=== block 1 ===
==> src/rtl/instr_fetch_pkg.sv <==
// Shared pipeline definitions for the instruction-fetch stage.
package instr_fetch_pkg;

    localparam int INSTR_W  = 32;
    localparam int ADDR_LSB = 2;

    localparam logic [INSTR_W-1:0] NOP = 32'h0;

    typedef enum logic {
        REQ  = 1'b0,
        WAIT = 1'b1
    } fetch_state_e;

    // Clears the byte-offset bits so every fetch address is word-aligned.
    function automatic logic [31:0] word_align(input logic [31:0] addr);
        return {addr[31:ADDR_LSB], {ADDR_LSB{1'b0}}};
    endfunction

endpackage

==> src/rtl/instr_fetch.sv <==
// Instruction-fetch stage: owns the PC, runs a one-outstanding request/grant/
// response handshake with instruction memory and buffers the returned word for
// the IF/ID register. Branch redirects override everything; a response that was
// already in flight when a redirect hit is marked killed and dropped on arrival.
module instr_fetch
    import instr_fetch_pkg::*;
#(
    parameter logic [31:0] RESET_PC = 32'h0000_0000
)
(
    input  logic               clk,
    input  logic               rst,
    input  logic               freeze,
    input  logic               branch_taken,
    input  logic [31:0]        branch_addr,
    output logic               imem_req,
    output logic [31:0]        imem_addr,
    input  logic               imem_gnt,
    input  logic               imem_rvalid,
    input  logic [INSTR_W-1:0] imem_rdata,
    output logic [31:0]        pc_out,
    output logic [INSTR_W-1:0] instruction,
    output logic               if_valid
);

    fetch_state_e       state_q, state_d;
    logic [31:0]        pc_q, pc_d;
    logic               kill_q, kill_d;
    logic               full_q, full_d;
    logic [INSTR_W-1:0] instr_q, instr_d;
    logic [31:0]        pcp4_q, pcp4_d;

    logic               consume;
    logic               req;
    logic               grant;
    logic               load;
    logic [31:0]        pc_plus4;

    assign pc_plus4 = pc_q + 32'd4;

    // IF/ID takes the buffered word on any unfrozen edge while it is full.
    assign consume = full_q & ~freeze;

    // Only ask for a new word when the buffer will have room for it; held low
    // during reset so nothing is granted while the fetch state is being cleared.
    assign req   = rst & (state_q == REQ) & (~full_q | ~freeze);
    assign grant = req & imem_gnt;

    // Next-state logic: FSM, kill tracking, PC advance and buffer load/consume.
    always_comb begin
        state_d = state_q;
        pc_d    = pc_q;
        kill_d  = kill_q;
        full_d  = full_q;
        instr_d = instr_q;
        pcp4_d  = pcp4_q;
        load    = 1'b0;

        case (state_q)
            REQ: begin
                if (grant) begin
                    state_d = WAIT;
                    kill_d  = branch_taken;
                end
            end
            WAIT: begin
                if (imem_rvalid) begin
                    state_d = REQ;
                    kill_d  = 1'b0;
                    load    = ~kill_q & ~branch_taken;
                end else if (branch_taken) begin
                    kill_d = 1'b1;
                end
            end
            default: begin
                state_d = REQ;
            end
        endcase

        if (load) begin
            instr_d = imem_rdata;
            pcp4_d  = pc_plus4;
        end

        if (branch_taken) begin
            pc_d   = word_align(branch_addr);
            full_d = 1'b0;
        end else if (load) begin
            pc_d   = pc_plus4;
            full_d = 1'b1;
        end else if (consume) begin
            full_d = 1'b0;
        end
    end

    // State registers with synchronous active-low reset.
    always_ff @(posedge clk) begin
        if (!rst) begin
            state_q <= REQ;
            pc_q    <= word_align(RESET_PC);
            kill_q  <= 1'b0;
            full_q  <= 1'b0;
            instr_q <= NOP;
            pcp4_q  <= '0;
        end else begin
            state_q <= state_d;
            pc_q    <= pc_d;
            kill_q  <= kill_d;
            full_q  <= full_d;
            instr_q <= instr_d;
            pcp4_q  <= pcp4_d;
        end
    end

    // Outputs are forced to their idle values for the whole reset cycle, not
    // just after the reset edge, so IF/ID never sees a stale word.
    assign imem_req    = req;
    assign imem_addr   = rst ? pc_q : word_align(RESET_PC);
    assign pc_out      = rst ? pcp4_q : '0;
    assign instruction = rst ? instr_q : NOP;
    assign if_valid    = rst & full_q & ~branch_taken;

endmodule
==> config.mk <==
export PLATFORM = sky130hd
export DESIGN_NAME = instr_fetch
export DESIGN_NICKNAME = d
export VERILOG_FILES = /design/src/rtl/instr_fetch_pkg.sv /design/src/rtl/instr_fetch.sv
export SDC_FILE = /design/constraint.sdc
export NUM_CORES = 1
export LEC_CHECK = 0
export ABC_AREA = 1
export CAP_MARGIN = 20
export CORE_MARGIN = 5
export CORE_UTILIZATION = 50
export CTS_CLUSTER_DIAMETER = 40
export CTS_CLUSTER_SIZE = 14
export DETAILED_ROUTE_END_ITERATION = 10
export GPL_ROUTABILITY_DRIVEN = 0
export GPL_TIMING_DRIVEN = 0
export PLACE_DENSITY = 0.87
export SLEW_MARGIN = 20
export SYNTH_ARGS = -nofsm -noshare
export SYNTH_HDL_FRONTEND = slang
export SYNTH_SLANG_ARGS = --single-unit
==> constraint.sdc <==
create_clock -name clk -period 2.8 [get_ports clk]
set_input_delay 0.84 -clock clk [delete_from_list [all_inputs] [get_ports clk]]
set_output_delay 0.84 -clock clk [all_outputs]
set_load 0.005 [all_outputs]
=== block 2 ===
==> src/rtl/csr_register_file.sv <==
// RV32 machine/supervisor CSR file: privileged CSRs, current privilege level,
// trap entry and MRET/SRET redirect for the pipeline, plus satp/SUM for the MMU.
module csr_register_file (
  input  logic        clk,
  input  logic        rst,
  input  logic        csr_wen,
  input  logic [11:0] csr_waddr,
  input  logic [31:0] csr_wdata,
  input  logic        csr_ren,
  input  logic [11:0] csr_raddr,
  output logic [31:0] csr_rdata,
  output logic [31:0] csr_status,
  input  logic [31:0] csr_trapPC,
  input  logic [4:0]  csr_trapID,
  input  logic [31:0] faulting_inst,
  input  logic [31:0] faulting_va_IMEM,
  input  logic [31:0] faulting_va_DMEM,
  input  logic        csr_ecall,
  input  logic        csr_mret,
  input  logic        csr_sret,
  output logic        csr_branch_signal,
  output logic [31:0] csr_branch_address,
  input  logic [11:0] csr_addr_EX,
  input  logic [11:0] csr_addr_MEM,
  input  logic [31:0] csr_rdata_EX,
  input  logic [31:0] csr_rdata_MEM,
  input  logic        msip,
  input  logic        mtip,
  input  logic        meip,
  output logic [31:0] satp_o,
  output logic [1:0]  priv_o,
  output logic [31:0] sstatus_sum
);

  localparam logic [1:0] PRIV_U = 2'b00;
  localparam logic [1:0] PRIV_S = 2'b01;
  localparam logic [1:0] PRIV_M = 2'b11;

  localparam logic [11:0] A_SSTATUS  = 12'h100;
  localparam logic [11:0] A_SIE      = 12'h104;
  localparam logic [11:0] A_STVEC    = 12'h105;
  localparam logic [11:0] A_SSCRATCH = 12'h140;
  localparam logic [11:0] A_SEPC     = 12'h141;
  localparam logic [11:0] A_SCAUSE   = 12'h142;
  localparam logic [11:0] A_STVAL    = 12'h143;
  localparam logic [11:0] A_SIP      = 12'h144;
  localparam logic [11:0] A_SATP     = 12'h180;
  localparam logic [11:0] A_MSTATUS  = 12'h300;
  localparam logic [11:0] A_MISA     = 12'h301;
  localparam logic [11:0] A_MEDELEG  = 12'h302;
  localparam logic [11:0] A_MIDELEG  = 12'h303;
  localparam logic [11:0] A_MIE      = 12'h304;
  localparam logic [11:0] A_MTVEC    = 12'h305;
  localparam logic [11:0] A_MSCRATCH = 12'h340;
  localparam logic [11:0] A_MEPC     = 12'h341;
  localparam logic [11:0] A_MCAUSE   = 12'h342;
  localparam logic [11:0] A_MTVAL    = 12'h343;
  localparam logic [11:0] A_MIP      = 12'h344;
  localparam logic [11:0] A_MCYCLE   = 12'hB00;
  localparam logic [11:0] A_CYCLE    = 12'hC00;
  localparam logic [11:0] A_MHARTID  = 12'hF14;

  localparam logic [31:0] MISA_VAL     = 32'h4014_1101;
  localparam logic [31:0] MSTATUS_MASK = 32'h000C_19AA;
  localparam logic [31:0] SSTATUS_MASK = 32'h000C_0122;
  localparam logic [31:0] SIE_MASK     = 32'h0000_0222;
  localparam logic [31:0] EPC_MASK     = 32'hFFFF_FFFC;

  logic [1:0]  r_priv;
  logic [31:0] r_mstatus, r_mie, r_medeleg, r_mideleg, r_mtvec, r_mscratch;
  logic [31:0] r_mepc, r_mcause, r_mtval, r_mcycle;
  logic [31:0] r_stvec, r_sscratch, r_sepc, r_scause, r_stval, r_satp;

  logic [31:0] w_mip, w_irq_pend, w_cause, w_tval, w_rd_val;
  logic [31:0] w_tgt_stored, w_tgt_raw, w_mstatus_evt;
  logic [11:0] w_tgt_addr;
  logic [3:0]  w_irq_code;
  logic        w_irq_take, w_trap, w_is_irq, w_to_s, w_mret, w_sret;

  assign w_mip      = {20'd0, meip, 3'd0, mtip, 3'd0, msip, 3'd0};
  assign w_irq_pend = r_mie & w_mip;
  assign w_irq_take = (w_irq_pend != 32'd0) && ((r_priv != PRIV_M) || r_mstatus[3]);
  assign w_irq_code = w_irq_pend[11] ? 4'd11 : (w_irq_pend[3] ? 4'd3 : 4'd7);

  always_comb begin
    // NOTE: every signal driven here gets a default first, so no path leaves a latch.
    w_trap   = 1'b0;
    w_is_irq = 1'b0;
    w_mret   = 1'b0;
    w_sret   = 1'b0;
    w_cause  = 32'd0;
    w_tval   = 32'd0;
    if (csr_trapID != 5'd0) begin
      w_trap  = 1'b1;
      w_cause = {27'd0, csr_trapID};
    end else if (csr_ecall) begin
      w_trap = 1'b1;
      case (r_priv)
        PRIV_U:  w_cause = 32'd8;
        PRIV_S:  w_cause = 32'd9;
        default: w_cause = 32'd11;
      endcase
    end else if (csr_mret) begin
      w_mret = 1'b1;
    end else if (csr_sret) begin
      w_sret = 1'b1;
    end else if (w_irq_take) begin
      w_trap   = 1'b1;
      w_is_irq = 1'b1;
      w_cause  = {1'b1, 27'd0, w_irq_code};
    end
    w_to_s = w_trap && !w_is_irq && (r_priv != PRIV_M) && r_medeleg[w_cause[4:0]];
    if (w_trap && !w_is_irq) begin
      case (w_cause[4:0])
        5'd2:                              w_tval = faulting_inst;
        5'd1, 5'd12:                       w_tval = faulting_va_IMEM;
        5'd4, 5'd5, 5'd6, 5'd7, 5'd13, 5'd15: w_tval = faulting_va_DMEM;
        default:                           w_tval = 32'd0;
      endcase
    end
  end

  // Redirect target: pick the vector/epc in use, then prefer in-flight writes (EX over MEM).
  always_comb begin
    w_tgt_addr   = 12'd0;
    w_tgt_stored = 32'd0;
    if (w_trap && w_to_s) begin
      w_tgt_addr = A_STVEC;  w_tgt_stored = r_stvec;
    end else if (w_trap) begin
      w_tgt_addr = A_MTVEC;  w_tgt_stored = r_mtvec;
    end else if (w_mret) begin
      w_tgt_addr = A_MEPC;   w_tgt_stored = r_mepc;
    end else if (w_sret) begin
      w_tgt_addr = A_SEPC;   w_tgt_stored = r_sepc;
    end
    if ((csr_addr_EX != 12'd0) && (csr_addr_EX == w_tgt_addr))
      w_tgt_raw = csr_rdata_EX;
    else if ((csr_addr_MEM != 12'd0) && (csr_addr_MEM == w_tgt_addr))
      w_tgt_raw = csr_rdata_MEM;
    else
      w_tgt_raw = w_tgt_stored;
  end

  assign csr_branch_signal  = w_trap || w_mret || w_sret;
  assign csr_branch_address = csr_branch_signal ? (w_tgt_raw & EPC_MASK) : 32'd0;

  always_comb begin
    w_mstatus_evt = r_mstatus;
    if (w_trap && !w_to_s) begin
      w_mstatus_evt[7]     = r_mstatus[3];
      w_mstatus_evt[3]     = 1'b0;
      w_mstatus_evt[12:11] = r_priv;
    end else if (w_trap) begin
      w_mstatus_evt[5] = r_mstatus[1];
      w_mstatus_evt[1] = 1'b0;
      w_mstatus_evt[8] = r_priv[0];
    end else if (w_mret) begin
      w_mstatus_evt[3]     = r_mstatus[7];
      w_mstatus_evt[7]     = 1'b1;
      w_mstatus_evt[12:11] = PRIV_U;
    end else if (w_sret) begin
      w_mstatus_evt[1] = r_mstatus[5];
      w_mstatus_evt[5] = 1'b1;
      w_mstatus_evt[8] = 1'b0;
    end
  end

  always_comb begin
    case (csr_raddr)
      A_SSTATUS:  w_rd_val = r_mstatus & SSTATUS_MASK;
      A_SIE:      w_rd_val = r_mie & SIE_MASK;
      A_STVEC:    w_rd_val = r_stvec;
      A_SSCRATCH: w_rd_val = r_sscratch;
      A_SEPC:     w_rd_val = r_sepc;
      A_SCAUSE:   w_rd_val = r_scause;
      A_STVAL:    w_rd_val = r_stval;
      A_SIP:      w_rd_val = w_mip & SIE_MASK;
      A_SATP:     w_rd_val = r_satp;
      A_MSTATUS:  w_rd_val = r_mstatus;
      A_MISA:     w_rd_val = MISA_VAL;
      A_MEDELEG:  w_rd_val = r_medeleg;
      A_MIDELEG:  w_rd_val = r_mideleg;
      A_MIE:      w_rd_val = r_mie;
      A_MTVEC:    w_rd_val = r_mtvec;
      A_MSCRATCH: w_rd_val = r_mscratch;
      A_MEPC:     w_rd_val = r_mepc;
      A_MCAUSE:   w_rd_val = r_mcause;
      A_MTVAL:    w_rd_val = r_mtval;
      A_MIP:      w_rd_val = w_mip;
      A_MCYCLE,
      A_CYCLE:    w_rd_val = r_mcycle;
      A_MHARTID:  w_rd_val = 32'd0;
      default:    w_rd_val = 32'd0;
    endcase
  end

  assign csr_rdata   = csr_ren ? w_rd_val : 32'd0;
  assign csr_status  = r_mstatus;
  assign satp_o      = r_satp;
  assign priv_o      = r_priv;
  assign sstatus_sum = {31'd0, r_mstatus[18]};

  always_ff @(posedge clk) begin
    if (rst) begin
      r_priv     <= PRIV_M;
      r_mstatus  <= '0;  r_mie      <= '0;  r_medeleg <= '0;  r_mideleg <= '0;
      r_mtvec    <= '0;  r_mscratch <= '0;  r_mepc    <= '0;  r_mcause  <= '0;
      r_mtval    <= '0;  r_mcycle   <= '0;  r_stvec   <= '0;  r_sscratch <= '0;
      r_sepc     <= '0;  r_scause   <= '0;  r_stval   <= '0;  r_satp    <= '0;
    end else begin
      r_mcycle <= r_mcycle + 32'd1;
      if (csr_wen) begin
        case (csr_waddr)
          A_SSTATUS:  r_mstatus  <= (r_mstatus & ~SSTATUS_MASK) | (csr_wdata & SSTATUS_MASK);
          A_SIE:      r_mie      <= (r_mie & ~SIE_MASK) | (csr_wdata & SIE_MASK);
          A_STVEC:    r_stvec    <= csr_wdata;
          A_SSCRATCH: r_sscratch <= csr_wdata;
          A_SEPC:     r_sepc     <= csr_wdata & EPC_MASK;
          A_SCAUSE:   r_scause   <= csr_wdata;
          A_STVAL:    r_stval    <= csr_wdata;
          A_SATP:     r_satp     <= csr_wdata;
          A_MSTATUS:  r_mstatus  <= csr_wdata & MSTATUS_MASK;
          A_MEDELEG:  r_medeleg  <= csr_wdata;
          A_MIDELEG:  r_mideleg  <= csr_wdata;
          A_MIE:      r_mie      <= csr_wdata;
          A_MTVEC:    r_mtvec    <= csr_wdata;
          A_MSCRATCH: r_mscratch <= csr_wdata;
          A_MEPC:     r_mepc     <= csr_wdata & EPC_MASK;
          A_MCAUSE:   r_mcause   <= csr_wdata;
          A_MTVAL:    r_mtval    <= csr_wdata;
          A_MCYCLE:   r_mcycle   <= csr_wdata;
          default:    ;
        endcase
      end
      // NOTE: the last non-blocking assignment in a block wins, so trap/xRET
      // updates below take precedence over a same-cycle write to those registers.
      if (w_trap && !w_to_s) begin
        r_mepc   <= csr_trapPC & EPC_MASK;
        r_mcause <= w_cause;
        r_mtval  <= w_tval;
        r_priv   <= PRIV_M;
      end else if (w_trap) begin
        r_sepc   <= csr_trapPC & EPC_MASK;
        r_scause <= w_cause;
        r_stval  <= w_tval;
        r_priv   <= PRIV_S;
      end else if (w_mret) begin
        r_priv <= r_mstatus[12:11];
      end else if (w_sret) begin
        r_priv <= {1'b0, r_mstatus[8]};
      end
      if (csr_branch_signal) r_mstatus <= w_mstatus_evt;
    end
  end

endmodule

==> config.mk <==
export PLATFORM = sky130hd
export DESIGN_NAME = csr_register_file
export DESIGN_NICKNAME = d
export VERILOG_FILES = /design/src/rtl/csr_register_file.sv
export SDC_FILE = /design/constraint.sdc
export NUM_CORES = 1
export LEC_CHECK = 0
export CAP_MARGIN = 25
export CORE_ASPECT_RATIO = 0.75
export CORE_MARGIN = 1.5
export CORE_UTILIZATION = 30
export DETAILED_ROUTE_END_ITERATION = 7
export GPL_TIMING_DRIVEN = 1
export SETUP_SLACK_MARGIN = 0.05
export SYNTH_ARGS = -nofsm -noshare
export SYNTH_HDL_FRONTEND = slang
export SYNTH_SLANG_ARGS = --single-unit
export TNS_END_PERCENT = 5
==> constraint.sdc <==
create_clock -name clk -period 5.4 [get_ports clk]
set_input_delay 1.08 -clock clk [delete_from_list [all_inputs] [get_ports clk]]
set_output_delay 1.08 -clock clk [all_outputs]
set_load 0.005 [all_outputs]
=== block 3 ===
<file path="config.mk">
export PLATFORM = sky130hd
export DESIGN_NAME = wb_stage
export DESIGN_NICKNAME = d
export VERILOG_FILES = /design/src/rtl/wb_stage.sv
export SDC_FILE = /design/constraint.sdc
export NUM_CORES = 1
export LEC_CHECK = 0
export ABC_AREA = 1
export CORE_ASPECT_RATIO = 0.5
export CORE_UTILIZATION = 34
export CTS_BUF_LIST = sky130_fd_sc_hd__clkbuf_8
export DETAILED_ROUTE_END_ITERATION = 8
export HOLD_SLACK_MARGIN = 0.06
export PLACE_DENSITY = 0.6
export SLEW_MARGIN = 20
export SYNTH_ARGS = -nofsm -noshare
export SYNTH_HDL_FRONTEND = slang
export SYNTH_SLANG_ARGS = --single-unit
</file>
<file path="constraint.sdc">
create_clock -name clk -period 5 [get_ports clk]
set_input_delay 1.5 -clock clk [delete_from_list [all_inputs] [get_ports clk]]
set_output_delay 1.5 -clock clk [all_outputs]
set_load 0.01 [all_outputs]
</file>
<file path="src/rtl/wb_stage.sv">
// Writeback stage: registers MEM results, formats load data, drives the GPR write port.
// Latency: one register stage; write presented the cycle after MEM advances.
// Backpressure: stall holds the stage and captures one-cycle load data; flush inserts a bubble.
module wb_stage (
    input  logic        clk,
    input  logic        rst,
    input  logic        stall,
    input  logic        flush,
    input  logic        m_we,
    input  logic [4:0]  m_waddr,
    input  logic [31:0] m_alures,
    input  logic [2:0]  m_memop,
    input  logic [1:0]  m_addrlo,
    input  logic [31:0] d_rdata,
    output logic        wb_we,
    output logic [4:0]  wb_waddr,
    output logic [31:0] wb_wdata,
    output logic        wb_adel
);
    localparam logic [2:0] OP_LB  = 3'd1;
    localparam logic [2:0] OP_LBU = 3'd2;
    localparam logic [2:0] OP_LH  = 3'd3;
    localparam logic [2:0] OP_LHU = 3'd4;
    localparam logic [2:0] OP_LW  = 3'd5;

    logic        r_valid;
    logic        r_we;
    logic [4:0]  r_waddr;
    logic [31:0] r_alures;
    logic [2:0]  r_memop;
    logic [1:0]  r_addrlo;
    logic [31:0] r_hold_data;
    logic        r_held;

    logic        w_is_load;
    logic [31:0] w_ld;
    logic [7:0]  w_byte;
    logic [15:0] w_half;
    logic [31:0] w_ext;
    logic        w_adel;

    assign w_is_load = (r_memop >= OP_LB) && (r_memop <= OP_LW);

    always_ff @(posedge clk or negedge rst) begin
        if (!rst) begin
            r_valid     <= 1'b0;
            r_we        <= 1'b0;
            r_waddr     <= 5'd0;
            r_alures    <= 32'd0;
            r_memop     <= 3'd0;
            r_addrlo    <= 2'd0;
            r_hold_data <= 32'd0;
            r_held      <= 1'b0;
        end else if (flush) begin
            r_valid <= 1'b0;
            r_we    <= 1'b0;
            r_held  <= 1'b0;
        end else if (stall) begin
            // Memory drives read data for one cycle only; capture it on the first stalled edge.
            if (r_valid && w_is_load && !r_held) begin
                r_hold_data <= d_rdata;
                r_held      <= 1'b1;
            end
        end else begin
            r_valid  <= 1'b1;
            r_we     <= m_we;
            r_waddr  <= m_waddr;
            r_alures <= m_alures;
            r_memop  <= m_memop;
            r_addrlo <= m_addrlo;
            r_held   <= 1'b0;
        end
    end

    assign w_ld = r_held ? r_hold_data : d_rdata;

    always_comb begin
        w_byte = w_ld[7:0];
        case (r_addrlo)
            2'd0: w_byte = w_ld[7:0];
            2'd1: w_byte = w_ld[15:8];
            2'd2: w_byte = w_ld[23:16];
            2'd3: w_byte = w_ld[31:24];
            default: w_byte = w_ld[7:0];
        endcase
        w_half = r_addrlo[1] ? w_ld[31:16] : w_ld[15:0];
        w_ext  = r_alures;
        case (r_memop)
            OP_LB:   w_ext = {{24{w_byte[7]}}, w_byte};
            OP_LBU:  w_ext = {24'd0, w_byte};
            OP_LH:   w_ext = {{16{w_half[15]}}, w_half};
            OP_LHU:  w_ext = {16'd0, w_half};
            OP_LW:   w_ext = w_ld;
            default: w_ext = r_alures;
        endcase
    end

    assign w_adel = r_valid &
                    ((((r_memop == OP_LH) || (r_memop == OP_LHU)) && r_addrlo[0]) ||
                     ((r_memop == OP_LW) && (r_addrlo != 2'd0)));

    assign wb_wdata = w_ext;
    assign wb_we    = r_valid & r_we & ~w_adel & (r_waddr != 5'd0);
    assign wb_waddr = r_waddr;
    assign wb_adel  = w_adel;
endmodule
</file>
=== block 4 ===
**config.mk**
```make
export PLATFORM = sky130hd
export DESIGN_NAME = pio_fifo
export DESIGN_NICKNAME = d
export VERILOG_FILES = /design/src/rtl/pio_fifo.sv
export SDC_FILE = /design/constraint.sdc
export NUM_CORES = 1
export LEC_CHECK = 0
export CAP_MARGIN = 20
export CORE_MARGIN = 2
export CORE_UTILIZATION = 55
export DETAILED_ROUTE_END_ITERATION = 16
export GPL_ROUTABILITY_DRIVEN = 1
export PLACE_DENSITY = 0.8
export SETUP_SLACK_MARGIN = 0.5
export SYNTH_ARGS = -nofsm -noshare
export SYNTH_HDL_FRONTEND = slang
export SYNTH_SLANG_ARGS = --single-unit
```
**constraint.sdc**
```tcl
create_clock -name wb_clk_i -period 14.5 [get_ports wb_clk_i]
set_clock_uncertainty 0.05 [all_clocks]
set_input_delay 3.625 -clock wb_clk_i [delete_from_list [all_inputs] [get_ports wb_clk_i]]
set_output_delay 3.625 -clock wb_clk_i [all_outputs]
set_load 0.05 [all_outputs]
```
**src/rtl/pio_fifo.sv**
```systemverilog
// Show-ahead FIFO between the Wishbone register block and one PIO state machine.
// Head word is presented combinationally; level is a separate counter driving full/empty/threshold.
module pio_fifo #(
  parameter int WIDTH = 32,
  parameter int DEPTH = 4,
  parameter int LW    = $clog2(DEPTH) + 1
) (
  input  logic             wb_clk_i,
  input  logic             wb_rst_i,
  input  logic             clear,
  input  logic             push,
  input  logic [WIDTH-1:0] push_data,
  input  logic             pull,
  output logic [WIDTH-1:0] pull_data,
  output logic             full,
  output logic             empty,
  output logic [LW-1:0]    level,
  input  logic [LW-1:0]    thresh,
  output logic             at_thresh,
  output logic             overflow,
  output logic             underflow
);

  localparam int AW = $clog2(DEPTH);
  localparam logic [LW-1:0] DEPTH_L = LW'(DEPTH);

  logic [WIDTH-1:0] r_mem [DEPTH];
  logic [AW-1:0]    r_wr_ptr;
  logic [AW-1:0]    r_rd_ptr;
  logic [LW-1:0]    r_level;
  logic             r_overflow;
  logic             r_underflow;

  logic w_empty;
  logic w_full;
  logic w_pull_ok;
  logic w_push_ok;

  assign w_empty   = (r_level == '0);
  assign w_full    = (r_level == DEPTH_L);
  assign w_pull_ok = pull & ~w_empty;
  // A pull from a full FIFO frees the slot the simultaneous push lands in.
  assign w_push_ok = push & (~w_full | w_pull_ok);

  always_ff @(posedge wb_clk_i or posedge wb_rst_i) begin
    if (wb_rst_i) begin
      r_wr_ptr    <= '0;
      r_rd_ptr    <= '0;
      r_level     <= '0;
      r_overflow  <= 1'b0;
      r_underflow <= 1'b0;
    end else if (clear) begin
      r_wr_ptr    <= '0;
      r_rd_ptr    <= '0;
      r_level     <= '0;
      r_overflow  <= 1'b0;
      r_underflow <= 1'b0;
    end else begin
      if (w_push_ok) r_wr_ptr <= r_wr_ptr + 1'b1;
      if (w_pull_ok) r_rd_ptr <= r_rd_ptr + 1'b1;
      case ({w_push_ok, w_pull_ok})
        2'b10:   r_level <= r_level + 1'b1;
        2'b01:   r_level <= r_level - 1'b1;
        default: r_level <= r_level;
      endcase
      if (push && !w_push_ok) r_overflow  <= 1'b1;
      if (pull && !w_pull_ok) r_underflow <= 1'b1;
    end
  end

  // Storage is deliberately left unreset; pointers alone define validity.
  always_ff @(posedge wb_clk_i) begin
    if (w_push_ok && !clear && !wb_rst_i) r_mem[r_wr_ptr] <= push_data;
  end

  assign pull_data = w_empty ? '0 : r_mem[r_rd_ptr];
  assign full      = w_full;
  assign empty     = w_empty;
  assign level     = r_level;
  assign at_thresh = (r_level >= thresh);
  assign overflow  = r_overflow;
  assign underflow = r_underflow;

endmodule
```
Block 2, sizing map:
Scale: 1.5 px per micron.
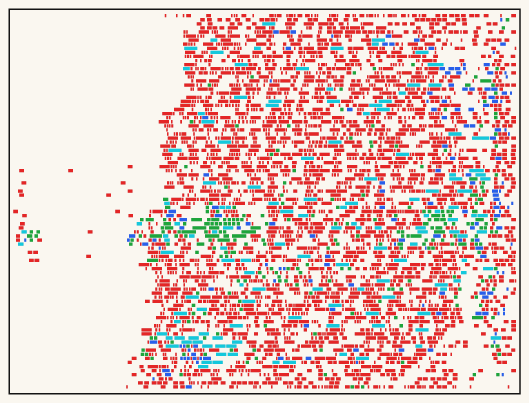
Key: x6 and larger = cyan [cells 138, most used clkbuf_16]; x1 and smaller = red [cells 3143, most used nand2_1]; x2 = blue [cells 153, most used mux2_2]; x3 and x4 = green [cells 258, most used buf_4]

==> results.ini, block 2 <==
[final_timing]
setup_ws_ps=-517
period_needed_ps=5920
setup_violations=31

[logic_synthesis]
top_area_cell=dfxtp_1

[global_route]
met2_usage_pct=41.6

[run_status]
status=finished, violations left
violations=DRC, setup timing

[floorplan]
taps=1128
die_width_microns=340

[worst_setup_path]
critPathLaunchType=input port
critPathMaxStageDelay_ps=590
worstPathRequired_ps=4320
cp-endpoint=csr_branch_address[7]
critPathTopFamily=buffers and inverters

[routing]
drc=1
drt_first_pass_iters=8

[final_layout]
ff_count=489
buf_share_pct=18.8

block 2: kinds of logic (layout without fill, tap and decap cells):
| kind of cell | count (synthesis) | in the layout | synth area share (%) |
|---|---|---|---|
| flip-flops | 489 | 489 | 38.4 |
| multiplexers | 182 | 182 | 7.40 |
| adder cells (fa/ha/maj) | 1 | 1 | 0.0491 |
| other | 1 | 60 | 0.0147 |
| XOR/XNOR | 32 | 32 | 1.10 |
| buffers and inverters | 387 | 766 | 6.84 |
| AND/OR/NAND/NOR | 1193 | 1193 | 19.3 |
| AND-OR/OR-AND | 973 | 973 | 26.8 |
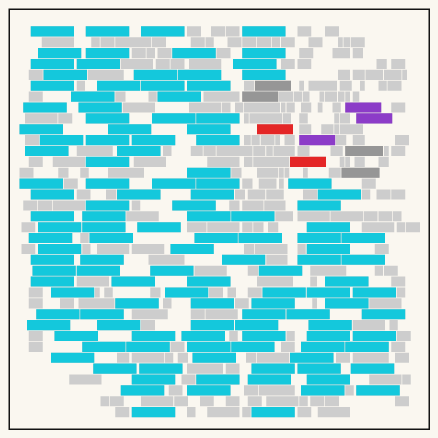
Block 4: register map, names as in the netlist
Scale: 4 px per micron. Other sequential cells in the stronger grey, the rest of the logic in the fainter grey.
Key: `r_wr_ptr` = red [sequential cells 2]; `level` = purple [sequential cells 3]; `r_mem` = cyan [sequential cells 128, where spread over the die]
Another 4 sequential cells are not coloured.
Reg area: 4070 sq um
Flop+latch power: 0.449 mW
Util after Layout: 71.8%
Seq area share: 57.8%

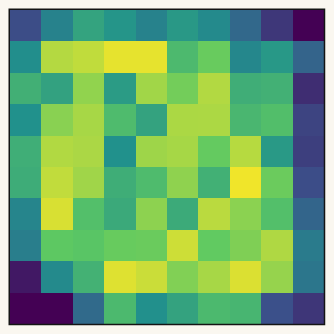
Block 4: placement density heat map
Scale: 3 px per micron. The die is cut into 10 by 10 equal tiles; dark purple is low, yellow is high, 0 to 100% covered.
3.0% of the tiles are nearly empty. The fullest tile reaches 98%. The mean over all tiles is 63%. 40% of the tiles are over 75% full.
core area: 9820 sq um
fp util: 56.7%

==> results.ini, block 4 <==
[worst_setup_path]
critPathMaxStageDelay_ps=690
worst-path-stages=6
path_class=in -> out
regToRegSetupSlack_ps=11930
cp-endpoint=at_thresh
cp_data_arrival_time_ps=5470

[final_layout]
final_cell_mix=edfxtp_1 (128), clkdlybuf4s50_1 (79), nor2b_1 (33), mux4_2 (32), clkbuf_16 (16)
dominant-cell-class=registers

[routing]
wl_mm=10.3
routed-wl-met3_microns=455

[run_status]
status=complete, no violations

[global_route]
use_met3_pct=6.18
grt_pass1_wl_mm=16.3
met2_usage_pct=33.6

[logic_synthesis]
async_flop_share_pct=6.57
top_cell_area_share_pct=69.0
mux_share_pct=13.4
synth-compound-area-share_pct=1.82

[clocking]
clk_pin_slew_ps=60

[place]
place.gp.congestion=0.692

[final_timing]
worst-slew-pin-transition_ps=853
slew_headroom_pct=43.1

-- block 4: state kept, by name (all words and copies together) (netlist names) --
name       cells
overflow       1
underflow      1
r_mem        128
r_rd_ptr       2
r_wr_ptr       2
level          3
-- block 4: tightest hold or removal path, cell delays in order, from the launching register on --
cell	delay (ps)
dfrtp_1	340
a31oi_1	40
nor2_1	90
-- block 4: report_power, final --
part	switching (mW)	total, mW	internal [mW]
sequential	0.00752	0.449	0.441
clock	0.160	0.370	0.209
combinational	0.118	0.195	0.0770
total	0.286	1.01	0.728
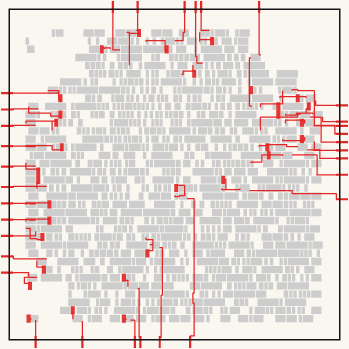
Block 1: port wiring
Scale: 3 px per micron.
Key: `pc_out` = red [direction output, edge 11 left, 9 right, 6 bottom, 6 top, end cells 32, buffers 32, wire 750 microns]

==> results.ini, block 1 <==
[worst_setup_path]
timing.rr.start=pc_q[2]
cp-end-kind=primary output
r2r_cells=8

[final_layout]
fin_nets=1039
num-multi-input-gates=519
dominant-cell-class=multi-input combinational cells
buf_share_pct=27.2
fin_util_pct=72.2

[place]
dp_cells=1090

[clocking]
cts-root-buf=clkbuf_8
h-tree-depth=3

[logic_synthesis]
top_cell=nand2_1
numSynthFlops=95

[routing]
num_vias=5432
vias_per_cell=4.92

[run_status]
status=complete, no violations

[final_timing]
fin_skew_ps=13.9

block 1: where the power goes:
group          internal (mW)  switching [mW]  total [mW]
Clock                  0.323           0.513       0.836
Combinational          0.207           0.183       0.390
Sequential              1.39          0.0430        1.44
Total                   1.92           0.739        2.66
block 1: logic make-up after synthesis:
kind of cell / after synthesis / share of synthesized area, %
AND-OR/OR-AND: 94 / 10.2
AND/OR/NAND/NOR: 413 / 35.3
flip-flops: 95 / 38.3
XOR/XNOR: 7 / 1.23
other: 1 / 0.0755
adder cells (fa/ha/maj): 1 / 0.252
buffers and inverters: 184 / 14.7
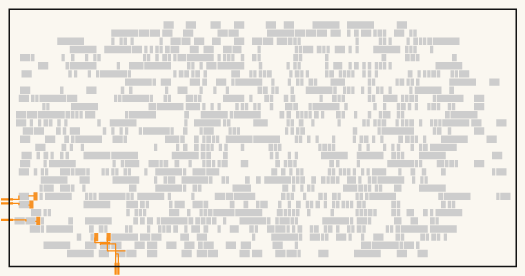
Block 3: port wiring
Scale: 3 px per micron.
Key: `m_waddr` = orange [direction input, edge 3 left, 2 bottom, end cells 5, buffers 5, wire 48.9 microns]

==> results.ini, block 3 <==
[logic_synthesis]
syn_avg_cell_area_sq_um=6.48
yosys.area_share.adder_pct=0.531
synth-compound-area-share_pct=12.2

[pwr]
switching_share_pct=38.0
peakVddDrop_v=0.000136

[routing]
wl_mm=15.4
drtIter0Drc=434

[final_layout]
clock_buffers=9
fin_area_sq_um=6260
seq_area_share_pct=30.8
finalNonFillerCells=1021

[floorplan]
rows=29

[run_status]
status=complete, no violations

[global_route]
antenna_found_initial=0
first_global_vias=4610

[hold_path]
hold_path.class=reg -> reg

[worst_setup_path]
path_cells=clkdlybuf4s50_1, nand2_1, nand2_1, nand2_1, nand2_2, buf_12, a21oi_1, a21oi_1, clkdlybuf4s50_1
critPathMaxStageDelay_ps=560

[final_timing]
hold_viol_final=0

## block 3: worst max-delay path, delay by kind of cell
kind | cells | cell delay, ps
compound gates | 2 | 310
simple gates | 4 | 380
buf+inv | 3 | 1180
## block 3: worst min path at each step
stage / cells after the start / from / end / slack [ps]
floorplan: 2 / r_alures[0] / r_alures[0] / 440
global placement: 2 / r_alures[2] / r_alures[2] / 460
detailed placement: 2 / r_alures[8] / r_alures[8] / 460
CTS: 2 / r_alures[8] / r_alures[8] / 480
global route: 2 / r_alures[29] / r_alures[29] / 500
finish: 2 / r_alures[20] / r_alures[20] / 480

==> gallery <==
Clock nets.
panel A
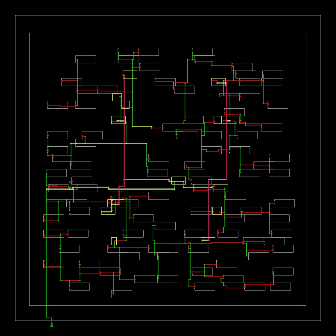
panel B
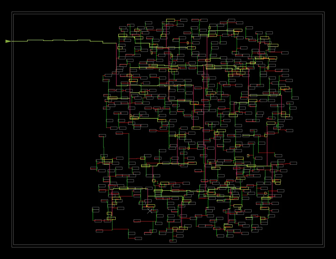
panel C
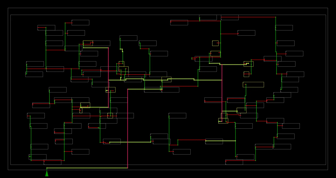
panel D
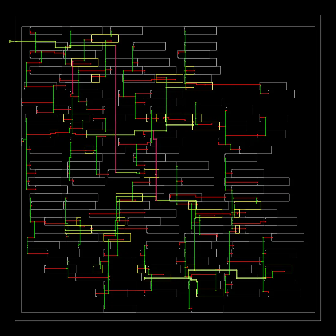
Of these, most clock buffers: panel B
Of these, most sequential cells: panel B
Panel C comes from block 3.
Panel B comes from block 2.
Panel D comes from block 4.
Panel A comes from block 1.


=== block 5 ===
Block 5, port wiring:
Scale: 4 px per micron.
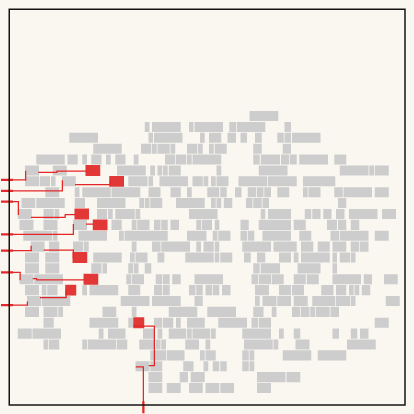

File: src/rtl/gf2m_mul_serial.sv
// rtl/gf2m_mul_serial.sv - digit-serial carry-less multiplier over GF(2)[x] with low/reduced/high modes
module gf2m_mul_serial #(
    parameter int           W    = 8,
    parameter int           D    = 2,
    parameter logic [W-1:0] POLY = 8'h1B
) (
    input  logic         clk,
    input  logic         rst,
    input  logic         in_valid,
    output logic         in_ready,
    input  logic [W-1:0] in_a,
    input  logic [W-1:0] in_b,
    input  logic [1:0]   in_mode,
    output logic         out_valid,
    input  logic         out_ready,
    output logic [W-1:0] out_y,
    output logic         out_err
);

    localparam int NDIG = W / D;
    localparam int KW   = (NDIG > 1) ? $clog2(NDIG) : 1;
    localparam int AW   = 2 * W - 1;

    generate
        if (W < 2 || D < 1 || D > W || (W % D) != 0 || POLY[0] != 1'b1) begin : g_bad_params
            $error("gf2m_mul_serial: illegal W/D/POLY combination");
        end
    endgenerate

    typedef enum logic [1:0] {
        S_IDLE = 2'd0,
        S_MUL  = 2'd1,
        S_RED  = 2'd2,
        S_DONE = 2'd3
    } state_t;

    state_t          r_state;
    state_t          w_state_next;

    logic [AW-1:0]   r_a_sh;
    logic [W-1:0]    r_b;
    logic [1:0]      r_mode;
    logic [AW-1:0]   r_acc;
    logic [KW-1:0]   r_k;
    logic [W-1:0]    r_y;
    logic            r_err;

    logic [AW-1:0]   w_pp;
    logic [AW-1:0]   w_acc_next;
    logic [AW-1:0]   w_red;
    logic [AW-1:0]   w_pfull;
    logic [W-1:0]    w_y;
    logic            w_last_digit;

    // State register
    always_ff @(posedge clk) begin
        if (rst) begin
            r_state <= S_IDLE;
        end else begin
            r_state <= w_state_next;
        end
    end

    assign w_last_digit = (r_k == KW'(NDIG - 1));

    // Next-state logic
    always_comb begin
        w_state_next = r_state;
        case (r_state)
            S_IDLE: if (in_valid)     w_state_next = S_MUL;
            S_MUL:  if (w_last_digit) w_state_next = S_RED;
            S_RED:                    w_state_next = S_DONE;
            S_DONE: if (out_ready)    w_state_next = S_IDLE;
            default:                  w_state_next = S_IDLE;
        endcase
    end

    // Output logic
    always_comb begin
        in_ready  = (r_state == S_IDLE) && !rst;
        out_valid = (r_state == S_DONE);
    end

    assign out_y   = r_y;
    assign out_err = r_err;

    // a is pre-shifted by k*D and b consumed from its low end, so each cycle needs only D AND/XOR rows
    always_comb begin
        w_pp = '0;
        for (int j = 0; j < D; j++) begin
            if (r_b[j]) begin
                w_pp = w_pp ^ (r_a_sh << j);
            end
        end
        w_acc_next = r_acc ^ w_pp;
    end

    assign w_pfull = AW'({1'b1, POLY});

    // Fold every coefficient above x^(W-1) back down, highest first, so the result is fully reduced
    always_comb begin
        w_red = r_acc;
        for (int i = AW - 1; i >= W; i--) begin
            if (w_red[i]) begin
                w_red = w_red ^ (w_pfull << (i - W));
            end
        end
    end

    always_comb begin
        w_y = '0;
        case (r_mode)
            2'd0:    w_y = r_acc[W-1:0];
            2'd1:    w_y = w_red[W-1:0];
            2'd2:    w_y = {1'b0, r_acc[AW-1:W]};
            default: w_y = '0;
        endcase
    end

    always_ff @(posedge clk) begin
        if (rst) begin
            r_a_sh <= '0;
            r_b    <= '0;
            r_mode <= '0;
            r_acc  <= '0;
            r_k    <= '0;
            r_y    <= '0;
            r_err  <= 1'b0;
        end else begin
            case (r_state)
                S_IDLE: begin
                    if (in_valid) begin
                        r_a_sh <= AW'(in_a);
                        r_b    <= in_b;
                        r_mode <= in_mode;
                        r_acc  <= '0;
                        r_k    <= '0;
                    end
                end
                S_MUL: begin
                    r_acc  <= w_acc_next;
                    r_a_sh <= r_a_sh << D;
                    r_b    <= r_b >> D;
                    r_k    <= r_k + KW'(1);
                end
                S_RED: begin
                    r_y   <= w_y;
                    r_err <= (r_mode == 2'd3);
                end
                default: begin
                end
            endcase
        end
    end

endmodule

File: config.mk
export PLATFORM = sky130hd
export DESIGN_NAME = gf2m_mul_serial
export DESIGN_NICKNAME = d
export VERILOG_FILES = /design/src/rtl/gf2m_mul_serial.sv
export SDC_FILE = /design/constraint.sdc
export NUM_CORES = 1
export LEC_CHECK = 0
export CORE_UTILIZATION = 30
export CTS_CLUSTER_SIZE = 20
export DETAILED_ROUTE_END_ITERATION = 8
export SYNTH_ARGS = -nofsm -noshare
export SYNTH_HDL_FRONTEND = slang
export SYNTH_SLANG_ARGS = --single-unit
File: constraint.sdc
create_clock -name clk -period 4.05 [get_ports clk]
set_input_delay 1.215 -clock clk [delete_from_list [all_inputs] [get_ports clk]]
set_output_delay 1.215 -clock clk [all_outputs]
set_load 0.01 [all_outputs]
=== block 6 ===
### src/rtl/reg_file.sv
// Register file with two combinational read ports, one write port, and ALU flags with a shadow copy.
// Optional same-cycle write/flag bypass is compiled in when REG_FILE_BYPASS_EN is defined.
module reg_file #(
    parameter int unsigned DW   = 8,
    parameter int unsigned NREG = 8,
    localparam int unsigned AW  = (NREG > 1) ? $clog2(NREG) : 1
) (
    input  logic          clk,
    input  logic          reset,
    input  logic [AW-1:0] raddr_a,
    input  logic [AW-1:0] raddr_b,
    output logic [DW-1:0] rdata_a,
    output logic [DW-1:0] rdata_b,
    input  logic          we,
    input  logic [AW-1:0] waddr,
    input  logic [DW-1:0] wdata,
    input  logic          flags_we,
    input  logic [2:0]    flags_in,
    input  logic          flags_save,
    input  logic          flags_restore,
    output logic [2:0]    flags_out,
    output logic          wr_conflict
);

    localparam logic [AW:0] NREG_W = NREG[AW:0];

    logic [DW-1:0] regs_q [NREG];
    logic [2:0]    flags_q, flags_d;
    logic [2:0]    shadow_q, shadow_d;
    logic          conflict_q, conflict_d;
    logic          waddr_ok;
    logic          wr_ok;
    logic          ra_ok, rb_ok;
    logic [DW-1:0] stored_a, stored_b;

    assign waddr_ok = ({1'b0, waddr} < NREG_W);
    assign wr_ok    = we && waddr_ok;
    assign ra_ok    = ({1'b0, raddr_a} < NREG_W);
    assign rb_ok    = ({1'b0, raddr_b} < NREG_W);

    // Out-of-range reads return zero rather than an undefined array element.
    assign stored_a = ra_ok ? regs_q[raddr_a] : '0;
    assign stored_b = rb_ok ? regs_q[raddr_b] : '0;

    always_comb begin
        flags_d = flags_q;
        if (flags_restore) begin
            flags_d = shadow_q;
        end else if (flags_we) begin
            flags_d = flags_in;
        end
    end

    // Save takes the pre-edge live value, so save+restore together swaps the two.
    always_comb begin
        shadow_d = shadow_q;
        if (flags_save) begin
            shadow_d = flags_q;
        end
    end

    always_comb begin
        conflict_d = conflict_q | (flags_we & flags_restore) | (we & ~waddr_ok);
    end

    always_ff @(posedge clk) begin
        if (reset) begin
            for (int i = 0; i < int'(NREG); i++) begin
                regs_q[i] <= '0;
            end
            flags_q    <= '0;
            shadow_q   <= '0;
            conflict_q <= 1'b0;
        end else begin
            if (wr_ok) begin
                regs_q[waddr] <= wdata;
            end
            flags_q    <= flags_d;
            shadow_q   <= shadow_d;
            conflict_q <= conflict_d;
        end
    end

`ifdef REG_FILE_BYPASS_EN
    always_comb begin
        rdata_a   = (wr_ok && (raddr_a == waddr)) ? wdata : stored_a;
        rdata_b   = (wr_ok && (raddr_b == waddr)) ? wdata : stored_b;
        flags_out = (flags_we && !flags_restore) ? flags_in : flags_q;
    end
`else
    always_comb begin
        rdata_a   = stored_a;
        rdata_b   = stored_b;
        flags_out = flags_q;
    end
`endif

    assign wr_conflict = conflict_q;

endmodule

### config.mk
export PLATFORM = sky130hd
export DESIGN_NAME = reg_file
export DESIGN_NICKNAME = d
export VERILOG_FILES = /design/src/rtl/reg_file.sv
export SDC_FILE = /design/constraint.sdc
export NUM_CORES = 1
export LEC_CHECK = 0
export CORE_AREA = 2 2 85 87
export CTS_CLUSTER_SIZE = 24
export DETAILED_ROUTE_END_ITERATION = 8
export DIE_AREA = 0 0 87 89
export DONT_BUFFER_PORTS = 1
export GPL_TIMING_DRIVEN = 0
export PLACE_DENSITY = 0.76
export SLEW_MARGIN = 10
export SYNTH_ARGS = -nofsm -noshare
export SYNTH_HDL_FRONTEND = slang
export SYNTH_SLANG_ARGS = --single-unit
### constraint.sdc
create_clock -name clk -period 1.67 [get_ports clk]
set_input_delay 0.167 -clock clk [delete_from_list [all_inputs] [get_ports clk]]
set_output_delay 0.167 -clock clk [all_outputs]
set_load 0.1 [all_outputs]
=== block 7 ===
==> src/rtl/jk_updown_counter_pkg.sv <==
// Shared definitions for the JK up/down counter: direction encodings,
// default width and the all-ones helper macro.

`ifndef JK_UPDOWN_COUNTER_DEFS
`define JK_UPDOWN_COUNTER_DEFS
// All-ones value of a given width, e.g. `CNT_ALL_ONES(4) == 4'b1111.
`define CNT_ALL_ONES(w) {(w){1'b1}}
`endif

package jk_updown_counter_pkg;

    // Direction encodings for up_dn.
    localparam logic DIR_UP = 1'b1;
    localparam logic DIR_DN = 1'b0;

    // Default number of JK stages.
    localparam int DEFAULT_WIDTH = 4;

endpackage

==> src/rtl/jk_updown_counter_jk_ff_ar.sv <==
// Single JK flip-flop stage with asynchronous active-high reset.
// JK = 00 hold, 01 reset, 10 set, 11 toggle.

module jk_ff_ar (
    input  logic clk,
    input  logic rst,
    input  logic j,
    input  logic k,
    output logic q,
    output logic qn
);

    logic r_q;

    // JK state update; reset clears the stage immediately.
    always_ff @(posedge clk or posedge rst) begin
        if (rst) begin
            r_q <= 1'b0;
        end else begin
            case ({j, k})
                2'b00:   r_q <= r_q;
                2'b01:   r_q <= 1'b0;
                2'b10:   r_q <= 1'b1;
                default: r_q <= ~r_q;
            endcase
        end
    end

    assign q  = r_q;
    assign qn = ~r_q;

endmodule

==> src/rtl/jk_updown_counter.sv <==
// Synchronous up/down binary counter built from WIDTH JK stages.
// The top holds only the J/K steering (load mux, up/down AND chains)
// and the terminal-count decode; all stages share clk, so no ripple.
// Priority: rst > load > en > hold.

module jk_updown_counter
    import jk_updown_counter_pkg::*;
#(
    parameter int WIDTH = DEFAULT_WIDTH
) (
    input  logic             clk,
    input  logic             rst,
    input  logic             en,
    input  logic             up_dn,
    input  logic             load,
    input  logic [WIDTH-1:0] d,
    output logic [WIDTH-1:0] q,
    output logic [WIDTH-1:0] qn,
    output logic             tc
);

    logic [WIDTH-1:0] w_q;
    logic [WIDTH-1:0] w_qn;
    logic [WIDTH-1:0] w_all1;   // w_all1[i] = AND of q[i-1:0]
    logic [WIDTH-1:0] w_all0;   // w_all0[i] = AND of ~q[i-1:0]
    logic [WIDTH-1:0] w_t;
    logic [WIDTH-1:0] w_j;
    logic [WIDTH-1:0] w_k;
    logic             w_dir_up;
    logic             w_dir_dn;

    assign w_dir_up = (up_dn == DIR_UP);
    assign w_dir_dn = (up_dn == DIR_DN);

    // Prefix AND chains over lower bits for both directions.
    always_comb begin
        w_all1    = '0;
        w_all0    = '0;
        w_all1[0] = 1'b1;
        w_all0[0] = 1'b1;
        for (int i = 1; i < WIDTH; i++) begin
            w_all1[i] = w_all1[i-1] & w_q[i-1];
            w_all0[i] = w_all0[i-1] & w_qn[i-1];
        end
    end

    // Toggle enables and J/K steering: load forces J=d, K=~d; otherwise J=K=T.
    always_comb begin
        w_t = '0;
        w_j = '0;
        w_k = '0;
        for (int i = 0; i < WIDTH; i++) begin
            w_t[i] = en & (w_dir_up ? w_all1[i] : w_all0[i]);
            if (load) begin
                w_j[i] = d[i];
                w_k[i] = ~d[i];
            end else begin
                w_j[i] = w_t[i];
                w_k[i] = w_t[i];
            end
        end
    end

    genvar gi;
    generate
        for (gi = 0; gi < WIDTH; gi++) begin : g_stage
            jk_ff_ar u_ff (
                .clk (clk),
                .rst (rst),
                .j   (w_j[gi]),
                .k   (w_k[gi]),
                .q   (w_q[gi]),
                .qn  (w_qn[gi])
            );
        end
    endgenerate

    assign q  = w_q;
    assign qn = w_qn;

    // Terminal count: next enabled step wraps; masked while reset is held.
    assign tc = ~rst & en &
                ((w_dir_up & (w_q == `CNT_ALL_ONES(WIDTH))) |
                 (w_dir_dn & (w_q == '0)));

endmodule

==> config.mk <==
export PLATFORM = sky130hd
export DESIGN_NAME = jk_updown_counter
export DESIGN_NICKNAME = d
export VERILOG_FILES = /design/src/rtl/jk_updown_counter_pkg.sv /design/src/rtl/jk_updown_counter_jk_ff_ar.sv /design/src/rtl/jk_updown_counter.sv
export SDC_FILE = /design/constraint.sdc
export NUM_CORES = 1
export LEC_CHECK = 0
export CAP_MARGIN = 20
export CELL_PAD_IN_SITES_DETAIL_PLACEMENT = 1
export CELL_PAD_IN_SITES_GLOBAL_PLACEMENT = 1
export CORE_MARGIN = 4
export CORE_UTILIZATION = 28
export CTS_BUF_LIST = sky130_fd_sc_hd__clkbuf_8 sky130_fd_sc_hd__clkbuf_16
export DETAILED_ROUTE_END_ITERATION = 16
export PLACE_DENSITY = 0.85
export SLEW_MARGIN = 20
export SYNTH_ARGS = -nofsm -noshare
export SYNTH_HDL_FRONTEND = slang
export SYNTH_SLANG_ARGS = --single-unit
==> constraint.sdc <==
create_clock -name clk -period 2 [get_ports clk]
set_clock_uncertainty 0.1 [all_clocks]
set_input_delay 0.4 -clock clk [delete_from_list [all_inputs] [get_ports clk]]
set_output_delay 0.4 -clock clk [all_outputs]
set_load 0.1 [all_outputs]
=== block 8 ===
File: src/rtl/nmr_seq_pkg.sv
// Shared types and default widths for the NMR acquisition sequencers.
// State encoding is common so selectors and debug taps decode it consistently.
package nmr_seq_pkg;

  localparam int CNT_W_DEF = 16;
  localparam int NUM_W_DEF = 12;

  typedef enum logic [2:0] {
    ST_IDLE,
    ST_RST,
    ST_PRE,
    ST_ACQ,
    ST_GAP,
    ST_FIN
  } seq_state_e;

endpackage

File: src/rtl/seq_cnt.sv
// Loadable down-counter shared by every timed phase of the sequencer.
// tc_o is high in the last cycle of a phase loaded with a value >= 1.
module seq_cnt #(
  parameter int W = 16
) (
  input  logic         clk_sys,
  input  logic         rst_n,
  input  logic         ld_i,
  input  logic [W-1:0] ld_val_i,
  input  logic         en_i,
  output logic         tc_o
);

  logic [W-1:0] cnt_q;
  logic [W-1:0] cnt_d;

  always_comb begin
    cnt_d = cnt_q;
    if (ld_i) begin
      cnt_d = ld_val_i;
    end else if (en_i && (cnt_q != '0)) begin
      cnt_d = cnt_q - W'(1);
    end
  end

  always_ff @(posedge clk_sys) begin
    if (!rst_n) begin
      cnt_q <= '0;
    end else begin
      cnt_q <= cnt_d;
    end
  end

  assign tc_o = (cnt_q == W'(1));

endmodule

File: src/rtl/n_acq_seq.sv
// Per-echo acquisition sequencer: receiver reset pulse, pre-delay, then N windows.
// All outputs are registered copies of the next-state decode; abort/reset win over everything.
module n_acq_seq
  import nmr_seq_pkg::*;
#(
  parameter int CNT_W = CNT_W_DEF,
  parameter int NUM_W = NUM_W_DEF
) (
  input  logic             clk_sys,
  input  logic             rst_n,
  input  logic             start,
  input  logic             abort,
  input  logic [CNT_W-1:0] rst_len,
  input  logic [CNT_W-1:0] pre_dly,
  input  logic [CNT_W-1:0] acq_len,
  input  logic [CNT_W-1:0] echo_period,
  input  logic [NUM_W-1:0] echo_num,
  output logic             n_acq_start,
  output logic             n_rst_n,
  output logic             busy,
  output logic             done,
  output logic [NUM_W-1:0] echo_idx
);

  seq_state_e state_q, state_d;

  logic [CNT_W-1:0] pre_q, acq_q, gap_q;
  logic [NUM_W-1:0] num_q, idx_q, idx_d;
  logic             acq_start_q, rst_n_q, busy_q, done_q;

  logic [CNT_W-1:0] rst_eff, acq_eff, gap_eff;
  logic signed [CNT_W:0] gap_diff;
  logic             cfg_ld, cnt_ld, cnt_tc, more_win;
  logic [CNT_W-1:0] cnt_val;

  // Gap is computed once at start; a non-positive difference still leaves one low cycle.
  always_comb begin
    rst_eff  = (rst_len == '0) ? CNT_W'(1) : rst_len;
    acq_eff  = (acq_len == '0) ? CNT_W'(1) : acq_len;
    gap_diff = $signed({1'b0, echo_period}) - $signed({1'b0, acq_eff});
    gap_eff  = (!gap_diff[CNT_W] && (gap_diff != '0)) ? gap_diff[CNT_W-1:0] : CNT_W'(1);
  end

  assign more_win = ((NUM_W+1)'(idx_q) + (NUM_W+1)'(1)) < (NUM_W+1)'(num_q);

  always_comb begin
    state_d = state_q;
    idx_d   = idx_q;
    cfg_ld  = 1'b0;
    cnt_ld  = 1'b0;
    cnt_val = '0;
    if (abort) begin
      state_d = ST_IDLE;
    end else begin
      unique case (state_q)
        ST_IDLE: if (start) begin
          state_d = ST_RST;
          cfg_ld  = 1'b1;
          idx_d   = '0;
          cnt_ld  = 1'b1;
          cnt_val = rst_eff;
        end
        ST_RST: if (cnt_tc) begin
          if (pre_q != '0) begin
            state_d = ST_PRE;
            cnt_ld  = 1'b1;
            cnt_val = pre_q;
          end else if (num_q == '0) begin
            state_d = ST_FIN;
          end else begin
            state_d = ST_ACQ;
            cnt_ld  = 1'b1;
            cnt_val = acq_q;
          end
        end
        ST_PRE: if (cnt_tc) begin
          if (num_q == '0) begin
            state_d = ST_FIN;
          end else begin
            state_d = ST_ACQ;
            cnt_ld  = 1'b1;
            cnt_val = acq_q;
          end
        end
        ST_ACQ: if (cnt_tc) begin
          if (more_win) begin
            state_d = ST_GAP;
            cnt_ld  = 1'b1;
            cnt_val = gap_q;
          end else begin
            state_d = ST_FIN;
          end
        end
        ST_GAP: if (cnt_tc) begin
          state_d = ST_ACQ;
          idx_d   = idx_q + NUM_W'(1);
          cnt_ld  = 1'b1;
          cnt_val = acq_q;
        end
        ST_FIN:  state_d = ST_IDLE;
        default: state_d = ST_IDLE;
      endcase
    end
  end

  always_ff @(posedge clk_sys) begin
    if (!rst_n) begin
      state_q     <= ST_IDLE;
      pre_q       <= '0;
      acq_q       <= CNT_W'(1);
      gap_q       <= CNT_W'(1);
      num_q       <= '0;
      idx_q       <= '0;
      acq_start_q <= 1'b0;
      rst_n_q     <= 1'b0;
      busy_q      <= 1'b0;
      done_q      <= 1'b0;
    end else begin
      state_q <= state_d;
      idx_q   <= idx_d;
      if (cfg_ld) begin
        pre_q <= pre_dly;
        acq_q <= acq_eff;
        gap_q <= gap_eff;
        num_q <= echo_num;
      end
      acq_start_q <= (state_d == ST_ACQ);
      rst_n_q     <= (state_d != ST_RST);
      busy_q      <= (state_d == ST_RST) || (state_d == ST_PRE) ||
                     (state_d == ST_ACQ) || (state_d == ST_GAP);
      done_q      <= (state_d == ST_FIN);
    end
  end

  seq_cnt #(.W(CNT_W)) u_cnt (
    .clk_sys  (clk_sys),
    .rst_n    (rst_n),
    .ld_i     (cnt_ld),
    .ld_val_i (cnt_val),
    .en_i     (state_q != ST_IDLE),
    .tc_o     (cnt_tc)
  );

  assign n_acq_start = acq_start_q;
  assign n_rst_n     = rst_n_q;
  assign busy        = busy_q;
  assign done        = done_q;
  assign echo_idx    = idx_q;

endmodule

File: config.mk
export PLATFORM = sky130hd
export DESIGN_NAME = n_acq_seq
export DESIGN_NICKNAME = d
export VERILOG_FILES = /design/src/rtl/nmr_seq_pkg.sv /design/src/rtl/seq_cnt.sv /design/src/rtl/n_acq_seq.sv
export SDC_FILE = /design/constraint.sdc
export NUM_CORES = 1
export LEC_CHECK = 0
export ABC_AREA = 0
export CORE_UTILIZATION = 55
export CTS_CLUSTER_DIAMETER = 120
export DETAILED_ROUTE_END_ITERATION = 12
export PLACE_DENSITY = 0.89
export SLEW_MARGIN = 25
export SYNTH_ARGS = -nofsm -noshare
export SYNTH_HDL_FRONTEND = slang
export SYNTH_SLANG_ARGS = --single-unit
File: constraint.sdc
create_clock -name clk_sys -period 7.73 [get_ports clk_sys]
set_input_delay 1.9325 -clock clk_sys [delete_from_list [all_inputs] [get_ports clk_sys]]
set_output_delay 1.9325 -clock clk_sys [all_outputs]
set_load 0.02 [all_outputs]
=== block 9 ===
`src/rtl/fetch_stage.sv`:
```
// fetch_stage
//   Instruction-fetch stage and IF/ID pipeline register, sitting directly
//   upstream of decode. Owns the PC, issues instruction-memory requests,
//   applies decode-driven redirects (jump/call, branch, return, refetch) and
//   parks one instruction fetched during a stall in a skid buffer so it does
//   not need to be fetched again.
//
// Ports
//   clk            clock, all state updates on the rising edge
//   reset          asynchronous, active-high reset
//   stall          load-use stall from decode: IF/ID holds
//   kill           redirect from decode: overrides stall, inserts a bubble
//   PcSrc          redirect select: 0 current pc, 1 jump_target,
//                  2 branch_target, 3 return_addr
//   jump_target    redirect target for JMP/CALL
//   branch_target  redirect target for a taken branch
//   return_addr    redirect target for RET
//   imem_addr      fetch address (the pc register)
//   imem_req       fetch request, low while the skid buffer is occupied
//   imem_rdata     instruction word, valid in the cycle imem_ready=1
//   imem_ready     fetch completes this cycle
//   id_instr       IF/ID instruction (NOP_INSTR when id_valid=0)
//   id_pc          IF/ID instruction address
//   id_pc_plus1    IF/ID instruction address + 1 (mod 2^WIDTH)
//   id_valid       IF/ID holds a real instruction
module fetch_stage #(
    parameter int unsigned     WIDTH     = 16,
    parameter logic [WIDTH-1:0] RESET_PC  = 16'h0000,
    parameter logic [WIDTH-1:0] NOP_INSTR = 16'h0000
) (
    input  logic             clk,
    input  logic             reset,
    input  logic             stall,
    input  logic             kill,
    input  logic [1:0]       PcSrc,
    input  logic [WIDTH-1:0] jump_target,
    input  logic [WIDTH-1:0] branch_target,
    input  logic [WIDTH-1:0] return_addr,
    output logic [WIDTH-1:0] imem_addr,
    output logic             imem_req,
    input  logic [WIDTH-1:0] imem_rdata,
    input  logic             imem_ready,
    output logic [WIDTH-1:0] id_instr,
    output logic [WIDTH-1:0] id_pc,
    output logic [WIDTH-1:0] id_pc_plus1,
    output logic             id_valid
);

    localparam logic [WIDTH-1:0] ONE = WIDTH'(1);

    // Which update the stage performs at the next edge, in priority order.
    typedef enum logic [2:0] {
        ACT_REDIRECT,   // kill: load new pc, bubble IF/ID, drop skid entry
        ACT_STALL,      // stall: IF/ID holds, a completed fetch is parked
        ACT_DRAIN,      // skid entry moves into IF/ID
        ACT_ADVANCE,    // fetched word moves into IF/ID
        ACT_BUBBLE      // nothing to deliver
    } action_e;

    // Program counter and skid buffer
    logic [WIDTH-1:0] pc_q, pc_d;
    logic             hold_valid_q, hold_valid_d;
    logic [WIDTH-1:0] hold_instr_q, hold_instr_d;
    logic [WIDTH-1:0] hold_pc_q, hold_pc_d;

    // IF/ID register
    logic [WIDTH-1:0] id_instr_q, id_instr_d;
    logic [WIDTH-1:0] id_pc_q, id_pc_d;
    logic [WIDTH-1:0] id_pc_plus1_q, id_pc_plus1_d;
    logic             id_valid_q, id_valid_d;

    logic             fetch_done;
    logic [WIDTH-1:0] pc_plus1;
    logic [WIDTH-1:0] redirect_pc;
    action_e          action;

    // ------------------------------------------------------------------
    // Combinational outputs
    // ------------------------------------------------------------------
    assign imem_addr  = pc_q;
    assign imem_req   = !hold_valid_q;
    assign fetch_done = imem_req & imem_ready;
    assign pc_plus1   = pc_q + ONE;

    assign id_instr    = id_instr_q;
    assign id_pc       = id_pc_q;
    assign id_pc_plus1 = id_pc_plus1_q;
    assign id_valid    = id_valid_q;

    // Targets are only looked at when kill is asserted, so X on an unused
    // target cannot reach state.
    always_comb begin
        redirect_pc = pc_q;
        unique case (PcSrc)
            2'd0: redirect_pc = pc_q;
            2'd1: redirect_pc = jump_target;
            2'd2: redirect_pc = branch_target;
            2'd3: redirect_pc = return_addr;
            default: redirect_pc = pc_q;
        endcase
    end

    // ------------------------------------------------------------------
    // Action select
    // ------------------------------------------------------------------
    always_comb begin
        action = ACT_BUBBLE;
        if (kill)
            action = ACT_REDIRECT;
        else if (stall)
            action = ACT_STALL;
        else if (hold_valid_q)
            action = ACT_DRAIN;
        else if (fetch_done)
            action = ACT_ADVANCE;
        else
            action = ACT_BUBBLE;
    end

    // ------------------------------------------------------------------
    // Next-state logic
    // ------------------------------------------------------------------
    always_comb begin
        pc_d          = pc_q;
        hold_valid_d  = hold_valid_q;
        hold_instr_d  = hold_instr_q;
        hold_pc_d     = hold_pc_q;
        id_instr_d    = id_instr_q;
        id_pc_d       = id_pc_q;
        id_pc_plus1_d = id_pc_plus1_q;
        id_valid_d    = id_valid_q;

        unique case (action)
            ACT_REDIRECT: begin
                // Any word returned this cycle is wrong-path and dropped.
                pc_d         = redirect_pc;
                hold_valid_d = 1'b0;
                id_valid_d   = 1'b0;
                id_instr_d   = NOP_INSTR;
            end
            ACT_STALL: begin
                // IF/ID holds. A fetch completing now is parked; since
                // imem_req drops while parked, at most one entry is ever held.
                if (fetch_done) begin
                    hold_instr_d = imem_rdata;
                    hold_pc_d    = pc_q;
                    hold_valid_d = 1'b1;
                    pc_d         = pc_plus1;
                end
            end
            ACT_DRAIN: begin
                // pc already points past the parked word, so it holds.
                id_instr_d    = hold_instr_q;
                id_pc_d       = hold_pc_q;
                id_pc_plus1_d = hold_pc_q + ONE;
                id_valid_d    = 1'b1;
                hold_valid_d  = 1'b0;
            end
            ACT_ADVANCE: begin
                id_instr_d    = imem_rdata;
                id_pc_d       = pc_q;
                id_pc_plus1_d = pc_plus1;
                id_valid_d    = 1'b1;
                pc_d          = pc_plus1;
            end
            ACT_BUBBLE: begin
                id_valid_d = 1'b0;
                id_instr_d = NOP_INSTR;
            end
            default: begin
                id_valid_d = 1'b0;
                id_instr_d = NOP_INSTR;
            end
        endcase
    end

    // ------------------------------------------------------------------
    // State registers
    // ------------------------------------------------------------------
    always_ff @(posedge clk or posedge reset) begin
        if (reset) begin
            pc_q          <= RESET_PC;
            hold_valid_q  <= 1'b0;
            hold_instr_q  <= '0;
            hold_pc_q     <= '0;
            id_instr_q    <= NOP_INSTR;
            id_pc_q       <= '0;
            id_pc_plus1_q <= '0;
            id_valid_q    <= 1'b0;
        end else begin
            pc_q          <= pc_d;
            hold_valid_q  <= hold_valid_d;
            hold_instr_q  <= hold_instr_d;
            hold_pc_q     <= hold_pc_d;
            id_instr_q    <= id_instr_d;
            id_pc_q       <= id_pc_d;
            id_pc_plus1_q <= id_pc_plus1_d;
            id_valid_q    <= id_valid_d;
        end
    end

endmodule

```
`config.mk`:
```
export PLATFORM = sky130hd
export DESIGN_NAME = fetch_stage
export DESIGN_NICKNAME = d
export VERILOG_FILES = /design/src/rtl/fetch_stage.sv
export SDC_FILE = /design/constraint.sdc
export NUM_CORES = 1
export LEC_CHECK = 0
export ABC_AREA = 1
export CORE_MARGIN = 10
export CORE_UTILIZATION = 35
export CTS_BUF_LIST = sky130_fd_sc_hd__clkbuf_8
export CTS_CLUSTER_DIAMETER = 50
export DETAILED_ROUTE_END_ITERATION = 16
export HOLD_SLACK_MARGIN = 0.15
export PLACE_DENSITY_LB_ADDON = 0.08
export SETUP_SLACK_MARGIN = 0.4
export SLEW_MARGIN = 20
export SYNTH_ARGS = -nofsm -noshare
export SYNTH_HDL_FRONTEND = slang
export SYNTH_SLANG_ARGS = --single-unit
export TNS_END_PERCENT = 100
```
`constraint.sdc`:
```
create_clock -name clk -period 5.15 [get_ports clk]
set_clock_uncertainty 0.15 [all_clocks]
set_input_delay 1.03 -clock clk [delete_from_list [all_inputs] [get_ports clk]]
set_output_delay 1.03 -clock clk [all_outputs]
set_load 0.02 [all_outputs]
```

==> screenshots <==
Clock nets.
picture 1
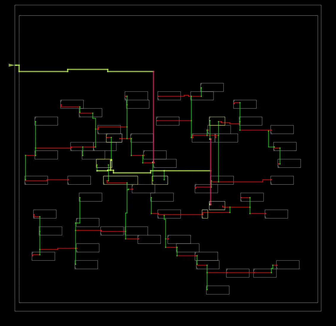
picture 2
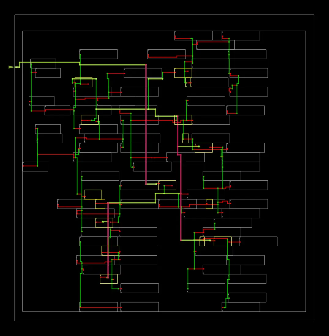
picture 3
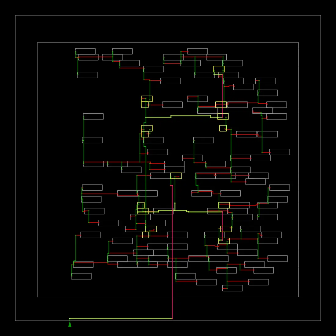
picture 4
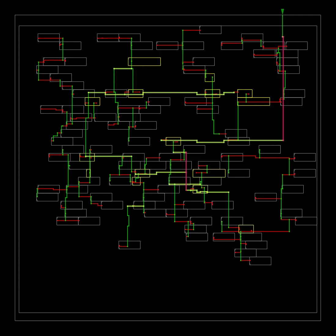
picture 5
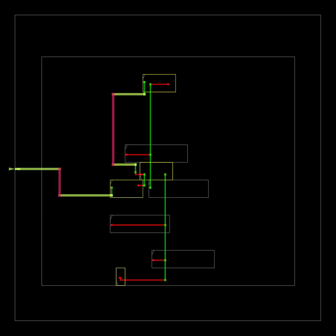
block 9: picture 3
block 8: picture 4
block 5: picture 1
block 7: picture 5
block 6: picture 2
Of these, fewest sequential cells: picture 5

Block 8, port wiring:
Scale: 4 px per micron.
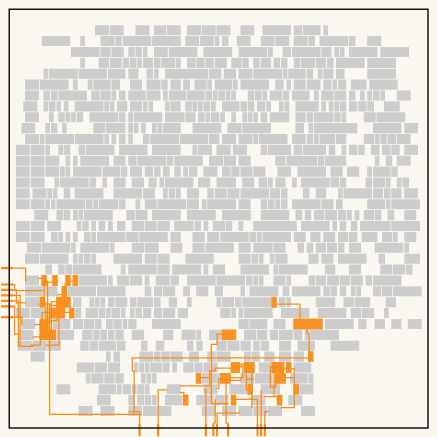
Key: `acq_len` = orange [direction input, edge 9 bottom, 7 left, end cells 36, buffers 16, wire 545 microns]

==> results.ini, block 8 <==
[final_layout]
clock_buffers=10
ff_count=95
num-multi-input-gates=555

[worst_setup_path]
critPathTopFamily=AND-OR/OR-AND gates
regToRegSetupSlack_ps=3790
cpMaxStageDelayCell=clkdlybuf4s50_1
timing.rr.start=echo_idx[0]
critPathLaunchType=input port

[global_route]
use_met3_pct=6.52
grt_overflow=0
track_usage_pct=31.0

[pwr]
power_density_nw_per_um2=173

[final_timing]
setup_violations=0
worst-slew-pin-transition_ps=995
setup_ws_ps=2270

[routing]
wl_met2_mm=7.64
ant_nets=0

[hold_path]
hold_end=acq_q[1]

[logic_synthesis]
top_cell=nand2_1
area_leaders=dfxtp_1 (33%), nand2_1 (7.4%), a21oi_1 (7.2%)
synth-edff-count=0
yosysUniqueCellTypes=66

[job]
warnings=27

[floorplan]
rows=36

[place]
place.gp.congestion=0.910

[run_status]
status=complete, no violations

[clocking]
post-cts-setup-buffers=0
ctsHoldBuffers=0

## block 8: cell families (layout without fill, tap and decap cells)
kind of cell    count (synthesis)  after routing  share of synthesized area (%)
flops                          95             95                           33.0
fa+ha+maj                      31             31                           6.87
xor+xnor                       32             32                           4.87
compound gates                214            214                           25.1
simple gates                  277            277                           24.2
mux                             1              1                          0.196
buf+inv                        79            154                           5.74
## block 8: where the power goes
group | internal, mW | switching, mW | total, mW
combinational | 0.124 | 0.159 | 0.283
sequential | 0.513 | 0.0200 | 0.533
clock | 0.214 | 0.173 | 0.388
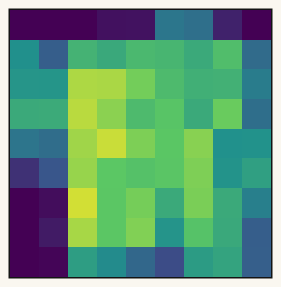
Block 6: placement density heat map
Scale: 3 px per micron. The die is cut into 9 by 9 equal tiles; dark purple is low, yellow is high, 0 to 100% covered.
21% of the tiles are over 75% full. The emptiest ninth of the die: bottom left. The mean over all tiles is 52%. The densest ninth of the die: middle. 9.9% of the tiles are nearly empty. The fullest tile reaches 93%.
core area: 6720 sq um
Util after Layout: 60.9%
fp util: 56.5%

==> results.ini, block 6 <==
[final_timing]
setup_violations=16
report.final.slew_viol_count=0
period_needed_ps=1870
setup_ws_ps=-203
finalSetupTns_ps=-2800
slew_headroom_pct=33.9

[run_status]
status=finished, violations left
violations=setup timing

[global_route]
busiest_layer=met2

[clocking]
post-cts-setup-buffers=0

[worst_setup_path]
r2r_cells=2

[routing]
num_vias=2350

[logic_synthesis]
synth_chip_area_sq_um=3790
area_leaders=edfxtp_1 (51%), mux4_1 (20%), nor3_1 (8.4%)

[final_layout]
fin_area_sq_um=4090
buf_share_pct=4.43
largest_reg_flops=64

[floorplan]
chipArea_sq_um=7740

[pwr]
p_total_mw=4.35

## block 6: synth_stat cells
cell type / instances
edfxtp_1: 64
buf_2: 6
a21oi_1: 1
nor3_1: 64
buf_1: 3
nand2_1: 1
o21bai_1: 8
mux2_2: 16
a211oi_1: 3
nor2_1: 4
mux4_2: 3
nand3b_1: 1
clkbuf_1: 12
buf_12: 2
clkinv_1: 8
mux2i_1: 6
nand2b_1: 2
or2_2: 1
mux4_1: 29
inv_1: 1
dfxtp_1: 7
or3b_2: 1
buf_6: 2
nor2b_1: 3
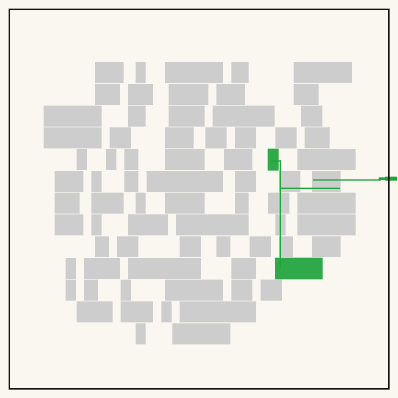
Block 7: port wiring
Scale: 8 px per micron.
Key: `rst` = green [direction input, edge right, end cells 2, buffers 1, wire 30.8 microns]

==> results.ini, block 7 <==
[pwr]
p_seq_share_pct=14.4

[clocking]
post-cts-setup-buffers=1
clk_pin_slew_ps=40
cts_buffers=3

[floorplan]
die_y_microns=47.3
pin_count=18
initCoreUtil_pct=31.2

[final_layout]
buf_share_pct=43.1
inv_count=7
clock_buffers=3
drive_above_1_share_pct=42.5
fill_cells=155
final-comb-area_sq_um=251
seq_area_share_pct=13.1
ff_count=4

[global_route]
busiest_layer=met2

[worst_setup_path]
timing.rr.start=g_stage[0].u_ff.q
critPathLaunch=g_stage[2].u_ff.q
crit_path_max_fanout=4
critPathMaxStageDelay_ps=430
cp-end-kind=primary output
critPathTopFamily=simple AND/OR/NAND/NOR gates

[routing]
ant_nets=0
wl_met2_microns=618
routedWlPerCell_microns=14.6

[final_timing]
hold_viol_final=0
finalSetupTns_ps=0
report.final.slew_viol_count=0

[run_status]
status=complete, no violations

[block 7: logic make-up (layout without fill, tap and decap cells)]
| family | count (synthesis) | in the layout | share of synthesized area [%] |
|---|---|---|---|
| AOI/OAI and AO/OA | 9 | 9 | 15.7 |
| buffers and inverters | 18 | 38 | 25.5 |
| xor gates and xnor gates | 2 | 2 | 4.06 |
| adders and majority gates | 2 | 2 | 5.80 |
| and+or+nand+nor | 18 | 18 | 25.8 |
| DFF | 4 | 4 | 23.2 |
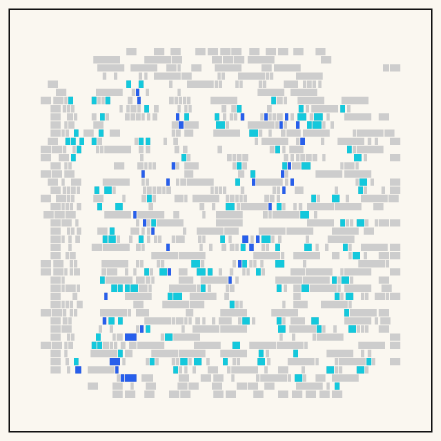
Block 9: logic cells by family
Scale: 3 px per micron.
Key: nor cells = blue [cells 38]; aoi and oai cells = cyan [cells 117]
most frequent logic cell in the layout: nand2_1
Comb area share: 33.0%
Post-Layout Cell Count: 974

==> results.ini, block 9 <==
[routing]
drc=0
wl_met2_mm=7.66
top_layer_used=met4
drt_first_pass_iters=6

[final_timing]
worst-slew-pin-transition_ps=799
finalSetupTns_ps=0

[floorplan]
die_width_microns=140

[worst_setup_path]
path_buffers=4

[job]
warnings=26

[run_status]
status=complete, no violations

[pwr]
clk-power_mw=0.498
combPwrFrac_pct=33.1

[logic_synthesis]
area_leaders=dfrtp_1 (48%), nand2_1 (17%), o21ai_0 (5.4%)
logic_family=simple AND/OR/NAND/NOR gates
simple_gate_area_share_pct=28.5

[clocking]
clk_path_buf_depth=2
post-cts-setup-buffers=0

[final_layout]
final-comb-area_sq_um=2230

[place]
place_ws_ps=1560

-- block 9: flip-flops by register name, summed over array words and instances, names as in the netlist --
name and count:
hold_instr_q 16, hold_valid_q 1, imem_addr 16, id_pc 16, id_instr 16, hold_pc_q 16, id_pc_plus1 16, id_valid 1
-- block 9: final timing paths --
kind                       slack, ps  cells after the start         endpoint
min in group asynchronous        860                      2    hold_pc_q[12]
hold reg to reg                  350                      2  hold_instr_q[0]
setup / recovery                1970                      7   id_pc_plus1[0]
max in group asynchronous       3060                      3     hold_pc_q[3]
hold / removal                   350                      2  hold_instr_q[0]
setup reg to reg                2780                      5   id_pc_plus1[0]
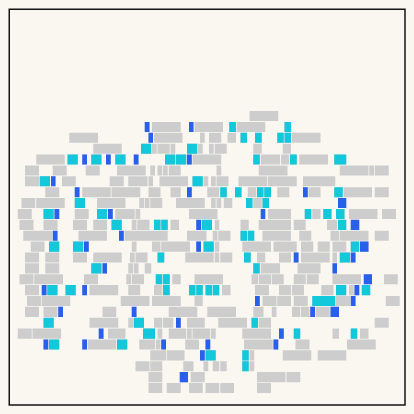
Block 5: logic cells by family
Scale: 4 px per micron.
Key: nor cells = blue [cells 46]; aoi and oai cells = cyan [cells 70]
Post-Layout Cell Count: 449
Comb area share: 48.5%

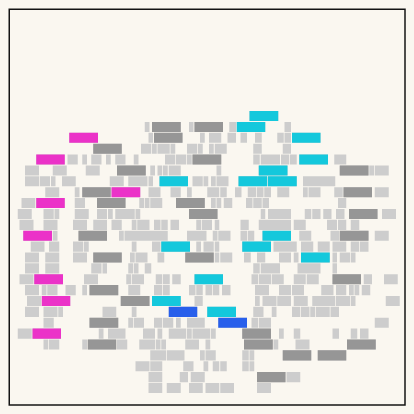
Block 5: register map, names as in the netlist
Scale: 4 px per micron. Other sequential cells in the stronger grey, the rest of the logic in the fainter grey.
Key: `r_acc` = cyan [sequential cells 15]; `r_b` = magenta [sequential cells 8, where left middle]; `r_state` = blue [sequential cells 2]
Another 28 sequential cells are not coloured.
Util after Layout: 36.5%
Seq area share: 32.7%

About 'port wiring' of block 5:
Key: `in_a` = red [direction input, edge 7 left, 1 bottom, end cells 8, buffers 8, wire 153 microns]
buffers added on ports: 32
I/O pins: 33

==> results.ini, block 5 <==
[routing]
drc=0
num_vias=2211
drt_first_pass_iters=4
wl_mm=5.58

[final_timing]
fin_skew_ps=8.25
setup_violations=0
rsz0062_at_grt=no
hold_viol_final=0
worst-slew-pin-transition_ps=801

[logic_synthesis]
top_cell_area_share_pct=37.9
syn_area_sq_um=2800
fp_nets=352
synth-xor-area-share_pct=12.1
synth_stat.cells=325
synth_chip_area_sq_um=2800

[global_route]
grt_start_max_net_pins=41
use_met3_pct=2.77

[clocking]
ctsHoldBuffers=0
clk_pin_slew_ps=90

[floorplan]
taps=108

[job]
warnings=29

[place]
dp_cells=442

[worst_setup_path]
critPathLaunchType=input port
path_cells=clkdlybuf4s50_1, nor2b_1, clkdlybuf4s50_1
r2r_end=r_acc[3]
cp-end-kind=primary output

[final_layout]
final_cell_mix=dfxtp_1 (53), nor2_1 (40), clkdlybuf4s50_1 (32), nand2_1 (31), xnor2_1 (26)
fin_area_sq_um=3250

[run_status]
status=complete, no violations

[block 5: report_power, final]
group / internal (mW) / total [mW] / switching (mW)
sequential: 0.621 / 0.745 / 0.123
combinational: 0.273 / 0.672 / 0.399
clock: 0.180 / 0.348 / 0.168
total: 1.07 / 1.77 / 0.691
[block 5: registers in the layout (all words and copies together) (netlist names)]
name / count
r_a_sh: 15
r_acc: 15
out_y: 8
r_b: 8
r_k: 2
r_mode: 2
r_state: 2
out_err: 1
[block 5: layer usage]
metal / part of all wire [%] / up-vias
li1: - / 1160
met1: 51 / 1003
met2: 44 / 43
met3: 3.4 / 5
met4: 0.90 / 0
met5: 0 / -

=== block 10 ===
Block 10, placement density heat map:
Scale: 6 px per micron. The die is cut into 9 by 9 equal tiles; dark purple is low, yellow is high, 0 to 100% covered.
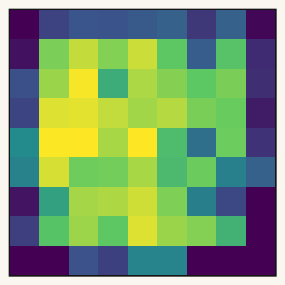
Block 10, port wiring:
Scale: 8 px per micron.
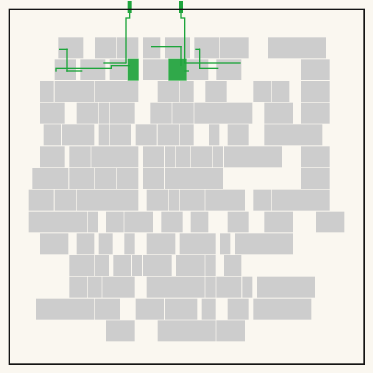
`src/rtl/mux_pipeline_arbiter.sv`:
```
// Round-robin, credit-gated arbiter driving mux_pipeline select, with a valid/select delay line matched to the mux latency.
// Optional packet locking (last port) is enabled by defining MUX_ARB_LOCK_EN.
module mux_pipeline_arbiter #(
    parameter int INPUT_COUNT = 4,
    parameter int MUX_LATENCY = 2,
    parameter int CREDITS     = 4,
    localparam int SEL_W      = $clog2(INPUT_COUNT),
    localparam int CNT_W      = $clog2(CREDITS + 1)
) (
    input  logic                             clk,
    input  logic                             rst,
    input  logic [INPUT_COUNT-1:0]           req,
    output logic [INPUT_COUNT-1:0]           grant,
    output logic [SEL_W-1:0]                 sel,
    output logic                             sel_valid,
    output logic [(MUX_LATENCY+1)*SEL_W-1:0] sel_stage,
    output logic                             out_valid,
    output logic [SEL_W-1:0]                 out_sel,
    input  logic                             credit_return,
    output logic [CNT_W-1:0]                 credit_count,
    output logic                             credit_err
`ifdef MUX_ARB_LOCK_EN
   ,input  logic [INPUT_COUNT-1:0]           last
`endif
);

    logic [SEL_W-1:0] ptr;
    logic [SEL_W-1:0] ptr_next;
    logic [SEL_W-1:0] scan_idx;
    logic             scan_hit;

    // Rotating priority scan; indices wrap at INPUT_COUNT, not at 2**SEL_W.
    always_comb begin
        int unsigned idx;
        scan_hit = 1'b0;
        scan_idx = '0;
        idx      = 0;
        for (int unsigned i = 0; i < INPUT_COUNT; i++) begin
            idx = 32'(ptr) + i;
            if (idx >= INPUT_COUNT) idx = idx - INPUT_COUNT;
            if (!scan_hit && req[idx[SEL_W-1:0]]) begin
                scan_hit = 1'b1;
                scan_idx = idx[SEL_W-1:0];
            end
        end
    end

`ifdef MUX_ARB_LOCK_EN
    logic             locked;
    logic [SEL_W-1:0] lock_idx;
`endif

    always_comb begin
        grant = '0;
        sel   = '0;
        if (!rst && credit_count != '0) begin
`ifdef MUX_ARB_LOCK_EN
            if (locked) begin
                if (req[lock_idx]) begin
                    grant[lock_idx] = 1'b1;
                    sel             = lock_idx;
                end
            end else if (scan_hit) begin
                grant[scan_idx] = 1'b1;
                sel             = scan_idx;
            end
`else
            if (scan_hit) begin
                grant[scan_idx] = 1'b1;
                sel             = scan_idx;
            end
`endif
        end
    end

    assign sel_valid = |grant;
    assign ptr_next  = (sel == SEL_W'(INPUT_COUNT - 1)) ? '0 : sel + 1'b1;

    always_ff @(posedge clk) begin
        if (rst) begin
            ptr          <= '0;
            credit_count <= CNT_W'(CREDITS);
            credit_err   <= 1'b0;
        end else begin
            if (sel_valid) ptr <= ptr_next;
            case ({sel_valid, credit_return})
                2'b10: credit_count <= credit_count - 1'b1;
                2'b01: begin
                    if (credit_count == CNT_W'(CREDITS)) credit_err   <= 1'b1;
                    else                                 credit_count <= credit_count + 1'b1;
                end
                default: ;
            endcase
        end
    end

`ifdef MUX_ARB_LOCK_EN
    always_ff @(posedge clk) begin
        if (rst) begin
            locked   <= 1'b0;
            lock_idx <= '0;
        end else if (sel_valid) begin
            if (locked) begin
                if (last[sel]) locked <= 1'b0;
            end else if (!last[sel]) begin
                locked   <= 1'b1;
                lock_idx <= sel;
            end
        end
    end
`endif

    generate
        if (MUX_LATENCY == 0) begin : g_comb
            assign sel_stage = sel;
            assign out_valid = sel_valid;
            assign out_sel   = sel;
        end else begin : g_pipe
            // Each entry is {valid, sel}; entry k-1 is delay stage k.
            logic [SEL_W:0] pipe [MUX_LATENCY];

            always_ff @(posedge clk) begin
                if (rst) begin
                    for (int unsigned k = 0; k < MUX_LATENCY; k++) pipe[k] <= '0;
                end else begin
                    pipe[0] <= {sel_valid, sel};
                    for (int unsigned k = 1; k < MUX_LATENCY; k++) pipe[k] <= pipe[k-1];
                end
            end

            assign sel_stage[SEL_W-1:0] = sel;
            for (genvar k = 1; k <= MUX_LATENCY; k++) begin : g_slice
                assign sel_stage[k*SEL_W +: SEL_W] = pipe[k-1][SEL_W-1:0];
            end

            assign out_valid = pipe[MUX_LATENCY-1][SEL_W];
            assign out_sel   = pipe[MUX_LATENCY-1][SEL_W-1:0];
        end
    endgenerate

endmodule

```
`config.mk`:
```
export PLATFORM = sky130hd
export DESIGN_NAME = mux_pipeline_arbiter
export DESIGN_NICKNAME = d
export VERILOG_FILES = /design/src/rtl/mux_pipeline_arbiter.sv
export SDC_FILE = /design/constraint.sdc
export NUM_CORES = 1
export LEC_CHECK = 0
export CORE_MARGIN = 2
export CORE_UTILIZATION = 41
export CTS_CLUSTER_DIAMETER = 40
export CTS_CLUSTER_SIZE = 40
export DETAILED_ROUTE_END_ITERATION = 10
export GPL_ROUTABILITY_DRIVEN = 0
export PLACE_DENSITY_LB_ADDON = 0.25
export SLEW_MARGIN = 10
export SYNTH_ARGS = -nofsm -noshare
export SYNTH_HDL_FRONTEND = slang
export SYNTH_SLANG_ARGS = --single-unit
```
`constraint.sdc`:
```
create_clock -name clk -period 3.1 [get_ports clk]
set_input_delay 0.775 -clock clk [delete_from_list [all_inputs] [get_ports clk]]
set_output_delay 0.775 -clock clk [all_outputs]
set_load 0.005 [all_outputs]
```
==> results.ini <==
[run_status]
status=complete, no violations

[worst_setup_path]
path_cells=clkdlybuf4s50_1, or2_4, nor2_2, buf_4, clkdlybuf4s50_1
cp-endpoint=sel_valid
path_buffers=3
r2r_end=credit_count[2]
worstPathRequired_ps=2320

[final_layout]
drive_above_1_share_pct=32.5

[final_timing]
rsz0062_at_grt=no
report.final.slew_viol_count=0
finalSetupTns_ps=0

[logic_synthesis]
syn_area_sq_um=662
numSynthFlops=12
logic_family=simple AND/OR/NAND/NOR gates
synth-xor-area-share_pct=1.32

[pwr]
power_density_nw_per_um2=730
switching_share_pct=34.5
p_seq_mw=0.254
p_comb_mw=0.404
p_leak_nw=0.494
peakVddDrop_v=0.000365

[global_route]
grt_util_met1_pct=22.2
first_global_vias=615
use_met3_pct=5.31
met2_usage_pct=30.0

[floorplan]
chipArea_sq_um=1950

[routing]
wl_met2_microns=882

[clocking]
cts.sinks=12

[place]
place_ws_ps=-296

## Picture notes: 'placement density heat map' of block 10
42% of the tiles are over 75% full. 11% of the tiles are nearly empty. The densest ninth of the die: middle. The emptiest ninth of the die: bottom right.

## Picture notes: 'port wiring' of block 10
Key: `sel` = green [direction output, edge top, end cells 2, buffers 4, wire 50.2 microns]
I/O pins: 27
buffers added on ports: 26

[layout make-up]
| class | instances | area, sq um |
|---|---|---|
| inverter | 1 | 3.75 |
| timing repair buffer | 46 | 399 |
| fill | 124 | 432 |
| sequential | 12 | 240 |
| multi-input combinational | 51 | 375 |
| clock buffer | 4 | 36.3 |
| tap | 16 | 20.0 |
[Yosys cell counts, types with 2 or more instances]
cell type	instances	area (sq um)
buf_4	9	67.6
nor2b_1	7	43.8
nand2_1	3	11.3
nor2_1	12	45.0
nor3_1	2	10.0
dfxtp_1	12	240
and2_1	2	12.5
nand3_1	3	15.0
or3_1	2	12.5
o21ai_0	2	10.0


==> layout pictures side by side <==
Logic cells by family.
image #1
Scale: 4 px per micron.
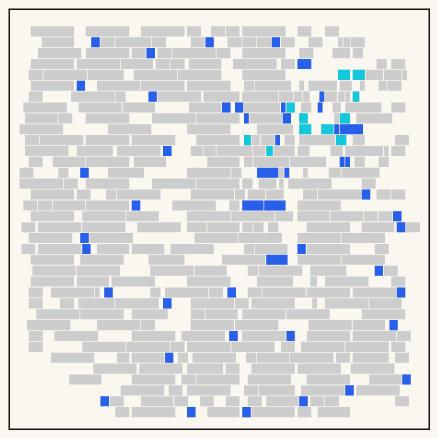
image #2
Scale: 1.5 px per micron.
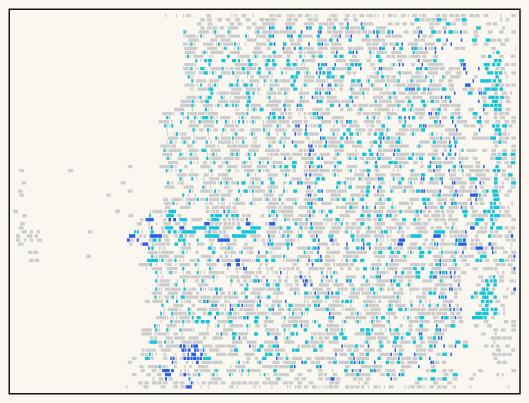
image #3
Scale: 4 px per micron.
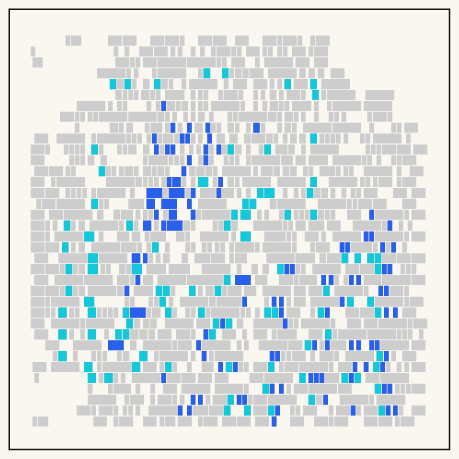
image #4
Scale: 4 px per micron.
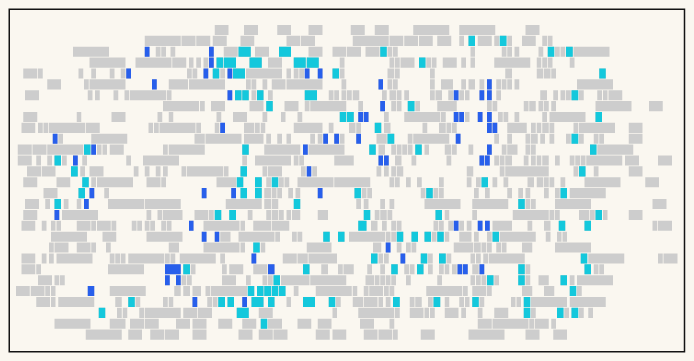
image #5
Scale: 12 px per micron.
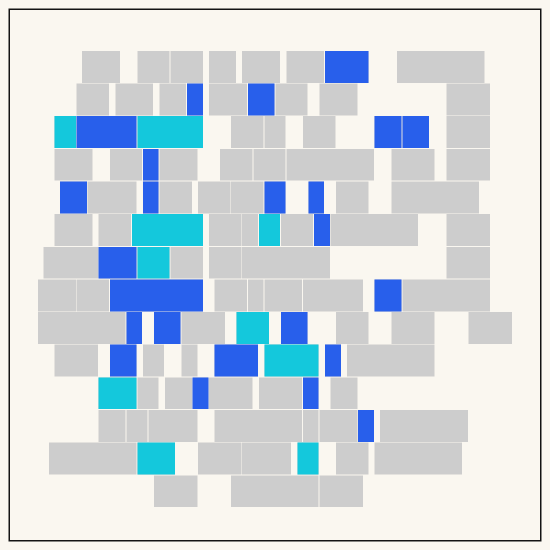
image #6
Scale: 6 px per micron.
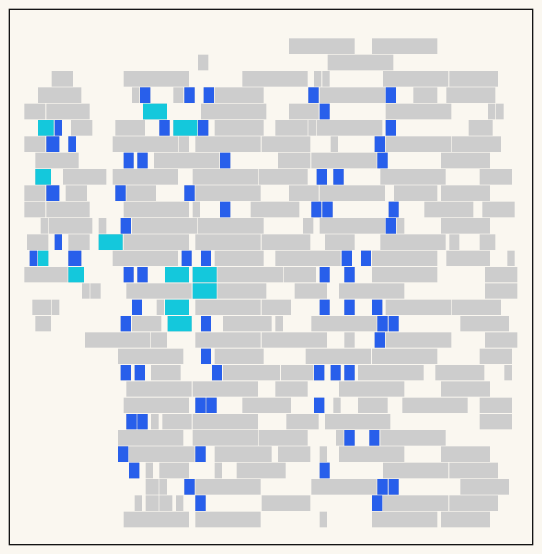
block 6: image #6
block 4: image #1
block 3: image #4
block 1: image #3
block 2: image #2
block 10: image #5
- most cells: image #2
- fewest cells: image #5


==> notes/layouts.md <==
Pictures saved along the way, in no particular order.

Port wiring.
Plate I
Scale: 4 px per micron.
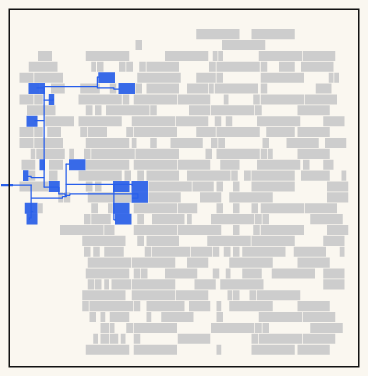
Plate II
Scale: 3 px per micron.
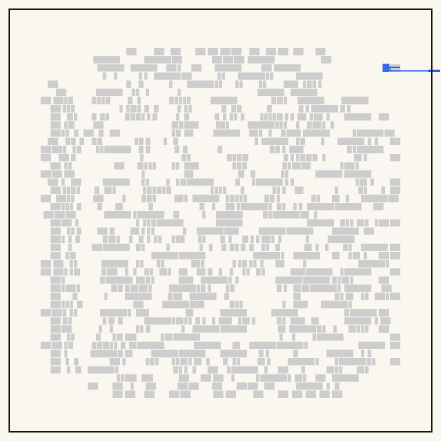
Plate III
Scale: 4 px per micron.
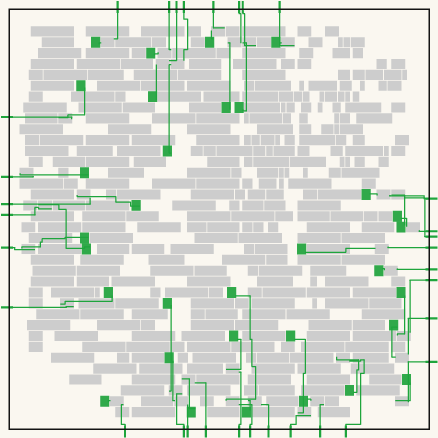
Plate IV
Scale: 1 px per micron.
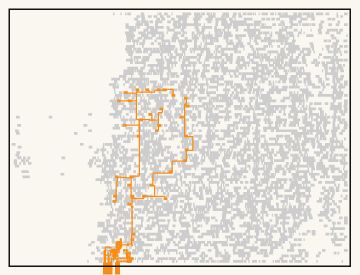
- block 9 = Plate II
- block 6 = Plate I
- block 2 = Plate IV
- block 4 = Plate III
- most cells: Plate IV

Power is estimated from default activity; no workload was simulated.
